# ---- sdhci_dat_busy_detector ----
--- src/rtl/sdhci_dat_busy_detector.sv ---
// rtl/sdhci_dat_busy_detector.sv - DAT0 CRC status token and busy detector with timeout
module sdhci_dat_busy_detector #(
  parameter int TimeoutWidth = 24,
  parameter int StartWindow  = 8
) (
  input  logic                    clk_i,
  input  logic                    rst_ni,
  input  logic                    sd_clk_en_i,
  input  logic                    dat0_i,
  input  logic                    start_i,
  input  logic                    busy_only_i,
  input  logic                    abort_i,
  input  logic [TimeoutWidth-1:0] timeout_limit_i,
  output logic                    busy_o,
  output logic                    done_o,
  output logic                    crc_error_o,
  output logic                    end_bit_error_o,
  output logic                    timeout_error_o
);

  typedef enum logic [2:0] {
    IDLE,
    WAIT_START,
    STATUS,
    END_BIT,
    BUSY_MIN,
    BUSY,
    FINISH
  } state_e;

  localparam logic [TimeoutWidth-1:0] StartWindowCnt = TimeoutWidth'(StartWindow);

  state_e                  state_q, state_d;
  logic [TimeoutWidth-1:0] cnt_q, cnt_d, cnt_inc;
  logic [1:0]              bit_cnt_q, bit_cnt_d;
  logic [2:0]              token_q, token_d;
  logic                    crc_flag_q, crc_flag_d;
  logic                    end_flag_q, end_flag_d;
  logic                    tmo_hit;
  logic                    limit_hit;
  logic                    busy_q, busy_d;
  logic                    done_q, done_d;
  logic                    crc_err_q, crc_err_d;
  logic                    end_err_q, end_err_d;
  logic                    tmo_err_q, tmo_err_d;

  // Saturating sample counter shared by the start window and the busy timeout
  always_comb begin
    cnt_inc   = (&cnt_q) ? cnt_q : cnt_q + 1'b1;
    limit_hit = (timeout_limit_i != '0) && (cnt_inc == timeout_limit_i);
  end

  // Next-state and next-output logic; abort overrides everything else
  always_comb begin
    state_d    = state_q;
    cnt_d      = cnt_q;
    bit_cnt_d  = bit_cnt_q;
    token_d    = token_q;
    crc_flag_d = crc_flag_q;
    end_flag_d = end_flag_q;
    tmo_hit    = 1'b0;

    unique case (state_q)
      IDLE: begin
        if (start_i) begin
          state_d    = WAIT_START;
          cnt_d      = '0;
          crc_flag_d = 1'b0;
          end_flag_d = 1'b0;
        end else if (busy_only_i) begin
          state_d    = BUSY_MIN;
          cnt_d      = '0;
          bit_cnt_d  = 2'd0;
          crc_flag_d = 1'b0;
          end_flag_d = 1'b0;
        end
      end
      WAIT_START: begin
        if (sd_clk_en_i) begin
          if (!dat0_i) begin
            state_d   = STATUS;
            bit_cnt_d = 2'd0;
          end else begin
            cnt_d = cnt_inc;
            if (cnt_inc == StartWindowCnt) begin
              state_d = FINISH;
              tmo_hit = 1'b1;
            end
          end
        end
      end
      STATUS: begin
        if (sd_clk_en_i) begin
          token_d   = {token_q[1:0], dat0_i};
          bit_cnt_d = bit_cnt_q + 2'd1;
          if (bit_cnt_q == 2'd2) begin
            state_d = END_BIT;
          end
        end
      end
      END_BIT: begin
        if (sd_clk_en_i) begin
          end_flag_d = !dat0_i;
          crc_flag_d = (token_q != 3'b010);
          state_d    = BUSY_MIN;
          cnt_d      = '0;
          bit_cnt_d  = 2'd0;
        end
      end
      BUSY_MIN: begin
        if (sd_clk_en_i) begin
          cnt_d     = cnt_inc;
          bit_cnt_d = bit_cnt_q + 2'd1;
          if (limit_hit) begin
            state_d = FINISH;
            tmo_hit = 1'b1;
          end else if (bit_cnt_q == 2'd1) begin
            state_d = BUSY;
          end
        end
      end
      BUSY: begin
        if (sd_clk_en_i) begin
          cnt_d = cnt_inc;
          if (dat0_i) begin
            state_d = FINISH;
          end else if (limit_hit) begin
            state_d = FINISH;
            tmo_hit = 1'b1;
          end
        end
      end
      FINISH: begin
        state_d    = IDLE;
        crc_flag_d = 1'b0;
        end_flag_d = 1'b0;
      end
      default: begin
        state_d = IDLE;
      end
    endcase

    if (abort_i) begin
      state_d    = IDLE;
      crc_flag_d = 1'b0;
      end_flag_d = 1'b0;
      tmo_hit    = 1'b0;
    end

    busy_d    = (state_d != IDLE);
    done_d    = (state_d == FINISH);
    crc_err_d = done_d & crc_flag_d;
    end_err_d = done_d & end_flag_d;
    tmo_err_d = done_d & tmo_hit;
  end

  // State, counters and registered outputs
  always_ff @(posedge clk_i or negedge rst_ni) begin
    if (!rst_ni) begin
      state_q    <= IDLE;
      cnt_q      <= '0;
      bit_cnt_q  <= 2'd0;
      token_q    <= 3'd0;
      crc_flag_q <= 1'b0;
      end_flag_q <= 1'b0;
      busy_q     <= 1'b0;
      done_q     <= 1'b0;
      crc_err_q  <= 1'b0;
      end_err_q  <= 1'b0;
      tmo_err_q  <= 1'b0;
    end else begin
      state_q    <= state_d;
      cnt_q      <= cnt_d;
      bit_cnt_q  <= bit_cnt_d;
      token_q    <= token_d;
      crc_flag_q <= crc_flag_d;
      end_flag_q <= end_flag_d;
      busy_q     <= busy_d;
      done_q     <= done_d;
      crc_err_q  <= crc_err_d;
      end_err_q  <= end_err_d;
      tmo_err_q  <= tmo_err_d;
    end
  end

  assign busy_o          = busy_q;
  assign done_o          = done_q;
  assign crc_error_o     = crc_err_q;
  assign end_bit_error_o = end_err_q;
  assign timeout_error_o = tmo_err_q;

endmodule
--- config.mk ---
export PLATFORM = sky130hd
export DESIGN_NAME = sdhci_dat_busy_detector
export DESIGN_NICKNAME = d
export VERILOG_FILES = /design/src/rtl/sdhci_dat_busy_detector.sv
export SDC_FILE = /design/constraint.sdc
export NUM_CORES = 1
export LEC_CHECK = 0
export CAP_MARGIN = 20
export CORE_MARGIN = 2
export CORE_UTILIZATION = 65
export CTS_BUF_LIST = sky130_fd_sc_hd__clkbuf_4 sky130_fd_sc_hd__clkbuf_8
export DETAILED_ROUTE_END_ITERATION = 6
export MAX_ROUTING_LAYER = met4
export PLACE_DENSITY = 0.95
export SLEW_MARGIN = 20
export SYNTH_ARGS = -nofsm -noshare
export SYNTH_HDL_FRONTEND = slang
export SYNTH_SLANG_ARGS = --single-unit
--- constraint.sdc ---
create_clock -name clk_i -period 6.96 [get_ports clk_i]
set_input_delay 1.392 -clock clk_i [delete_from_list [all_inputs] [get_ports clk_i]]
set_output_delay 1.392 -clock clk_i [all_outputs]
set_load 0.03 [all_outputs]
# ---- rs_slot_alloc ----
<file path="config.mk">
export PLATFORM = sky130hd
export DESIGN_NAME = rs_slot_alloc
export DESIGN_NICKNAME = d
export VERILOG_FILES = /design/src/rtl/rs_pkg.sv /design/src/rtl/rs_prio_enc.sv /design/src/rtl/rs_slot_alloc.sv
export SDC_FILE = /design/constraint.sdc
export NUM_CORES = 1
export LEC_CHECK = 0
export CAP_MARGIN = 20
export CORE_MARGIN = 2
export CORE_UTILIZATION = 45
export DETAILED_ROUTE_END_ITERATION = 16
export GPL_TIMING_DRIVEN = 0
export PLACE_DENSITY = 0.74
export SLEW_MARGIN = 5
export SYNTH_ARGS = -nofsm -noshare
export SYNTH_HDL_FRONTEND = slang
export SYNTH_HIERARCHICAL = 1
export SYNTH_SLANG_ARGS = --single-unit
</file>
<file path="constraint.sdc">
create_clock -name clk -period 8.85 [get_ports clk]
set_input_delay 2.2125 -clock clk [delete_from_list [all_inputs] [get_ports clk]]
set_output_delay 2.2125 -clock clk [all_outputs]
set_load 0.01 [all_outputs]
</file>
<file path="src/rtl/rs_pkg.sv">
// Shared definitions for the reservation-station slot allocator.
package rs_pkg;
  localparam int RS_DEPTH = 8;
  localparam int RS_IDX_W = $clog2(RS_DEPTH);
  typedef logic [RS_IDX_W-1:0] rs_idx_t;
endpackage

</file>
<file path="src/rtl/rs_prio_enc.sv">
// Lowest-zero finder over the RS busy bitmap; purely combinational.
module rs_prio_enc
  import rs_pkg::*;
#(
  parameter int DEPTH = RS_DEPTH,
  parameter int IDX_W = $clog2(DEPTH)
) (
  input  logic [DEPTH-1:0] busy_vec,
  output logic             found,
  output logic [IDX_W-1:0] idx
);

  // Scan from the top so the last hit written is the lowest free index.
  always_comb begin
    found = 1'b0;
    idx   = '0;
    for (int i = DEPTH - 1; i >= 0; i--) begin
      if (!busy_vec[i]) begin
        found = 1'b1;
        idx   = IDX_W'(i);
      end
    end
  end

endmodule

</file>
<file path="src/rtl/rs_slot_alloc.sv">
// Reservation-station slot allocator and occupancy tracker.
// Build option: RS_REL_BYPASS_EN lets a full RS grant the slot being released that cycle.
module rs_slot_alloc
  import rs_pkg::*;
#(
  parameter int DEPTH = RS_DEPTH,
  parameter int IDX_W = $clog2(DEPTH)
) (
  input  logic             clk,
  input  logic             rst_n,
  input  logic             flush,
  input  logic             alloc_req,
  output logic             alloc_gnt,
  output logic [IDX_W-1:0] alloc_idx,
  input  logic             rel_valid,
  input  logic [IDX_W-1:0] rel_idx,
  output logic [DEPTH-1:0] busy_vec,
  output logic [IDX_W:0]   free_cnt,
  output logic             full,
  output logic             empty,
  output logic             err_rel
);

  logic             enc_found;
  logic [IDX_W-1:0] enc_idx;
  logic             rel_hit;
  logic             rel_bad;
  logic             bypass;
  logic [DEPTH-1:0] busy_nxt;
  logic [IDX_W:0]   cnt_nxt;

  rs_prio_enc #(.DEPTH(DEPTH), .IDX_W(IDX_W)) u_prio_enc (
    .busy_vec (busy_vec),
    .found    (enc_found),
    .idx      (enc_idx)
  );

  assign rel_hit = rel_valid & busy_vec[rel_idx];
  assign rel_bad = rel_valid & ~busy_vec[rel_idx];

`ifdef RS_REL_BYPASS_EN
  assign bypass = full & rel_hit;
`else
  assign bypass = 1'b0;
`endif

  // enc_found is exactly ~full, since full tracks busy_vec all ones.
  assign alloc_gnt = alloc_req & ~flush & (enc_found | bypass);
  assign alloc_idx = !alloc_gnt ? '0 : (bypass ? rel_idx : enc_idx);

  always_comb begin
    busy_nxt = busy_vec;
    cnt_nxt  = free_cnt;
    if (flush) begin
      busy_nxt = '0;
      cnt_nxt  = (IDX_W+1)'(DEPTH);
    end else begin
      // Clear before set so a bypassed slot ends up busy again.
      if (rel_hit)
        busy_nxt[rel_idx] = 1'b0;
      if (alloc_gnt)
        busy_nxt[alloc_idx] = 1'b1;
      if (alloc_gnt && !rel_hit)
        cnt_nxt = free_cnt - 1'b1;
      else if (rel_hit && !alloc_gnt)
        cnt_nxt = free_cnt + 1'b1;
    end
  end

  always_ff @(posedge clk or negedge rst_n) begin
    if (!rst_n) begin
      busy_vec <= '0;
      free_cnt <= (IDX_W+1)'(DEPTH);
      full     <= 1'b0;
      empty    <= 1'b1;
      err_rel  <= 1'b0;
    end else begin
      busy_vec <= busy_nxt;
      free_cnt <= cnt_nxt;
      full     <= &busy_nxt;
      empty    <= ~|busy_nxt;
      if (!flush && rel_bad)
        err_rel <= 1'b1;
    end
  end

endmodule

</file>
# ---- ecc_sec_encoder_pipe ----
$ cat config.mk
export PLATFORM = sky130hd
export DESIGN_NAME = ecc_sec_encoder_pipe
export DESIGN_NICKNAME = d
export VERILOG_FILES = /design/src/rtl/ecc_sec_pkg.sv /design/src/rtl/ecc_sec_chkgen.sv /design/src/rtl/ecc_sec_encoder_pipe.sv
export SDC_FILE = /design/constraint.sdc
export NUM_CORES = 1
export LEC_CHECK = 0
export CAP_MARGIN = 15
export CORE_MARGIN = 3
export CORE_UTILIZATION = 40
export CTS_BUF_LIST = sky130_fd_sc_hd__clkbuf_4 sky130_fd_sc_hd__clkbuf_8
export DETAILED_ROUTE_END_ITERATION = 16
export HOLD_SLACK_MARGIN = 0.06
export PLACE_DENSITY = 0.74
export SLEW_MARGIN = 20
export SYNTH_ARGS = -nofsm -noshare
export SYNTH_HDL_FRONTEND = slang
export SYNTH_SLANG_ARGS = --single-unit
$ cat constraint.sdc
create_clock -name clk -period 2.8 [get_ports clk]
set_input_delay 0.42 -clock clk [delete_from_list [all_inputs] [get_ports clk]]
set_output_delay 0.42 -clock clk [all_outputs]
set_load 0.005 [all_outputs]
$ cat src/rtl/ecc_sec_pkg.sv
// Shared definitions for the 32-bit SEC encoder/corrector pair: widths, coverage masks, codeword layout.
package ecc_sec_pkg;

    localparam int DATA_W = 32;
    localparam int CHK_W  = 8;
    localparam int NIB_N  = DATA_W / 4;
    localparam int CW_W   = DATA_W + CHK_W;

    // Bit i of CHK_MASK[k] set means data bit i contributes to check bit k.
    localparam logic [DATA_W-1:0] CHK_MASK [CHK_W] = '{
        32'h00FF_1111,
        32'hFF00_2222,
        32'h0F0F_4444,
        32'hF0F0_8888,
        32'h1111_00FF,
        32'h2222_FF00,
        32'h4444_0F0F,
        32'h8888_F0F0
    };

    typedef struct packed {
        logic [CHK_W-1:0]  chk;
        logic [DATA_W-1:0] data;
    } codeword_t;

    function automatic logic [CHK_W-1:0] ecc_chk(input logic [DATA_W-1:0] d);
        logic [CHK_W-1:0] c;
        for (int k = 0; k < CHK_W; k++) begin
            c[k] = ^(d & CHK_MASK[k]);
        end
        return c;
    endfunction

endpackage

$ cat src/rtl/ecc_sec_chkgen.sv
// Check-bit combiner: whole nibbles covered by a mask use precomputed nibble parities, the rest use data bits.
module ecc_sec_chkgen
    import ecc_sec_pkg::*;
(
    input  logic [DATA_W-1:0] data,
    input  logic [NIB_N-1:0]  nib_par,
    output logic [CHK_W-1:0]  chk
);

    always_comb begin
        chk = '0;
        for (int k = 0; k < CHK_W; k++) begin
            for (int n = 0; n < NIB_N; n++) begin
                if (CHK_MASK[k][4*n +: 4] == 4'hF) begin
                    chk[k] = chk[k] ^ nib_par[n];
                end else begin
                    chk[k] = chk[k] ^ (^(data[4*n +: 4] & CHK_MASK[k][4*n +: 4]));
                end
            end
        end
    end

endmodule

$ cat src/rtl/ecc_sec_encoder_pipe.sv
// Two-stage SEC check-bit generator with valid/ready backpressure and a saturating handoff counter.
// Optional error injector enabled by defining ECC_ERR_INJECT_EN.
module ecc_sec_encoder_pipe
    import ecc_sec_pkg::*;
#(
    parameter int CNT_W = 16
) (
    input  logic              clk,
    input  logic              rst_n,
    input  logic              in_valid,
    output logic              in_ready,
    input  logic [DATA_W-1:0] in_data,
    output logic              out_valid,
    input  logic              out_ready,
    output logic [DATA_W-1:0] out_data,
    output logic [CHK_W-1:0]  out_check,
    input  logic              cnt_clr,
`ifdef ECC_ERR_INJECT_EN
    input  logic              inj_arm,
    input  logic [5:0]        inj_pos,
    output logic              inj_done,
`endif
    output logic [CNT_W-1:0]  word_cnt
);

    localparam logic [CNT_W-1:0] CNT_MAX = '1;

    logic              s1_valid;
    logic [DATA_W-1:0] s1_data;
    logic [NIB_N-1:0]  s1_nib;
    logic [NIB_N-1:0]  nib_par;
    logic [CHK_W-1:0]  s2_chk;
    logic              s1_adv;
    logic              s2_adv;
    logic              accept;
    logic              handoff;
    codeword_t         cw_next;

    assign s2_adv   = ~out_valid | out_ready;
    assign s1_adv   = ~s1_valid | s2_adv;
    assign in_ready = s1_adv;
    assign accept   = in_valid & in_ready;
    assign handoff  = out_valid & out_ready;

    always_comb begin
        nib_par = '0;
        for (int n = 0; n < NIB_N; n++) begin
            nib_par[n] = ^in_data[4*n +: 4];
        end
    end

    ecc_sec_chkgen u_chkgen (
        .data    (s1_data),
        .nib_par (s1_nib),
        .chk     (s2_chk)
    );

`ifdef ECC_ERR_INJECT_EN
    logic              armed;
    logic [5:0]        arm_pos;
    logic              s1_inj;
    logic [5:0]        s1_pos;
    logic              s2_inj;
    logic [CW_W-1:0]   flip;

    // Flip lands on the finished codeword so the check bits describe the clean data.
    assign flip     = (s1_inj && s1_pos < 6'd40) ? (CW_W'(1) << s1_pos) : '0;
    assign cw_next  = codeword_t'({s2_chk, s1_data} ^ flip);
    assign inj_done = handoff & s2_inj;

    always_ff @(posedge clk or negedge rst_n) begin
        if (!rst_n) begin
            armed   <= 1'b0;
            arm_pos <= '0;
            s1_inj  <= 1'b0;
            s1_pos  <= '0;
            s2_inj  <= 1'b0;
        end else begin
            if (inj_arm) begin
                armed   <= 1'b1;
                arm_pos <= inj_pos;
            end else if (accept) begin
                armed   <= 1'b0;
            end
            if (s1_adv) begin
                s1_inj <= accept & armed;
                s1_pos <= arm_pos;
            end
            if (s2_adv) begin
                s2_inj <= s1_valid & s1_inj;
            end
        end
    end
`else
    assign cw_next = codeword_t'({s2_chk, s1_data});
`endif

    always_ff @(posedge clk or negedge rst_n) begin
        if (!rst_n) begin
            s1_valid <= 1'b0;
            s1_data  <= '0;
            s1_nib   <= '0;
        end else if (s1_adv) begin
            s1_valid <= in_valid;
            if (in_valid) begin
                s1_data <= in_data;
                s1_nib  <= nib_par;
            end
        end
    end

    always_ff @(posedge clk or negedge rst_n) begin
        if (!rst_n) begin
            out_valid <= 1'b0;
            out_data  <= '0;
            out_check <= '0;
        end else if (s2_adv) begin
            out_valid <= s1_valid;
            if (s1_valid) begin
                out_data  <= cw_next.data;
                out_check <= cw_next.chk;
            end
        end
    end

    always_ff @(posedge clk or negedge rst_n) begin
        if (!rst_n) begin
            word_cnt <= '0;
        end else if (cnt_clr) begin
            word_cnt <= '0;
        end else if (handoff && word_cnt != CNT_MAX) begin
            word_cnt <= word_cnt + 1'b1;
        end
    end

endmodule

Fig. 1: sdhci_dat_busy_detector, sequential cells colored by netlist name
Bar = 20 microns. Other sequential cells in the stronger gray, the rest of the logic in the fainter gray.
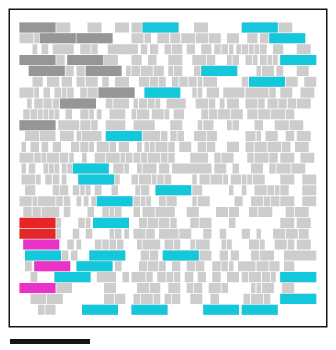
- bit_cnt_q: red (sequential cells 2)
- token_q: magenta (sequential cells 3)
- cnt_q: cyan (sequential cells 24; where all over the die)
sequential power: 0.265 mW
register area: 976 sq um
post-layout util: 73.9%
Seq area share: 24.1%

==> flow_metrics.tcl, sdhci_dat_busy_detector <==
# flow metrics
set metrics [dict create \
    worstMarginPinSlew_ns 0.908 \
    cp_cell_sequence "ha_1 > nand4_2 > or4_1 > nor3_4 > and3_1 > o2111ai_2 > nor4_4 > o21ba_2 > or4b_4 > a2111oi_2" \
    ys.flop_type "dfrtp_1" \
    grt_max_degree 40 \
    wl_met2_mm 5.11 \
    grt_antenna_before_repair 0 \
    grt_pass1_vias 3715 \
    cts_root_buffer "clkbuf_8" \
    ant_nets 0 \
    wl_met3_mm 1.10 \
    firstDrtPassIters 6 \
    hold_buffers 0 \
    n_tap_cell 72 \
    path_max_fanout 9 \
    async_reset_ff_share_pct 100 \
    synthSimpleGateAreaFrac_pct 29.9 \
    setup_violations 0 \
    top_cells_by_area "dfrtp_1 27%, a21oi_1 5.3%, xnor2_1 5.2%" \
    maxPowerGroup "sequential cells" \
    clock_power_mw 0.160 \
    yosysChipArea_sq_um 3670 \
    p_int_mw 0.378 \
    grt_first_pass_wirelength_mm 18.7 \
    cp_slowest_cell "or4_1" \
    syn_nets 503 \
    crit_type "flop to flop" \
    die_x_microns 79.2 \
    use_met1_pct 52.4 \
    antenna_cells 0 \
    yosysCellCount 469 \
    hold_ws_ns 0.519 \
    comb_area_sq_um 2480 \
    yosysWarnings 0 \
    p_leak_nw 1.49 \
    synth_seq_share_pct 26.6 \
    power.share.switching_pct 36.9 \
    outcome "complete, no violations" \
    nClkBuffers 5 \
    max-vdd-ir-drop_uv 126 \
    vias 3956 \
    edf_count 0 \
]
-- sdhci_dat_busy_detector: per-stage QoR --
| stage | instances | util, % | power, mW |
|---|---|---|---|
| after floorplan | 469 | - | 0.373 |
| after global placement | 541 | 72.3 | 0.431 |
| after detailed placement | 541 | 72.3 | 0.437 |
| after CTS | 549 | 73.9 | 0.594 |
| after global routing | 549 | 73.9 | 0.625 |
| final | 549 | 73.9 | 0.599 |
-- sdhci_dat_busy_detector: sequential cells by signal (all words and copies together) (netlist names) --
name and flops:
end_flag_q 1, busy_o 1, timeout_error_o 1, token_q 3
crc_flag_q 1, bit_cnt_q 2, end_bit_error_o 1, cnt_q 24
done_o 1, crc_error_o 1, state_q 3
-- sdhci_dat_busy_detector: path summary, 6_finish.rpt --
check | endpoint | cells after the start | slack (ns) | from
setup reg to reg | crc_error_o | 10 | 2.44 | cnt_q[1]
hold / removal | token_q[2] | 1 | 0.52 | token_q[2]
hold reg to reg | token_q[2] | 1 | 0.52 | token_q[2]
min in group asynchronous | token_q[2] | 1 | 1.22 | rst_ni
max in group asynchronous | crc_error_o | 1 | 5.18 | rst_ni
setup / recovery | crc_error_o | 10 | 2.44 | cnt_q[1]
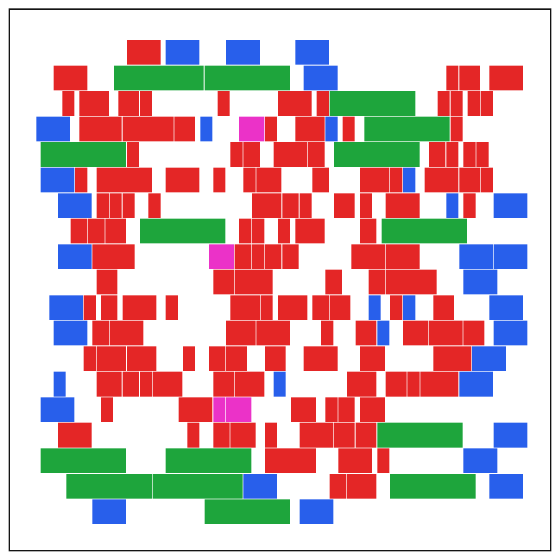
Fig. 2. Placement by cell class (rs_slot_alloc).
- remaining logic cells: red (cells 135; share of their area 56%)
- clock drivers and dummy loads: magenta (cells 4; share of their area 1.7%)
- registers: green (cells 15; share of their area 24%)
- remaining buffers and delay cells: blue (cells 34; share of their area 18%)
post-layout util: 58.8%
Seq area share: 23.5%
Std-Cell Rows: 19
Core Area: 2730 sq um
Finished Cell Area: 1610 sq um

==> flow_metrics.tcl, rs_slot_alloc <==
# flow metrics
set metrics [dict create \
    cts_root_buffer "clkbuf_4" \
    use_met1_pct 29.5 \
    setup_violations 0 \
    path_max_fanout 9 \
    routabilityCongestion 0.931 \
    top_cells_by_area "dfrtp_1 25%, nor2_1 7.0%, mux2i_1 5.4%" \
    h-tree-depth 1 \
    portBuffers 25 \
    hold_buffers 0 \
    top_layer "met4" \
    place_inst 215 \
    grt_antenna_before_repair 0 \
    outcome "complete, no violations" \
    final_cells 219 \
    gr-total-overflow 0 \
    worst-path-buf-inv 4 \
    top_level_ports 27 \
    comb_share_pct 52.9 \
    edf_count 0 \
]
rs_slot_alloc: layout by cell type (no fill, tap or decap), types with 2 or more instances in the layout:
cell type         n
clkdlybuf4s50_1  25
nor2_1           24
nand2_1          15
dfrtp_1          13
clkbuf_1          9
inv_1             7
mux2i_1           7
a21oi_1           7
nor2b_1           6
o21ai_0           6
nor3_1            4
a31oi_1           4
nand3_1           3
a22oi_1           3
a2111oi_0         3
a32o_1            3
nand4b_1          3
a32oi_1           3
a41o_1            3
clkbuf_4          3
and4b_1           2
mux2_4            2
and2_1            2
mux2_2            2
a22o_1            2
ha_1              2
dfstp_2           2
rs_slot_alloc: flip-flops by register name, summed over array words and instances, names as in the netlist:
name / cells
free_cnt: 4
empty: 1
busy_vec: 8
full: 1
err_rel: 1
rs_slot_alloc: how the worst min path moves through the flow:
stage	startpoint	to	slack [ns]	depth (start not counted)
6_report	err_rel	err_rel	0.48	1
5_1_grt	err_rel	err_rel	0.50	1
4_1_cts	err_rel	err_rel	0.48	1
3_5_place_dp	err_rel	err_rel	0.46	1
3_3_place_gp	err_rel	err_rel	0.46	1
2_1_floorplan	err_rel	err_rel	0.50	1
Fig. 3: ecc_sec_encoder_pipe, placement by cell class
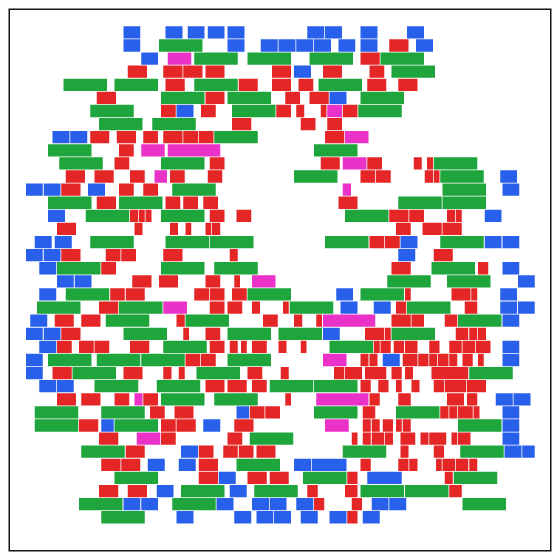
- clock drivers and dummy loads: magenta (cells 16; share of their area 4.2%)
- registers: green (cells 98; share of their area 43%)
- remaining buffers and delay cells: blue (cells 98; share of their area 18%)
- remaining logic cells: red (cells 244; share of their area 35%)
Seq area share: 42.0%
post-layout util: 53.4%

==> flow_metrics.tcl, ecc_sec_encoder_pipe <==
# flow metrics
set metrics [dict create \
    outcome "complete, no violations" \
    wire_per_inst_microns 16.1 \
    maxPowerGroup "sequential cells" \
    firstDrtPassIters 4 \
    clock_power_share_pct 26.0 \
    warning_count 26 \
    cts_resized 0 \
    p_seq_mw 1.89 \
    ys_seq_elements 98 \
    place_area_sq_um 5600 \
    clk_pin_slew_worst_paths_ns 0.10 \
    hold_buffers 0 \
    final_area_sq_um 5840 \
    edf_count 0 \
    r2r_start "word_cnt[0]" \
    syn_inst 358 \
    synthDistinctLibCells 35 \
    fin_tns_setup_ns 0 \
    grt_max_degree 74 \
    crit_type "flop to flop" \
    numCtsBuffers 9 \
    ys_sh_mux_pct 17.2 \
    comb_share_pct 33.9 \
    p_int_mw 3.06 \
    timing.critical_path.slowest_cell_delay_ns 0.64 \
    n_tap_cell 140 \
    grt_antenna_before_repair 0 \
    syn_area_sq_um 4500 \
    final_cells 596 \
    endpoint_kind "flop" \
    ys.flop_type "dfrtp_1" \
    worst-path-buf-inv 0 \
    finalCriticalPeriod_ns 2.12 \
]
ecc_sec_encoder_pipe: metal layers:
| metal | track usage [%] | routed length [microns] |
|---|---|---|
| met2 | 25.7 | 4520 |
| met3 | 2.75 | 399 |
| met1 | 21.8 | 4510 |
| met4 | 6.01 | 147 |
| met5 | 0 | 0 |
ecc_sec_encoder_pipe: layout by cell type (no fill, tap or decap), types with 2 or more instances in the layout:
cell type and n:
nand4_1 4, nor2_1 5, nand2_1 21, nand3_1 3
nor4_1 2, o31ai_1 7, a21oi_1 11, buf_12 2
nor2b_1 4, clkbuf_8 9, or4_1 6, bufinv_16 3
nand2_2 2, o21ai_0 20, clkdlybuf4s50_1 93, clkinv_2 2
dfrtp_1 98, or3_1 3, xnor2_1 64, buf_4 3
mux2_2 68, nand2b_1 6, nor3_1 2
ecc_sec_encoder_pipe: how the worst max path moves through the flow:
stage,start,endpoint,slack (ns),depth (start not counted)
floorplan,word_cnt[0],word_cnt[6],1.07,5
global placement,out_ready,word_cnt[9],0.44,5
detailed placement,out_ready,word_cnt[15],0.33,5
CTS,word_cnt[0],word_cnt[8],0.70,5
global route,word_cnt[0],word_cnt[8],0.46,5
finish,word_cnt[0],word_cnt[8],0.68,5

# ---- md_audio_mix ----
Fig. 4: md_audio_mix, routed clock nets over the placement
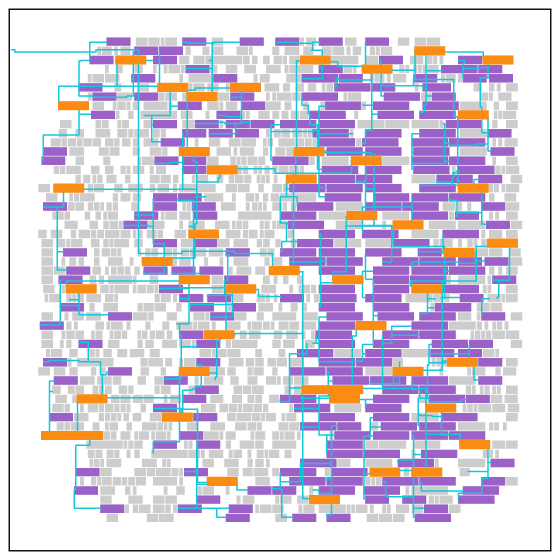

<file path="src/rtl/md_audio_mix.sv">
// Stereo FM + PSG mixer: per-frame FM accumulation, a one-cycle mix/saturate
// stage and a 4-entry output FIFO with sticky overflow/frame-length flags.
module md_audio_mix #(
  parameter int unsigned FM_SHIFT   = 2,
  parameter int unsigned PSG_SHIFT  = 2,
  parameter logic [15:0] PSG_OFFSET = 16'h0000
) (
  input  logic        MCLK,
  input  logic        SRES,
  input  logic [8:0]  MOL,
  input  logic [8:0]  MOR,
  input  logic        FM_EN,
  input  logic        FM_SYNC,
  input  logic [15:0] PSG,
  output logic [15:0] OUT_L,
  output logic [15:0] OUT_R,
  output logic        OUT_VALID,
  input  logic        OUT_READY,
  input  logic        CLR_FLAGS,
  output logic        OVF,
  output logic        FRAME_ERR
);

  localparam int XW = 20;
  localparam logic [4:0]          FRAME_SLOTS = 5'd24;
  localparam logic signed [XW-1:0] SAT_HI     = 20'sd32767;
  localparam logic signed [XW-1:0] SAT_LO     = -20'sd32768;

  typedef enum logic {ST_INIT, ST_RUN} state_t;

  state_t             r_state;
  logic signed [13:0] r_acc_l, r_acc_r;
  logic [4:0]         r_cnt;
  logic               r_mix_valid;
  logic signed [13:0] r_mix_acc_l, r_mix_acc_r;
  logic [4:0]         r_mix_cnt;
  logic [15:0]        r_mix_psg;

  logic signed [13:0] w_mol_ext, w_mor_ext;
  assign w_mol_ext = {{5{MOL[8]}}, MOL};
  assign w_mor_ext = {{5{MOR[8]}}, MOR};

  // Frame accumulation, slot counter and INIT/RUN sequencing. A sample that
  // coincides with FM_SYNC seeds the new frame rather than closing the old one.
  always_ff @(posedge MCLK) begin
    if (!SRES) begin
      r_state     <= ST_INIT;
      r_acc_l     <= '0;
      r_acc_r     <= '0;
      r_cnt       <= '0;
      r_mix_valid <= 1'b0;
      r_mix_acc_l <= '0;
      r_mix_acc_r <= '0;
      r_mix_cnt   <= '0;
      r_mix_psg   <= '0;
    end else begin
      // NOTE: non-blocking assignments let this default be overridden below
      // without creating an ordering dependency between statements.
      r_mix_valid <= 1'b0;
      if (FM_SYNC) begin
        r_mix_valid <= (r_state == ST_RUN);
        r_mix_acc_l <= r_acc_l;
        r_mix_acc_r <= r_acc_r;
        r_mix_cnt   <= r_cnt;
        r_mix_psg   <= PSG;
        r_state     <= ST_RUN;
        r_acc_l     <= FM_EN ? w_mol_ext : '0;
        r_acc_r     <= FM_EN ? w_mor_ext : '0;
        r_cnt       <= FM_EN ? 5'd1 : 5'd0;
      end else if (FM_EN) begin
        r_acc_l <= r_acc_l + w_mol_ext;
        r_acc_r <= r_acc_r + w_mor_ext;
        if (r_cnt != 5'd31) r_cnt <= r_cnt + 5'd1;
      end
    end
  end

  function automatic logic [15:0] sat16(input logic signed [XW-1:0] x);
    if (x > SAT_HI)      return 16'h7FFF;
    else if (x < SAT_LO) return 16'h8000;
    else                 return x[15:0];
  endfunction

  logic signed [XW-1:0] w_psg_diff, w_psg_term, w_fm_l, w_fm_r;
  logic [15:0]          w_sat_l, w_sat_r;
  assign w_psg_diff = $signed(XW'({1'b0, r_mix_psg})) - $signed(XW'(PSG_OFFSET));
  assign w_psg_term = w_psg_diff >>> PSG_SHIFT;
  assign w_fm_l     = $signed({{(XW-14){r_mix_acc_l[13]}}, r_mix_acc_l}) <<< FM_SHIFT;
  assign w_fm_r     = $signed({{(XW-14){r_mix_acc_r[13]}}, r_mix_acc_r}) <<< FM_SHIFT;
  assign w_sat_l    = sat16(w_fm_l + w_psg_term);
  assign w_sat_r    = sat16(w_fm_r + w_psg_term);

  logic [31:0] r_mem [4];
  logic [1:0]  r_wr_ptr, r_rd_ptr;
  logic [2:0]  r_occ;
  logic [15:0] r_hold_l, r_hold_r;
  logic        r_ovf, r_ferr;

  logic        w_pop, w_full, w_push_ok, w_drop;
  logic [31:0] w_head;
  assign w_head    = r_mem[r_rd_ptr];
  assign w_pop     = (r_occ != 3'd0) && OUT_READY;
  assign w_full    = (r_occ == 3'd4);
  assign w_push_ok = r_mix_valid && (!w_full || w_pop);
  assign w_drop    = r_mix_valid && w_full && !w_pop;

  // NOTE: storage has no reset; occupancy alone decides what is valid, and
  // leaving the array unreset keeps it a plain register file / RAM.
  always_ff @(posedge MCLK) begin
    if (SRES && w_push_ok) r_mem[r_wr_ptr] <= {w_sat_l, w_sat_r};
  end

  // Pop is applied before push, so a full FIFO that is drained this cycle
  // still accepts the incoming sample. Set events beat CLR_FLAGS.
  always_ff @(posedge MCLK) begin
    if (!SRES) begin
      r_wr_ptr <= '0;
      r_rd_ptr <= '0;
      r_occ    <= '0;
      r_hold_l <= '0;
      r_hold_r <= '0;
      r_ovf    <= 1'b0;
      r_ferr   <= 1'b0;
    end else begin
      if (w_pop) begin
        r_rd_ptr <= r_rd_ptr + 2'd1;
        r_hold_l <= w_head[31:16];
        r_hold_r <= w_head[15:0];
      end
      if (w_push_ok) r_wr_ptr <= r_wr_ptr + 2'd1;
      r_occ <= r_occ + {2'b00, w_push_ok} - {2'b00, w_pop};
      if (w_drop)         r_ovf <= 1'b1;
      else if (CLR_FLAGS) r_ovf <= 1'b0;
      if (r_mix_valid && (r_mix_cnt != FRAME_SLOTS)) r_ferr <= 1'b1;
      else if (CLR_FLAGS)                            r_ferr <= 1'b0;
    end
  end

  assign OUT_VALID = (r_occ != 3'd0);
  assign OUT_L     = OUT_VALID ? w_head[31:16] : r_hold_l;
  assign OUT_R     = OUT_VALID ? w_head[15:0]  : r_hold_r;
  assign OVF       = r_ovf;
  assign FRAME_ERR = r_ferr;

endmodule

</file>
<file path="config.mk">
export PLATFORM = sky130hd
export DESIGN_NAME = md_audio_mix
export DESIGN_NICKNAME = d
export VERILOG_FILES = /design/src/rtl/md_audio_mix.sv
export SDC_FILE = /design/constraint.sdc
export NUM_CORES = 1
export LEC_CHECK = 0
export CAP_MARGIN = 25
export CORE_MARGIN = 8
export CORE_UTILIZATION = 60
export CTS_CLUSTER_DIAMETER = 30
export CTS_CLUSTER_SIZE = 24
export DETAILED_ROUTE_END_ITERATION = 10
export GPL_TIMING_DRIVEN = 1
export PLACE_DENSITY_LB_ADDON = 0.15
export SYNTH_ARGS = -nofsm -noshare
export SYNTH_HDL_FRONTEND = slang
export SYNTH_SLANG_ARGS = --single-unit
</file>
<file path="constraint.sdc">
create_clock -name MCLK -period 3.8 [get_ports MCLK]
set_input_delay 1.14 -clock MCLK [delete_from_list [all_inputs] [get_ports MCLK]]
set_output_delay 1.14 -clock MCLK [all_outputs]
set_load 0.01 [all_outputs]
</file>
# ---- compuertas_sweep ----
**src/rtl/compuertas_pkg.sv**
```systemverilog
// Shared definitions for compuertas_sweep: gate function codes and sweep FSM states.
package compuertas_pkg;

  localparam logic [2:0] OP_AND  = 3'd0;
  localparam logic [2:0] OP_OR   = 3'd1;
  localparam logic [2:0] OP_XOR  = 3'd2;
  localparam logic [2:0] OP_NAND = 3'd3;
  localparam logic [2:0] OP_NOR  = 3'd4;
  localparam logic [2:0] OP_XNOR = 3'd5;

  typedef enum logic [1:0] {
    IDLE  = 2'd0,
    SWEEP = 2'd1,
    DONE  = 2'd2
  } state_t;

endpackage

```
**src/rtl/compuertas_sweep_gate_eval.sv**
```systemverilog
// gate_eval: combinational N_IN-input reducing gate; the function is chosen by op.
module gate_eval
  import compuertas_pkg::*;
#(
  parameter int N_IN = 3
) (
  input  logic [N_IN-1:0] x,
  input  logic [2:0]      op,
  output logic            y
);

  // NOTE: y gets a default before the case so no path through this block infers a latch.
  always_comb begin
    y = 1'b0;
    case (op)
      OP_AND:  y = &x;
      OP_OR:   y = |x;
      OP_XOR:  y = ^x;
      OP_NAND: y = ~&x;
      OP_NOR:  y = ~|x;
      OP_XNOR: y = ~^x;
      default: y = 1'b0;  // reserved codes 6 and 7
    endcase
  end

endmodule

```
**src/rtl/compuertas_sweep.sv**
```systemverilog
// compuertas_sweep: two selectable N_IN-input gates with a registered direct mode and a
// truth-table sweep mode. Define COMPUERTAS_SWEEP_POPCOUNT_EN to add ones_s1/ones_s2 counters.
module compuertas_sweep
  import compuertas_pkg::*;
#(
  parameter  int N_IN = 3,
  localparam int TT_W = 2 ** N_IN
) (
  input  logic            clk,
  input  logic            rst,
  input  logic [N_IN-1:0] in_vec,
  input  logic            in_valid,
  input  logic [2:0]      op1,
  input  logic [2:0]      op2,
  input  logic            start,
  output logic            S1,
  output logic            S2,
  output logic            out_valid,
  output logic            busy,
  output logic            done,
  output logic [TT_W-1:0] tt_s1,
  output logic [TT_W-1:0] tt_s2
`ifdef COMPUERTAS_SWEEP_POPCOUNT_EN
  ,
  output logic [N_IN:0]   ones_s1,
  output logic [N_IN:0]   ones_s2
`endif
);

  localparam logic [N_IN:0] IDX_LAST = (N_IN + 1)'(TT_W - 1);

  state_t          state_q, state_d;
  logic [N_IN:0]   idx_q;
  logic [2:0]      op1_q, op2_q;
  logic            s1_q, s2_q, out_valid_q;
  logic [TT_W-1:0] tt_s1_q, tt_s2_q;

  logic [N_IN-1:0] eval_in;
  logic [2:0]      eval_op1, eval_op2;
  logic            y1, y2;
  logic            in_sweep;

  assign in_sweep = (state_q == SWEEP);

  // During a sweep the gates see the index and the ops captured at start, not the live inputs.
  assign eval_in  = in_sweep ? idx_q[N_IN-1:0] : in_vec;
  assign eval_op1 = in_sweep ? op1_q : op1;
  assign eval_op2 = in_sweep ? op2_q : op2;

  gate_eval #(.N_IN(N_IN)) u_gate_s1 (.x(eval_in), .op(eval_op1), .y(y1));
  gate_eval #(.N_IN(N_IN)) u_gate_s2 (.x(eval_in), .op(eval_op2), .y(y2));

  always_comb begin
    state_d = state_q;
    case (state_q)
      IDLE:    if (start) state_d = SWEEP;
      SWEEP:   if (idx_q == IDX_LAST) state_d = DONE;
      DONE:    state_d = IDLE;
      default: state_d = IDLE;
    endcase
  end

  // NOTE: all state below is updated with non-blocking assignments so every register
  // samples the pre-edge values, independent of statement order.
  always_ff @(posedge clk or posedge rst) begin
    if (rst) state_q <= IDLE;
    else     state_q <= state_d;
  end

  always_ff @(posedge clk or posedge rst) begin
    if (rst) begin
      idx_q       <= '0;
      op1_q       <= '0;
      op2_q       <= '0;
      s1_q        <= 1'b0;
      s2_q        <= 1'b0;
      out_valid_q <= 1'b0;
      tt_s1_q     <= '0;
      tt_s2_q     <= '0;
    end else begin
      out_valid_q <= 1'b0;
      case (state_q)
        IDLE: begin
          if (start) begin
            // start outranks in_valid: the direct request in the same cycle is dropped.
            idx_q   <= '0;
            op1_q   <= op1;
            op2_q   <= op2;
            tt_s1_q <= '0;
            tt_s2_q <= '0;
          end else if (in_valid) begin
            s1_q        <= y1;
            s2_q        <= y2;
            out_valid_q <= 1'b1;
          end
        end
        SWEEP: begin
          tt_s1_q[idx_q[N_IN-1:0]] <= y1;
          tt_s2_q[idx_q[N_IN-1:0]] <= y2;
          idx_q                    <= idx_q + 1'b1;
        end
        default: ;
      endcase
    end
  end

`ifdef COMPUERTAS_SWEEP_POPCOUNT_EN
  logic [N_IN:0] ones_s1_q, ones_s2_q;

  always_ff @(posedge clk or posedge rst) begin
    if (rst) begin
      ones_s1_q <= '0;
      ones_s2_q <= '0;
    end else if (state_q == IDLE && start) begin
      ones_s1_q <= '0;
      ones_s2_q <= '0;
    end else if (in_sweep) begin
      ones_s1_q <= ones_s1_q + {{N_IN{1'b0}}, y1};
      ones_s2_q <= ones_s2_q + {{N_IN{1'b0}}, y2};
    end
  end

  assign ones_s1 = ones_s1_q;
  assign ones_s2 = ones_s2_q;
`endif

  assign S1        = s1_q;
  assign S2        = s2_q;
  assign out_valid = out_valid_q;
  assign busy      = in_sweep;
  assign done      = (state_q == DONE);
  assign tt_s1     = tt_s1_q;
  assign tt_s2     = tt_s2_q;

endmodule

```
**config.mk**
```make
export PLATFORM = sky130hd
export DESIGN_NAME = compuertas_sweep
export DESIGN_NICKNAME = d
export VERILOG_FILES = /design/src/rtl/compuertas_pkg.sv /design/src/rtl/compuertas_sweep_gate_eval.sv /design/src/rtl/compuertas_sweep.sv
export SDC_FILE = /design/constraint.sdc
export NUM_CORES = 1
export LEC_CHECK = 0
export ABC_CLOCK_PERIOD_IN_PS = 4100
export CORE_MARGIN = 3
export CORE_UTILIZATION = 65
export DETAILED_ROUTE_END_ITERATION = 8
export DONT_BUFFER_PORTS = 1
export PLACE_DENSITY = 0.81
export REMOVE_ABC_BUFFERS = 1
export SLEW_MARGIN = 40
export SYNTH_ARGS = -nofsm -noshare
export SYNTH_HDL_FRONTEND = slang
export SYNTH_HIERARCHICAL = 1
export SYNTH_SLANG_ARGS = --single-unit
```
**constraint.sdc**
```tcl
create_clock -name clk -period 4.1 [get_ports clk]
set_clock_uncertainty 0.15 [all_clocks]
set_input_delay 0.41 -clock clk [delete_from_list [all_inputs] [get_ports clk]]
set_output_delay 0.41 -clock clk [all_outputs]
set_load 0.02 [all_outputs]
```
# ---- disp_arbiter ----
===== src/rtl/disp_pkg.sv =====
// Shared display constants, arbiter state type and digit extraction helper
// for the multiplexed 7-segment display arbiter.
package disp_pkg;

   localparam int DIGITS = 6;
   localparam int NIB_W  = 4;
   localparam int DISP_W = DIGITS * NIB_W;
   localparam int DP_W   = 6;

   typedef enum logic {
      IDLE = 1'b0,
      OWN  = 1'b1
   } state_t;

   // Digit k (num_k) of a packed 24-bit display word.
   function automatic logic [NIB_W-1:0] digit(input logic [DISP_W-1:0] word, input int k);
      return word[k*NIB_W +: NIB_W];
   endfunction

endpackage


===== src/rtl/disp_pick.sv =====
// Combinational winner search over a request vector: fixed priority
// (lowest index wins, start ignored) or rotating search upward from start.
module disp_pick #(
   parameter int NREQ = 3,
   parameter int IW   = (NREQ > 1) ? $clog2(NREQ) : 1
) (
   input  logic [NREQ-1:0] req,
   input  logic [IW-1:0]   start,
   input  logic            rr,
   output logic [NREQ-1:0] win,
   output logic            valid
);

   // First requester found in search order becomes the one-hot winner.
   always_comb begin
      win   = '0;
      valid = 1'b0;
      for (int i = 0; i < NREQ; i++) begin
         int j;
         j = rr ? ((int'(start) + i) % NREQ) : i;
         if (!valid && req[j]) begin
            win[j] = 1'b1;
            valid  = 1'b1;
         end
      end
   end

endmodule


===== src/rtl/disp_arbiter.sv =====
// Arbitrates the shared 6-digit display driver among NREQ sources using a
// registered req/grant handshake with a minimum-hold anti-flicker rule.
// Build option: define DISP_ARB_RR_EN for round-robin time-slicing instead
// of fixed priority with preemption.
module disp_arbiter
   import disp_pkg::*;
#(
   parameter int NREQ     = 3,
   parameter int MIN_HOLD = 4
) (
   input  logic                   clk,
   input  logic                   rst,
   input  logic [NREQ-1:0]        req,
   input  logic [NREQ*DISP_W-1:0] disp_data,
   input  logic [NREQ*DP_W-1:0]   disp_dp,
   output logic [NREQ-1:0]        grant,
   output logic [NIB_W-1:0]       num0,
   output logic [NIB_W-1:0]       num1,
   output logic [NIB_W-1:0]       num2,
   output logic [NIB_W-1:0]       num3,
   output logic [NIB_W-1:0]       num4,
   output logic [NIB_W-1:0]       num5,
   output logic [DP_W-1:0]        dp_out,
   output logic                   busy
);

   localparam int IW = (NREQ > 1) ? $clog2(NREQ) : 1;
   localparam int HW = $clog2(MIN_HOLD + 1);

`ifdef DISP_ARB_RR_EN
   localparam logic RR_MODE = 1'b1;
`else
   localparam logic RR_MODE = 1'b0;
`endif

   state_t          state;
   logic [HW-1:0]   hold_cnt;
   logic [IW-1:0]   last_owner;   // current owner while in OWN
   logic [NREQ-1:0] higher_mask;
   logic [NREQ-1:0] pick_req;
   logic [IW-1:0]   pick_start;
   logic [NREQ-1:0] win;
   logic            win_valid;
   logic [IW-1:0]   win_idx;
   logic            hold_done;

   assign hold_done  = (hold_cnt == HW'(MIN_HOLD));
   assign pick_start = (int'(last_owner) == NREQ - 1) ? '0 : last_owner + 1'b1;

   // Requesters with strictly higher priority than the owner; masking also
   // keeps unknowns on lower-priority lines away from the winner search.
   always_comb begin
      higher_mask = '0;
      for (int j = 0; j < NREQ; j++) higher_mask[j] = (j < int'(last_owner));
   end

   // In OWN only challengers are searched: higher priority, or anyone else in rotation.
   always_comb begin
      pick_req = req;
      if (state == OWN) pick_req = RR_MODE ? (req & ~grant) : (req & higher_mask);
   end

   disp_pick #(.NREQ(NREQ), .IW(IW)) u_pick (
      .req   (pick_req),
      .start (pick_start),
      .rr    (RR_MODE),
      .win   (win),
      .valid (win_valid)
   );

   // One-hot winner to index.
   always_comb begin
      win_idx = '0;
      for (int i = 0; i < NREQ; i++) if (win[i]) win_idx = IW'(i);
   end

   // Grant FSM: handshake, minimum hold, preemption/rotation, registered outputs.
   // NOTE: sequential state uses non-blocking assignments so every register
   // samples pre-edge values regardless of statement order.
   always_ff @(posedge clk or negedge rst) begin
      if (!rst) begin
         state      <= IDLE;
         grant      <= '0;
         busy       <= 1'b0;
         hold_cnt   <= '0;
         last_owner <= IW'(NREQ - 1);
      end else begin
         case (state)
            IDLE: begin
               if (win_valid) begin
                  state      <= OWN;
                  grant      <= win;
                  busy       <= 1'b1;
                  hold_cnt   <= '0;
                  last_owner <= win_idx;
               end
            end
            OWN: begin
               if (!req[last_owner]) begin
                  state <= IDLE;
                  grant <= '0;
                  busy  <= 1'b0;
               end else if (hold_done && win_valid) begin
                  grant      <= win;
                  hold_cnt   <= '0;
                  last_owner <= win_idx;
               end else if (!hold_done) begin
                  hold_cnt <= hold_cnt + 1'b1;
               end
            end
            default: state <= IDLE;
         endcase
      end
   end

   // Display data path: follow the owner's slice one cycle behind grant, hold in IDLE.
   always_ff @(posedge clk or negedge rst) begin
      if (!rst) begin
         num0   <= '0;
         num1   <= '0;
         num2   <= '0;
         num3   <= '0;
         num4   <= '0;
         num5   <= '0;
         dp_out <= '0;
      end else if (busy) begin
         num0   <= digit(disp_data[DISP_W*int'(last_owner) +: DISP_W], 0);
         num1   <= digit(disp_data[DISP_W*int'(last_owner) +: DISP_W], 1);
         num2   <= digit(disp_data[DISP_W*int'(last_owner) +: DISP_W], 2);
         num3   <= digit(disp_data[DISP_W*int'(last_owner) +: DISP_W], 3);
         num4   <= digit(disp_data[DISP_W*int'(last_owner) +: DISP_W], 4);
         num5   <= digit(disp_data[DISP_W*int'(last_owner) +: DISP_W], 5);
         dp_out <= disp_dp[DP_W*int'(last_owner) +: DP_W];
      end
   end

endmodule


===== config.mk =====
export PLATFORM = sky130hd
export DESIGN_NAME = disp_arbiter
export DESIGN_NICKNAME = d
export VERILOG_FILES = /design/src/rtl/disp_pkg.sv /design/src/rtl/disp_pick.sv /design/src/rtl/disp_arbiter.sv
export SDC_FILE = /design/constraint.sdc
export NUM_CORES = 1
export LEC_CHECK = 0
export CORE_ASPECT_RATIO = 1.5
export CORE_MARGIN = 4
export CORE_UTILIZATION = 43
export CTS_BUF_LIST = sky130_fd_sc_hd__clkbuf_4
export DETAILED_ROUTE_END_ITERATION = 10
export GPL_TIMING_DRIVEN = 1
export MAX_ROUTING_LAYER = met4
export PLACE_DENSITY_LB_ADDON = 0.2
export SETUP_SLACK_MARGIN = 0.05
export SLEW_MARGIN = 20
export SYNTH_ARGS = -nofsm -noshare
export SYNTH_HDL_FRONTEND = slang
export SYNTH_SLANG_ARGS = --single-unit

===== constraint.sdc =====
create_clock -name clk -period 4.3 [get_ports clk]
set_input_delay 0.86 -clock clk [delete_from_list [all_inputs] [get_ports clk]]
set_output_delay 0.86 -clock clk [all_outputs]
set_load 0.05 [all_outputs]

# ---- msi_bus ----
--- config.mk ---
export PLATFORM = sky130hd
export DESIGN_NAME = msi_bus
export DESIGN_NICKNAME = d
export VERILOG_FILES = /design/src/rtl/msi_bus.sv
export SDC_FILE = /design/constraint.sdc
export NUM_CORES = 1
export LEC_CHECK = 0
export CAP_MARGIN = 20
export CELL_PAD_IN_SITES_DETAIL_PLACEMENT = 0
export CELL_PAD_IN_SITES_GLOBAL_PLACEMENT = 1
export CORE_MARGIN = 2
export CORE_UTILIZATION = 35
export CTS_CLUSTER_SIZE = 28
export DETAILED_ROUTE_END_ITERATION = 10
export HOLD_SLACK_MARGIN = 0.02
export PLACE_DENSITY_LB_ADDON = 0.1
export SYNTH_ARGS = -nofsm -noshare
export SYNTH_HDL_FRONTEND = slang
export SYNTH_SLANG_ARGS = --single-unit
--- constraint.sdc ---
create_clock -name clk_i -period 1.92 [get_ports clk_i]
set_input_delay 0.384 -clock clk_i [delete_from_list [all_inputs] [get_ports clk_i]]
set_output_delay 0.384 -clock clk_i [all_outputs]
set_load 0.05 [all_outputs]
--- src/rtl/msi_bus.sv ---
// rtl/msi_bus.sv - MSI snooping-bus controller: round-robin arbitration, broadcast,
// snoop collection and memory sequencing.
module msi_bus #(
  parameter int NUM_CACHES = 2,
  parameter int ADDR_W     = 2
) (
  input  logic                         clk_i,
  input  logic                         rst_i,
  input  logic [NUM_CACHES-1:0]        req_valid_i,
  input  logic [2*NUM_CACHES-1:0]      req_msg_i,
  input  logic [ADDR_W*NUM_CACHES-1:0] req_addr_i,
  output logic [NUM_CACHES-1:0]        req_done_o,
  output logic [NUM_CACHES-1:0]        data_valid_o,
  output logic                         bus_valid_o,
  output logic [1:0]                   bus_msg_o,
  output logic [ADDR_W-1:0]            bus_addr_o,
  output logic [NUM_CACHES-1:0]        bus_src_o,
  input  logic [NUM_CACHES-1:0]        snoop_flush_i,
  output logic                         mem_req_o,
  output logic                         mem_we_o,
  output logic [ADDR_W-1:0]            mem_addr_o,
  input  logic                         mem_ack_i,
  output logic                         err_o
);

  localparam int WIN_W = (NUM_CACHES > 1) ? $clog2(NUM_CACHES) : 1;

  localparam logic [1:0] MSG_RD    = 2'b00;
  localparam logic [1:0] MSG_RDX   = 2'b01;
  localparam logic [1:0] MSG_UPGR  = 2'b10;

  typedef enum logic [2:0] {IDLE, BCAST, SNOOP, WB, MRD, DONE} state_t;

  state_t state_q, state_d;

  logic [1:0]            msg_q;
  logic [ADDR_W-1:0]     addr_q;
  logic [NUM_CACHES-1:0] src_q;
  logic [WIN_W-1:0]      last_q;

  logic                  grant_any;
  logic [WIN_W-1:0]      grant_idx;
  logic [NUM_CACHES-1:0] grant_oh;
  logic [1:0]            grant_msg;
  logic [ADDR_W-1:0]     grant_addr;
  int                    idx;

  logic [NUM_CACHES-1:0] hit;
  logic                  multi_hit;

  logic                  bus_valid_d;
  logic [NUM_CACHES-1:0] done_d, dv_d;
  logic                  mem_req_d, mem_we_d;
  logic [ADDR_W-1:0]     mem_addr_d;
  logic                  err_set;

  // Round-robin search starting just after the previous winner.
  always_comb begin
    grant_any  = 1'b0;
    grant_idx  = '0;
    grant_oh   = '0;
    grant_msg  = '0;
    grant_addr = '0;
    idx        = 0;
    for (int k = 1; k <= NUM_CACHES; k++) begin
      idx = int'(last_q) + k;
      if (idx >= NUM_CACHES) idx = idx - NUM_CACHES;
      if (!grant_any && req_valid_i[idx]) begin
        grant_any     = 1'b1;
        grant_idx     = idx[WIN_W-1:0];
        grant_oh[idx] = 1'b1;
        grant_msg     = req_msg_i[2*idx +: 2];
        grant_addr    = req_addr_i[ADDR_W*idx +: ADDR_W];
      end
    end
  end

  assign hit       = snoop_flush_i & ~src_q;
  assign multi_hit = |(hit & (hit - 1'b1));

  always_comb begin
    state_d     = state_q;
    bus_valid_d = 1'b0;
    done_d      = '0;
    dv_d        = '0;
    mem_req_d   = 1'b0;
    mem_we_d    = 1'b0;
    mem_addr_d  = '0;
    err_set     = 1'b0;
    case (state_q)
      IDLE: begin
        if (grant_any) begin
          state_d     = BCAST;
          bus_valid_d = 1'b1;
        end
      end
      BCAST: state_d = SNOOP;
      SNOOP: begin
        if (msg_q == MSG_UPGR) begin
          state_d = DONE;
          done_d  = src_q;
          err_set = |hit;
        end else begin
          err_set    = multi_hit;
          mem_req_d  = 1'b1;
          mem_addr_d = addr_q;
          // Flush always writes back; reads write back only when a peer holds it Modified.
          if (msg_q[1] || (|hit)) begin
            state_d  = WB;
            mem_we_d = 1'b1;
          end else begin
            state_d = MRD;
          end
        end
      end
      WB, MRD: begin
        if (mem_ack_i) begin
          state_d = DONE;
          done_d  = src_q;
          if (msg_q == MSG_RD || msg_q == MSG_RDX) dv_d = src_q;
        end else begin
          mem_req_d  = 1'b1;
          mem_we_d   = (state_q == WB);
          mem_addr_d = addr_q;
        end
      end
      DONE:    state_d = IDLE;
      default: state_d = IDLE;
    endcase
  end

  always_ff @(posedge clk_i or posedge rst_i) begin
    if (rst_i) begin
      state_q      <= IDLE;
      msg_q        <= '0;
      addr_q       <= '0;
      src_q        <= '0;
      last_q       <= WIN_W'(NUM_CACHES - 1);
      bus_valid_o  <= 1'b0;
      bus_msg_o    <= '0;
      bus_addr_o   <= '0;
      bus_src_o    <= '0;
      req_done_o   <= '0;
      data_valid_o <= '0;
      mem_req_o    <= 1'b0;
      mem_we_o     <= 1'b0;
      mem_addr_o   <= '0;
      err_o        <= 1'b0;
    end else begin
      state_q      <= state_d;
      bus_valid_o  <= bus_valid_d;
      bus_msg_o    <= bus_valid_d ? grant_msg  : '0;
      bus_addr_o   <= bus_valid_d ? grant_addr : '0;
      bus_src_o    <= bus_valid_d ? grant_oh   : '0;
      req_done_o   <= done_d;
      data_valid_o <= dv_d;
      mem_req_o    <= mem_req_d;
      mem_we_o     <= mem_we_d;
      mem_addr_o   <= mem_addr_d;
      err_o        <= err_o | err_set;
      if (state_q == IDLE && grant_any) begin
        msg_q  <= grant_msg;
        addr_q <= grant_addr;
        src_q  <= grant_oh;
        last_q <= grant_idx;
      end
    end
  end

endmodule

Fig. 5: md_audio_mix, placement by cell class
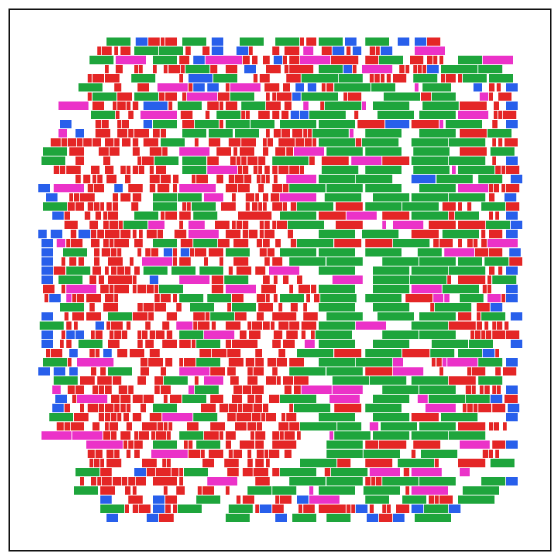
- remaining logic cells: red (cells 804; share of their area 40%)
- clock drivers and dummy loads: magenta (cells 85; share of their area 11%)
- remaining buffers and delay cells: blue (cells 97; share of their area 6.4%)
- registers: green (cells 253; share of their area 43%)

Notes on Fig. 4 above:
- clock wires: cyan (length 3,240 microns)
- clock-net drivers: orange (count 47)
- flip-flops: purple (count 253)
- routed clock nets: 48

==> flow_metrics.tcl, md_audio_mix <==
# flow metrics
set metrics [dict create \
    outcome "complete, no violations" \
    syn_inst 1107 \
    hold_start "r_hold_r[2]" \
    p_seq_mw 3.20 \
    core-area_sq_um 20800 \
    clk_pin_slew_worst_paths_ns 0.05 \
    rows 53 \
    hold_buffers 0 \
    reg2reg_to "r_mem[0][16]" \
    synth_seq_share_pct 50.8 \
    worst-path-buf-inv 2 \
    grt_max_degree 42 \
    yosysCellCount 1107 \
    hold_violations 0 \
    cts_resized 0 \
    p_sw_mw 2.56 \
    timing.final.ws_setup_ns 0.147 \
    r2r_start "r_mix_psg[5]" \
    endpoint_kind "output port" \
    maxPowerGroup "the clock network" \
    top_area_cell "edfxtp_1" \
    seq_power_share_pct 32.9 \
    lay_top_cells "128 x edfxtp_1, 124 x dfxtp_1, 114 x nand2_1" \
    yosysChipArea_sq_um 12500 \
    ys_seq_elements 253 \
    p_leak_nw 6.06 \
    antenna_cells 0 \
    place_inst 1429 \
    cp_slowest_cell "mux4_2" \
    gr-total-overflow 0 \
    crit_required_ns 2.66 \
    cp_top_family "multiplexers" \
    postCtsSetupBuffers 0 \
    top_level_ports 75 \
    routabilityCongestion 0.888 \
    die_h_microns 160 \
    grt_antenna_before_repair 0 \
    final_layout_size_suffix_gt1_share_pct 15.5 \
    setup_violations 0 \
    grt_usage_pct 21.0 \
    numCtsBuffers 47 \
    edf_count 128 \
    top_cell "edfxtp_1" \
    fmax_mhz 274 \
    final_area_sq_um 15200 \
    grt_pass1_vias 8691 \
    skew_ns 0.0236 \
]
## md_audio_mix: kinds of logic (layout without fill, tap and decap cells)
| family | Yosys count | count (layout) | share of synthesized area [%] |
|---|---|---|---|
| xor+xnor | 36 | 36 | 2.52 |
| fa+ha+maj | 63 | 63 | 6.60 |
| mux | 125 | 125 | 13.6 |
| flops | 253 | 253 | 50.8 |
| simple gates | 300 | 300 | 10.7 |
| buf+inv | 80 | 212 | 2.65 |
| compound gates | 250 | 250 | 13.2 |
## md_audio_mix: layout make-up
cell class                 count  area [sq um]  area share (%)
sequential                   253          6350            41.7
multi-input combinational    774          5830            38.2
clock buffer                  56          1240            8.14
timing repair buffer          97           956            6.27
clock inverter                29           405            2.66
tap                          275           344            2.26
inverter                      30           114           0.747
## md_audio_mix: metal layers
metal | share of wire [%] | track usage (%) | vias up
met3 | 5.0 | 4.20 | 39
met5 | 0 | 0 | -
met2 | 49 | 36.4 | 209
met1 | 45 | 26.2 | 4142
met4 | 1.6 | 5.82 | 0
li1 | - | - | 4287
## md_audio_mix: tightest hold or removal path, cell delays in order, from the launching register on
cell,delay (ns)
dfxtp_1,0.30
nand2_1,0.05
a21oi_1,0.05
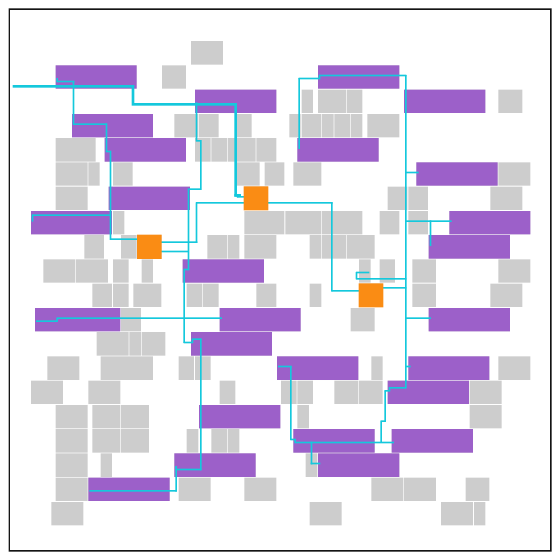
Fig. 6. Routed clock nets over the placement (msi_bus).
- flip-flops: purple (count 26)
- clock wires: cyan (length 314 microns)
- clock-net drivers: orange (count 3)
- flops lie: all over the die
clock skew: 0.00225 ns
clock network fraction of design power: 9.9%
clk pwr: 0.238 mW
Clock Latency Late Sink: 0.32 ns

Fig. 7: msi_bus, clock wiring as the flow saved it
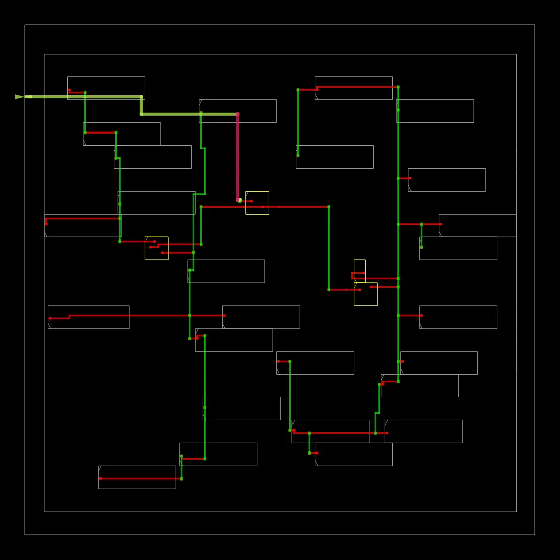
clock buffer count from CTS: 3
CLK BUF: 4
CTS sink cnt: 26

==> flow_metrics.tcl, msi_bus <==
# flow metrics
set metrics [dict create \
    max_cap_viol_count 0 \
    p_comb_share_pct 50.7 \
    cts_root_buffer "clkbuf_4" \
    rsz0062_at_grt "false" \
    crit_arrival_ns 1.47 \
    crit_type "flop to output port" \
    setup_violations 0 \
    largest_cell_class "sequential cells" \
    final_cells 178 \
    maxPowerGroup "combinational cells" \
    lay_top_cells "27 x clkdlybuf4s50_1, 25 x dfrtp_1, 10 x o21ai_1" \
    top_area_share_pct 55.9 \
    grt_usage_pct 14.2 \
    final_area_sq_um 1500 \
    finalCriticalPeriod_ns 1.85 \
    hold_buffers 0 \
    top_level_ports 31 \
    maxSlewHeadroom_pct 66.7 \
    seq_share_pct 43.5 \
    ff_count 26 \
    crit_required_ns 1.54 \
    synthDistinctLibCells 33 \
    worstHoldPathType "input port to async pin" \
    dp_slack_ns 0.120 \
    synth_seq_share_pct 58.2 \
    clk_pin_slew_worst_paths_ns 0.13 \
    hold_ws_ns 0.400 \
    worst-path-buf-inv 1 \
    hold_violations 0 \
    rows 20 \
    edf_count 0 \
    p_comb_mw 1.22 \
    yosysWarnings 0 \
    n_tap_cell 44 \
    comb_share_pct 29.4 \
    ant_nets 0 \
    top_cell "dfrtp_1" \
    nNetsFinal 150 \
    outcome "complete, no violations" \
    async_reset_ff_share_pct 100 \
    n_all_buffers 32 \
    syn_inst 100 \
    wire_per_inst_microns 12.7 \
    grt_max_degree 27 \
]
-- msi_bus: kinds of logic after synthesis --
kind of cell    Yosys count  synth area share (%)
buf+inv                   5                  2.46
simple gates             35                  19.1
compound gates           34                  20.2
flops                    26                  58.2
-- msi_bus: state kept, by name (all words and copies together) (netlist names) --
register,flops
bus_msg_o,2
src_q,2
req_done_o,2
bus_valid_o,1
err_o,1
mem_req_o,1
bus_addr_o,2
msg_q,2
addr_q,2
mem_addr_o,2
data_valid_o,2
last_q,1
mem_we_o,1
bus_src_o,2
state_q,3
-- msi_bus: routing by layer --
layer  vias up  routed length [microns]  global-route usage [%]
met5         -                        0                       0
met4         0                       10                    2.80
met3         2                       94                    3.84
met2        26                     1060                    22.0
met1       421                     1100                    20.3
li1        430                        -                       -
-- msi_bus: final timing paths --
| check | startpoint | end | slack (ns) | cells after the start |
|---|---|---|---|---|
| min in group clk_i | err_o | err_o | 0.50 | 1 |
| max reg2reg | state_q[0] | src_q[1] | 0.54 | 3 |
| max in group asynchronous | rst_i | last_q | 1.22 | 3 |
| min | rst_i | bus_valid_o | 0.40 | 3 |
| max | bus_addr_o[1] | bus_addr_o[1] | 0.07 | 1 |
| min reg2reg | err_o | err_o | 0.50 | 1 |
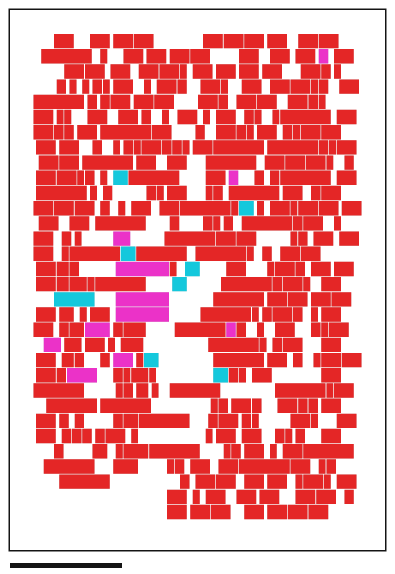
Fig. 8. Cell sizes after repair (disp_arbiter).
Bar = 20 microns.
- x1 and smaller: red (cells 358; most used clkdlybuf4s50_1)
- x2: magenta (cells 11)
- x3 and x4: cyan (cells 8; most used clkbuf_4)

==> flow_metrics.tcl, disp_arbiter <==
# flow metrics
set metrics [dict create \
    seq_power_share_pct 29.4 \
    buf_share_pct 35.8 \
    syn_inst 258 \
    whs_path_depth 2 \
    rsz0062_at_grt "false" \
    endpoint_kind "output port" \
    hold_buffers 0 \
    yosysCellCount 258 \
    edf_count 0 \
    largest_cell_class "buffers" \
    outcome "complete, no violations" \
    finalCoreUtilization_pct 70.3 \
    setup_violations 0 \
    async_reset_ff_share_pct 100 \
    hold_violations 0 \
    worst-path-buf-inv 1 \
    syn_area_sq_um 2250 \
    initCoreUtil_pct 44.0 \
    cts_resized 0 \
    cts_root_buffer "clkbuf_4" \
    top_cells_by_area "dfrtp_1 43%, a21oi_1 14%, mux2i_1 14%" \
    synthDistinctLibCells 34 \
    comb_share_pct 32.0 \
    crit_arrival_ns 1.54 \
    comb_area_sq_um 1150 \
]
disp_arbiter: power by group through the flow:
stage          combinational (mW)  sequential [mW]  clock, mW
4_1_cts                      1.62            0.744      0.186
3_5_place_dp                 1.62            0.751          0
2_1_floorplan               0.612             1.20          0
5_1_grt                      1.71            0.770      0.207
3_3_place_gp                 1.59            0.738          0
6_report                     1.60            0.742      0.178
disp_arbiter: state kept, by name (all words and copies together) (netlist names):
signal and cells:
grant 3, num0 4, last_owner 2, state 1, num1 4, num3 4, dp_out 6, num5 4
busy 1, hold_cnt 3, num4 4, num2 4
disp_arbiter: cell families (layout without fill, tap and decap cells):
kind of cell	after synthesis	count (layout)	share of synthesized area (%)
DFF	40	40	44.5
buffers and inverters	24	143	4.50
adders and majority gates	2	2	1.11
muxes	33	33	14.8
AOI/OAI and AO/OA	81	81	20.3
and+or+nand+nor	78	78	14.9
disp_arbiter: worst min-delay path, delay by kind of cell, from the launching register on:
| kind | cells | cell delay (ns) |
|---|---|---|
| AND-OR/OR-AND | 1 | 0.10 |
| flip-flops | 1 | 0.36 |
| AND/OR/NAND/NOR | 1 | 0.04 |
Fig. 9: compuertas_sweep, placement by cell class
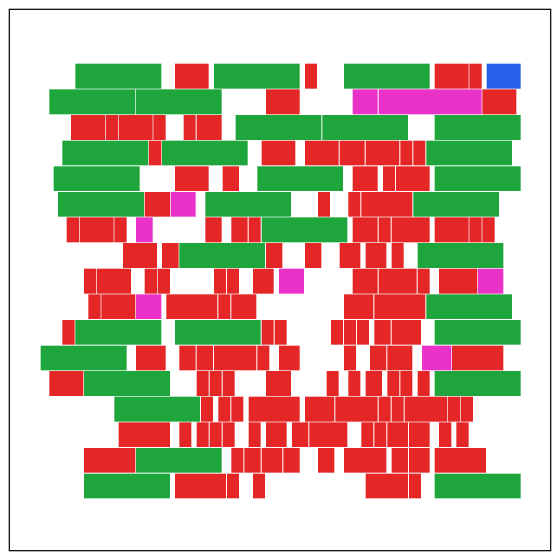
- registers: green (cells 31; share of their area 44%)
- remaining buffers and delay cells: blue (cells 1; share of their area 0.57%)
- clock drivers and dummy loads: magenta (cells 8; share of their area 4.6%)
- remaining logic cells: red (cells 135; share of their area 51%)

==> flow_metrics.tcl, compuertas_sweep <==
# flow metrics
set metrics [dict create \
    viasPerCell 6.34 \
    portBuffers 0 \
    max-vdd-ir-drop_uv 666 \
    grt_max_degree 32 \
    cts_max_path_buffers 2 \
    die_h_microns 57.4 \
    cts_tree "yes" \
    outcome "complete, no violations" \
    worst-path-buf-inv 3 \
    warning_count 27 \
    worstHoldPathType "input port to flop" \
    chip_area_sq_um 3290 \
    cp_slowest_cell "dfrtp_1" \
    p_sw_mw 0.842 \
    r2r_start "state_q[1]" \
    grt_antenna_before_repair 0 \
    p_comb_share_pct 51.0 \
    ff_count 31 \
    routed_wl_mm 3.51 \
    grt_pass1_vias 1287 \
    syn_inst 173 \
    reg2reg_to "tt_s2[7]" \
    max_cap_viol_count 0 \
    final_area_sq_um 1790 \
    fmax_mhz 315 \
    yosysWarnings 6 \
    antenna_cells 0 \
    p_seq_mw 0.616 \
    lay_top_cells "50 x nand2_1, 31 x dfrtp_1, 17 x mux2i_1" \
    comb_area_sq_um 847 \
    timing.final.ws_setup_ns 0.927 \
    wl_met1_mm 1.47 \
    comb_share_pct 47.4 \
    crit_arrival_ns 3.29 \
    drtIter0Drc 52 \
    grt_first_pass_wirelength_mm 6.18 \
    gr-total-overflow 0 \
    finalCriticalPeriod_ns 3.17 \
]
[compuertas_sweep: sequential cells by signal (all words and copies together) (netlist names)]
register / count
idx_q: 4
op2_q: 3
op1_q: 3
S2: 1
S1: 1
out_valid: 1
state_q: 2
tt_s1: 8
tt_s2: 8
[compuertas_sweep: logic make-up after synthesis]
family                     after synthesis  synth area share (%)
DFF                                     31                  45.3
AOI/OAI and AO/OA                       15                  6.42
adders and majority gates                5                  3.65
and+or+nand+nor                         78                  21.5
buffers and inverters                   17                  5.33
muxes                                   27                  17.8
[compuertas_sweep: synth_stat cells, types with 3 or more instances]
library cell / n / share of area [%]
nand2_1: 50 / 11
dfrtp_1: 31 / 45
mux2i_1: 17 / 9.9
inv_1: 9 / 2.0
mux2_4: 6 / 5.3
ha_1: 5 / 3.6
nand3_1: 5 / 1.5
a21oi_1: 4 / 1.2
buf_2: 4 / 1.2
mux2_1: 4 / 2.6
buf_6: 3 / 2.0
nand3b_1: 3 / 1.3
nor2b_1: 3 / 1.1
nor3_1: 3 / 0.88
nor3b_1: 3 / 1.3


==> notes/layouts.md <==
Pictures saved along the way, in no particular order.

Placement by cell class.
image #1
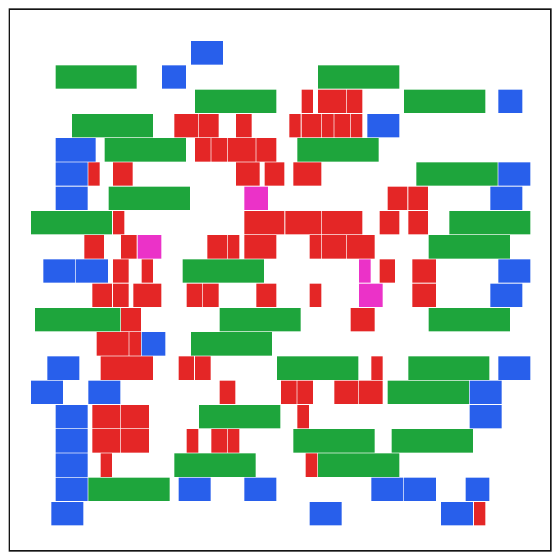
image #2
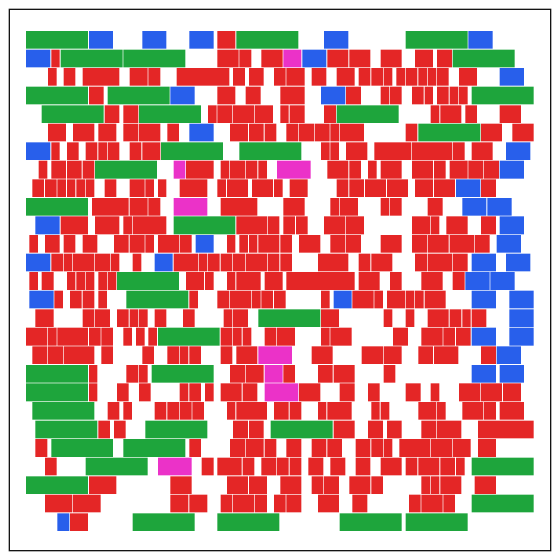
image #3
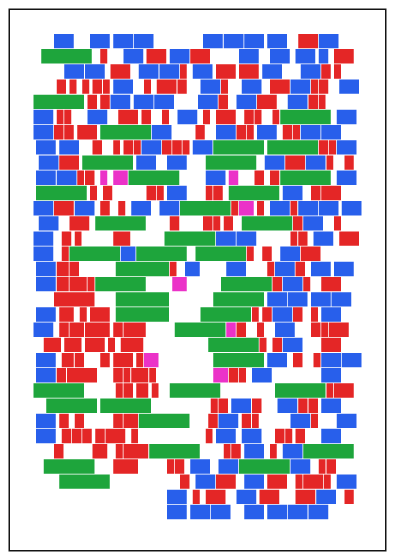
- msi_bus = image #1
- disp_arbiter = image #3
- sdhci_dat_busy_detector = image #2

Key to image #3:
- remaining buffers and delay cells: blue (cells 130; share of their area 37%)
- remaining logic cells: red (cells 199; share of their area 33%)
- clock drivers and dummy loads: magenta (cells 8; share of their area 1.5%)
- registers: green (cells 40; share of their area 29%)


==> gallery <==
Cell sizes after repair.
Plate I
Bar = 20 microns.
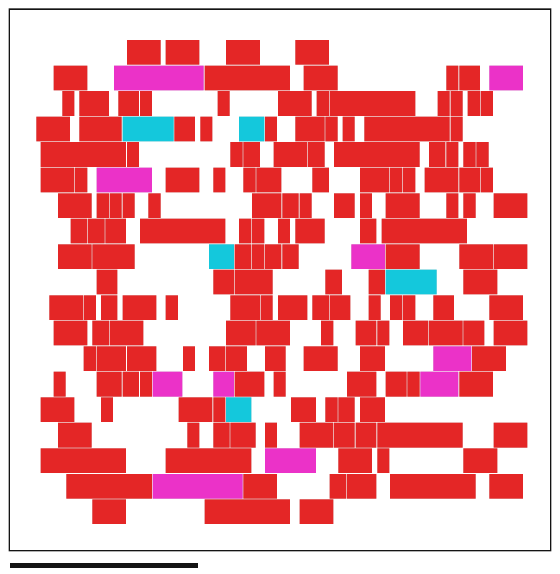
Plate II
Bar = 50 microns.
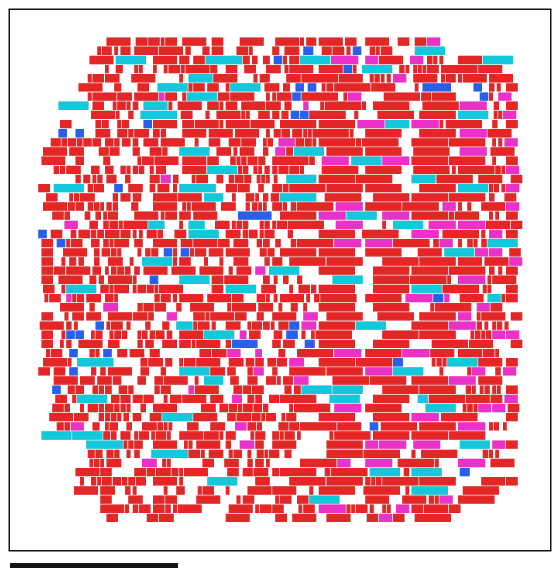
Plate III
Bar = 20 microns.
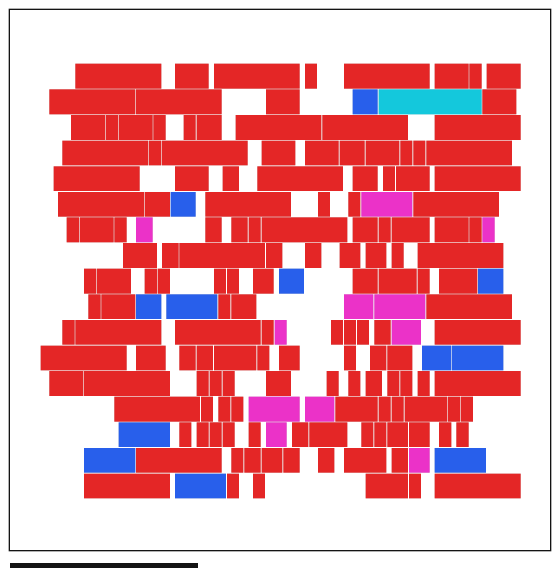
Plate IV
Bar = 20 microns.
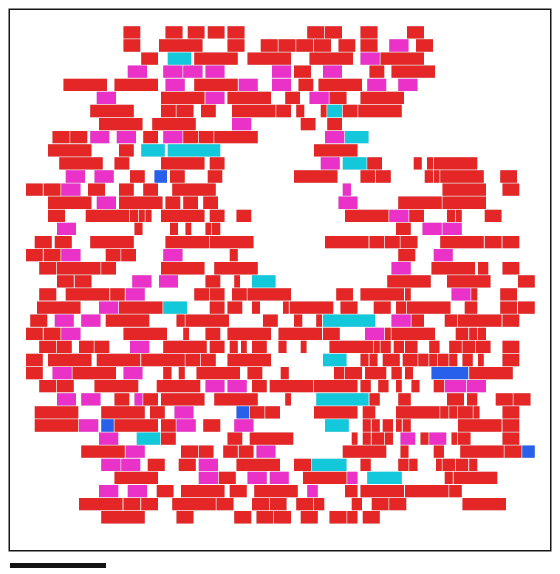
Plate V
Bar = 20 microns.
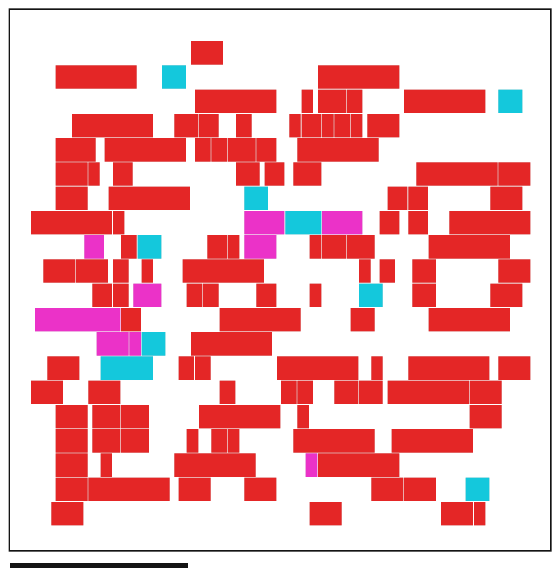
Plate VI
Bar = 20 microns.
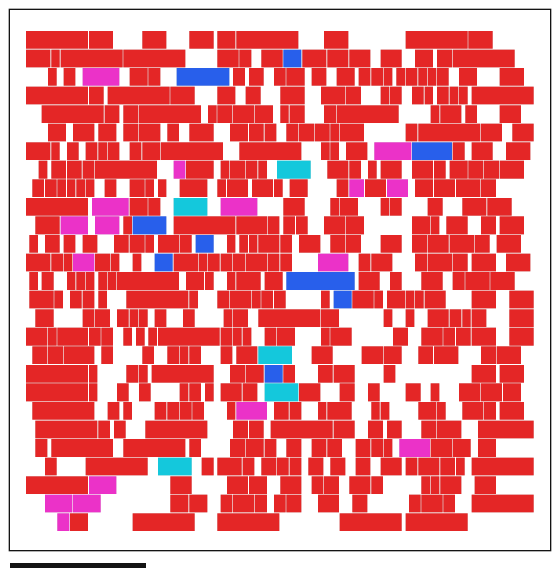
- largest die: Plate II
Plate I -> rs_slot_alloc
Plate IV -> ecc_sec_encoder_pipe
Plate III -> compuertas_sweep
Plate II -> md_audio_mix
Plate V -> msi_bus
Plate VI -> sdhci_dat_busy_detector

Key to Plate I:
- x2: magenta (cells 10)
- x3 and x4: cyan (cells 5; most used clkbuf_4)
- x1 and smaller: red (cells 173; most used clkdlybuf4s50_1)

Power and IR drop assume default switching activity.
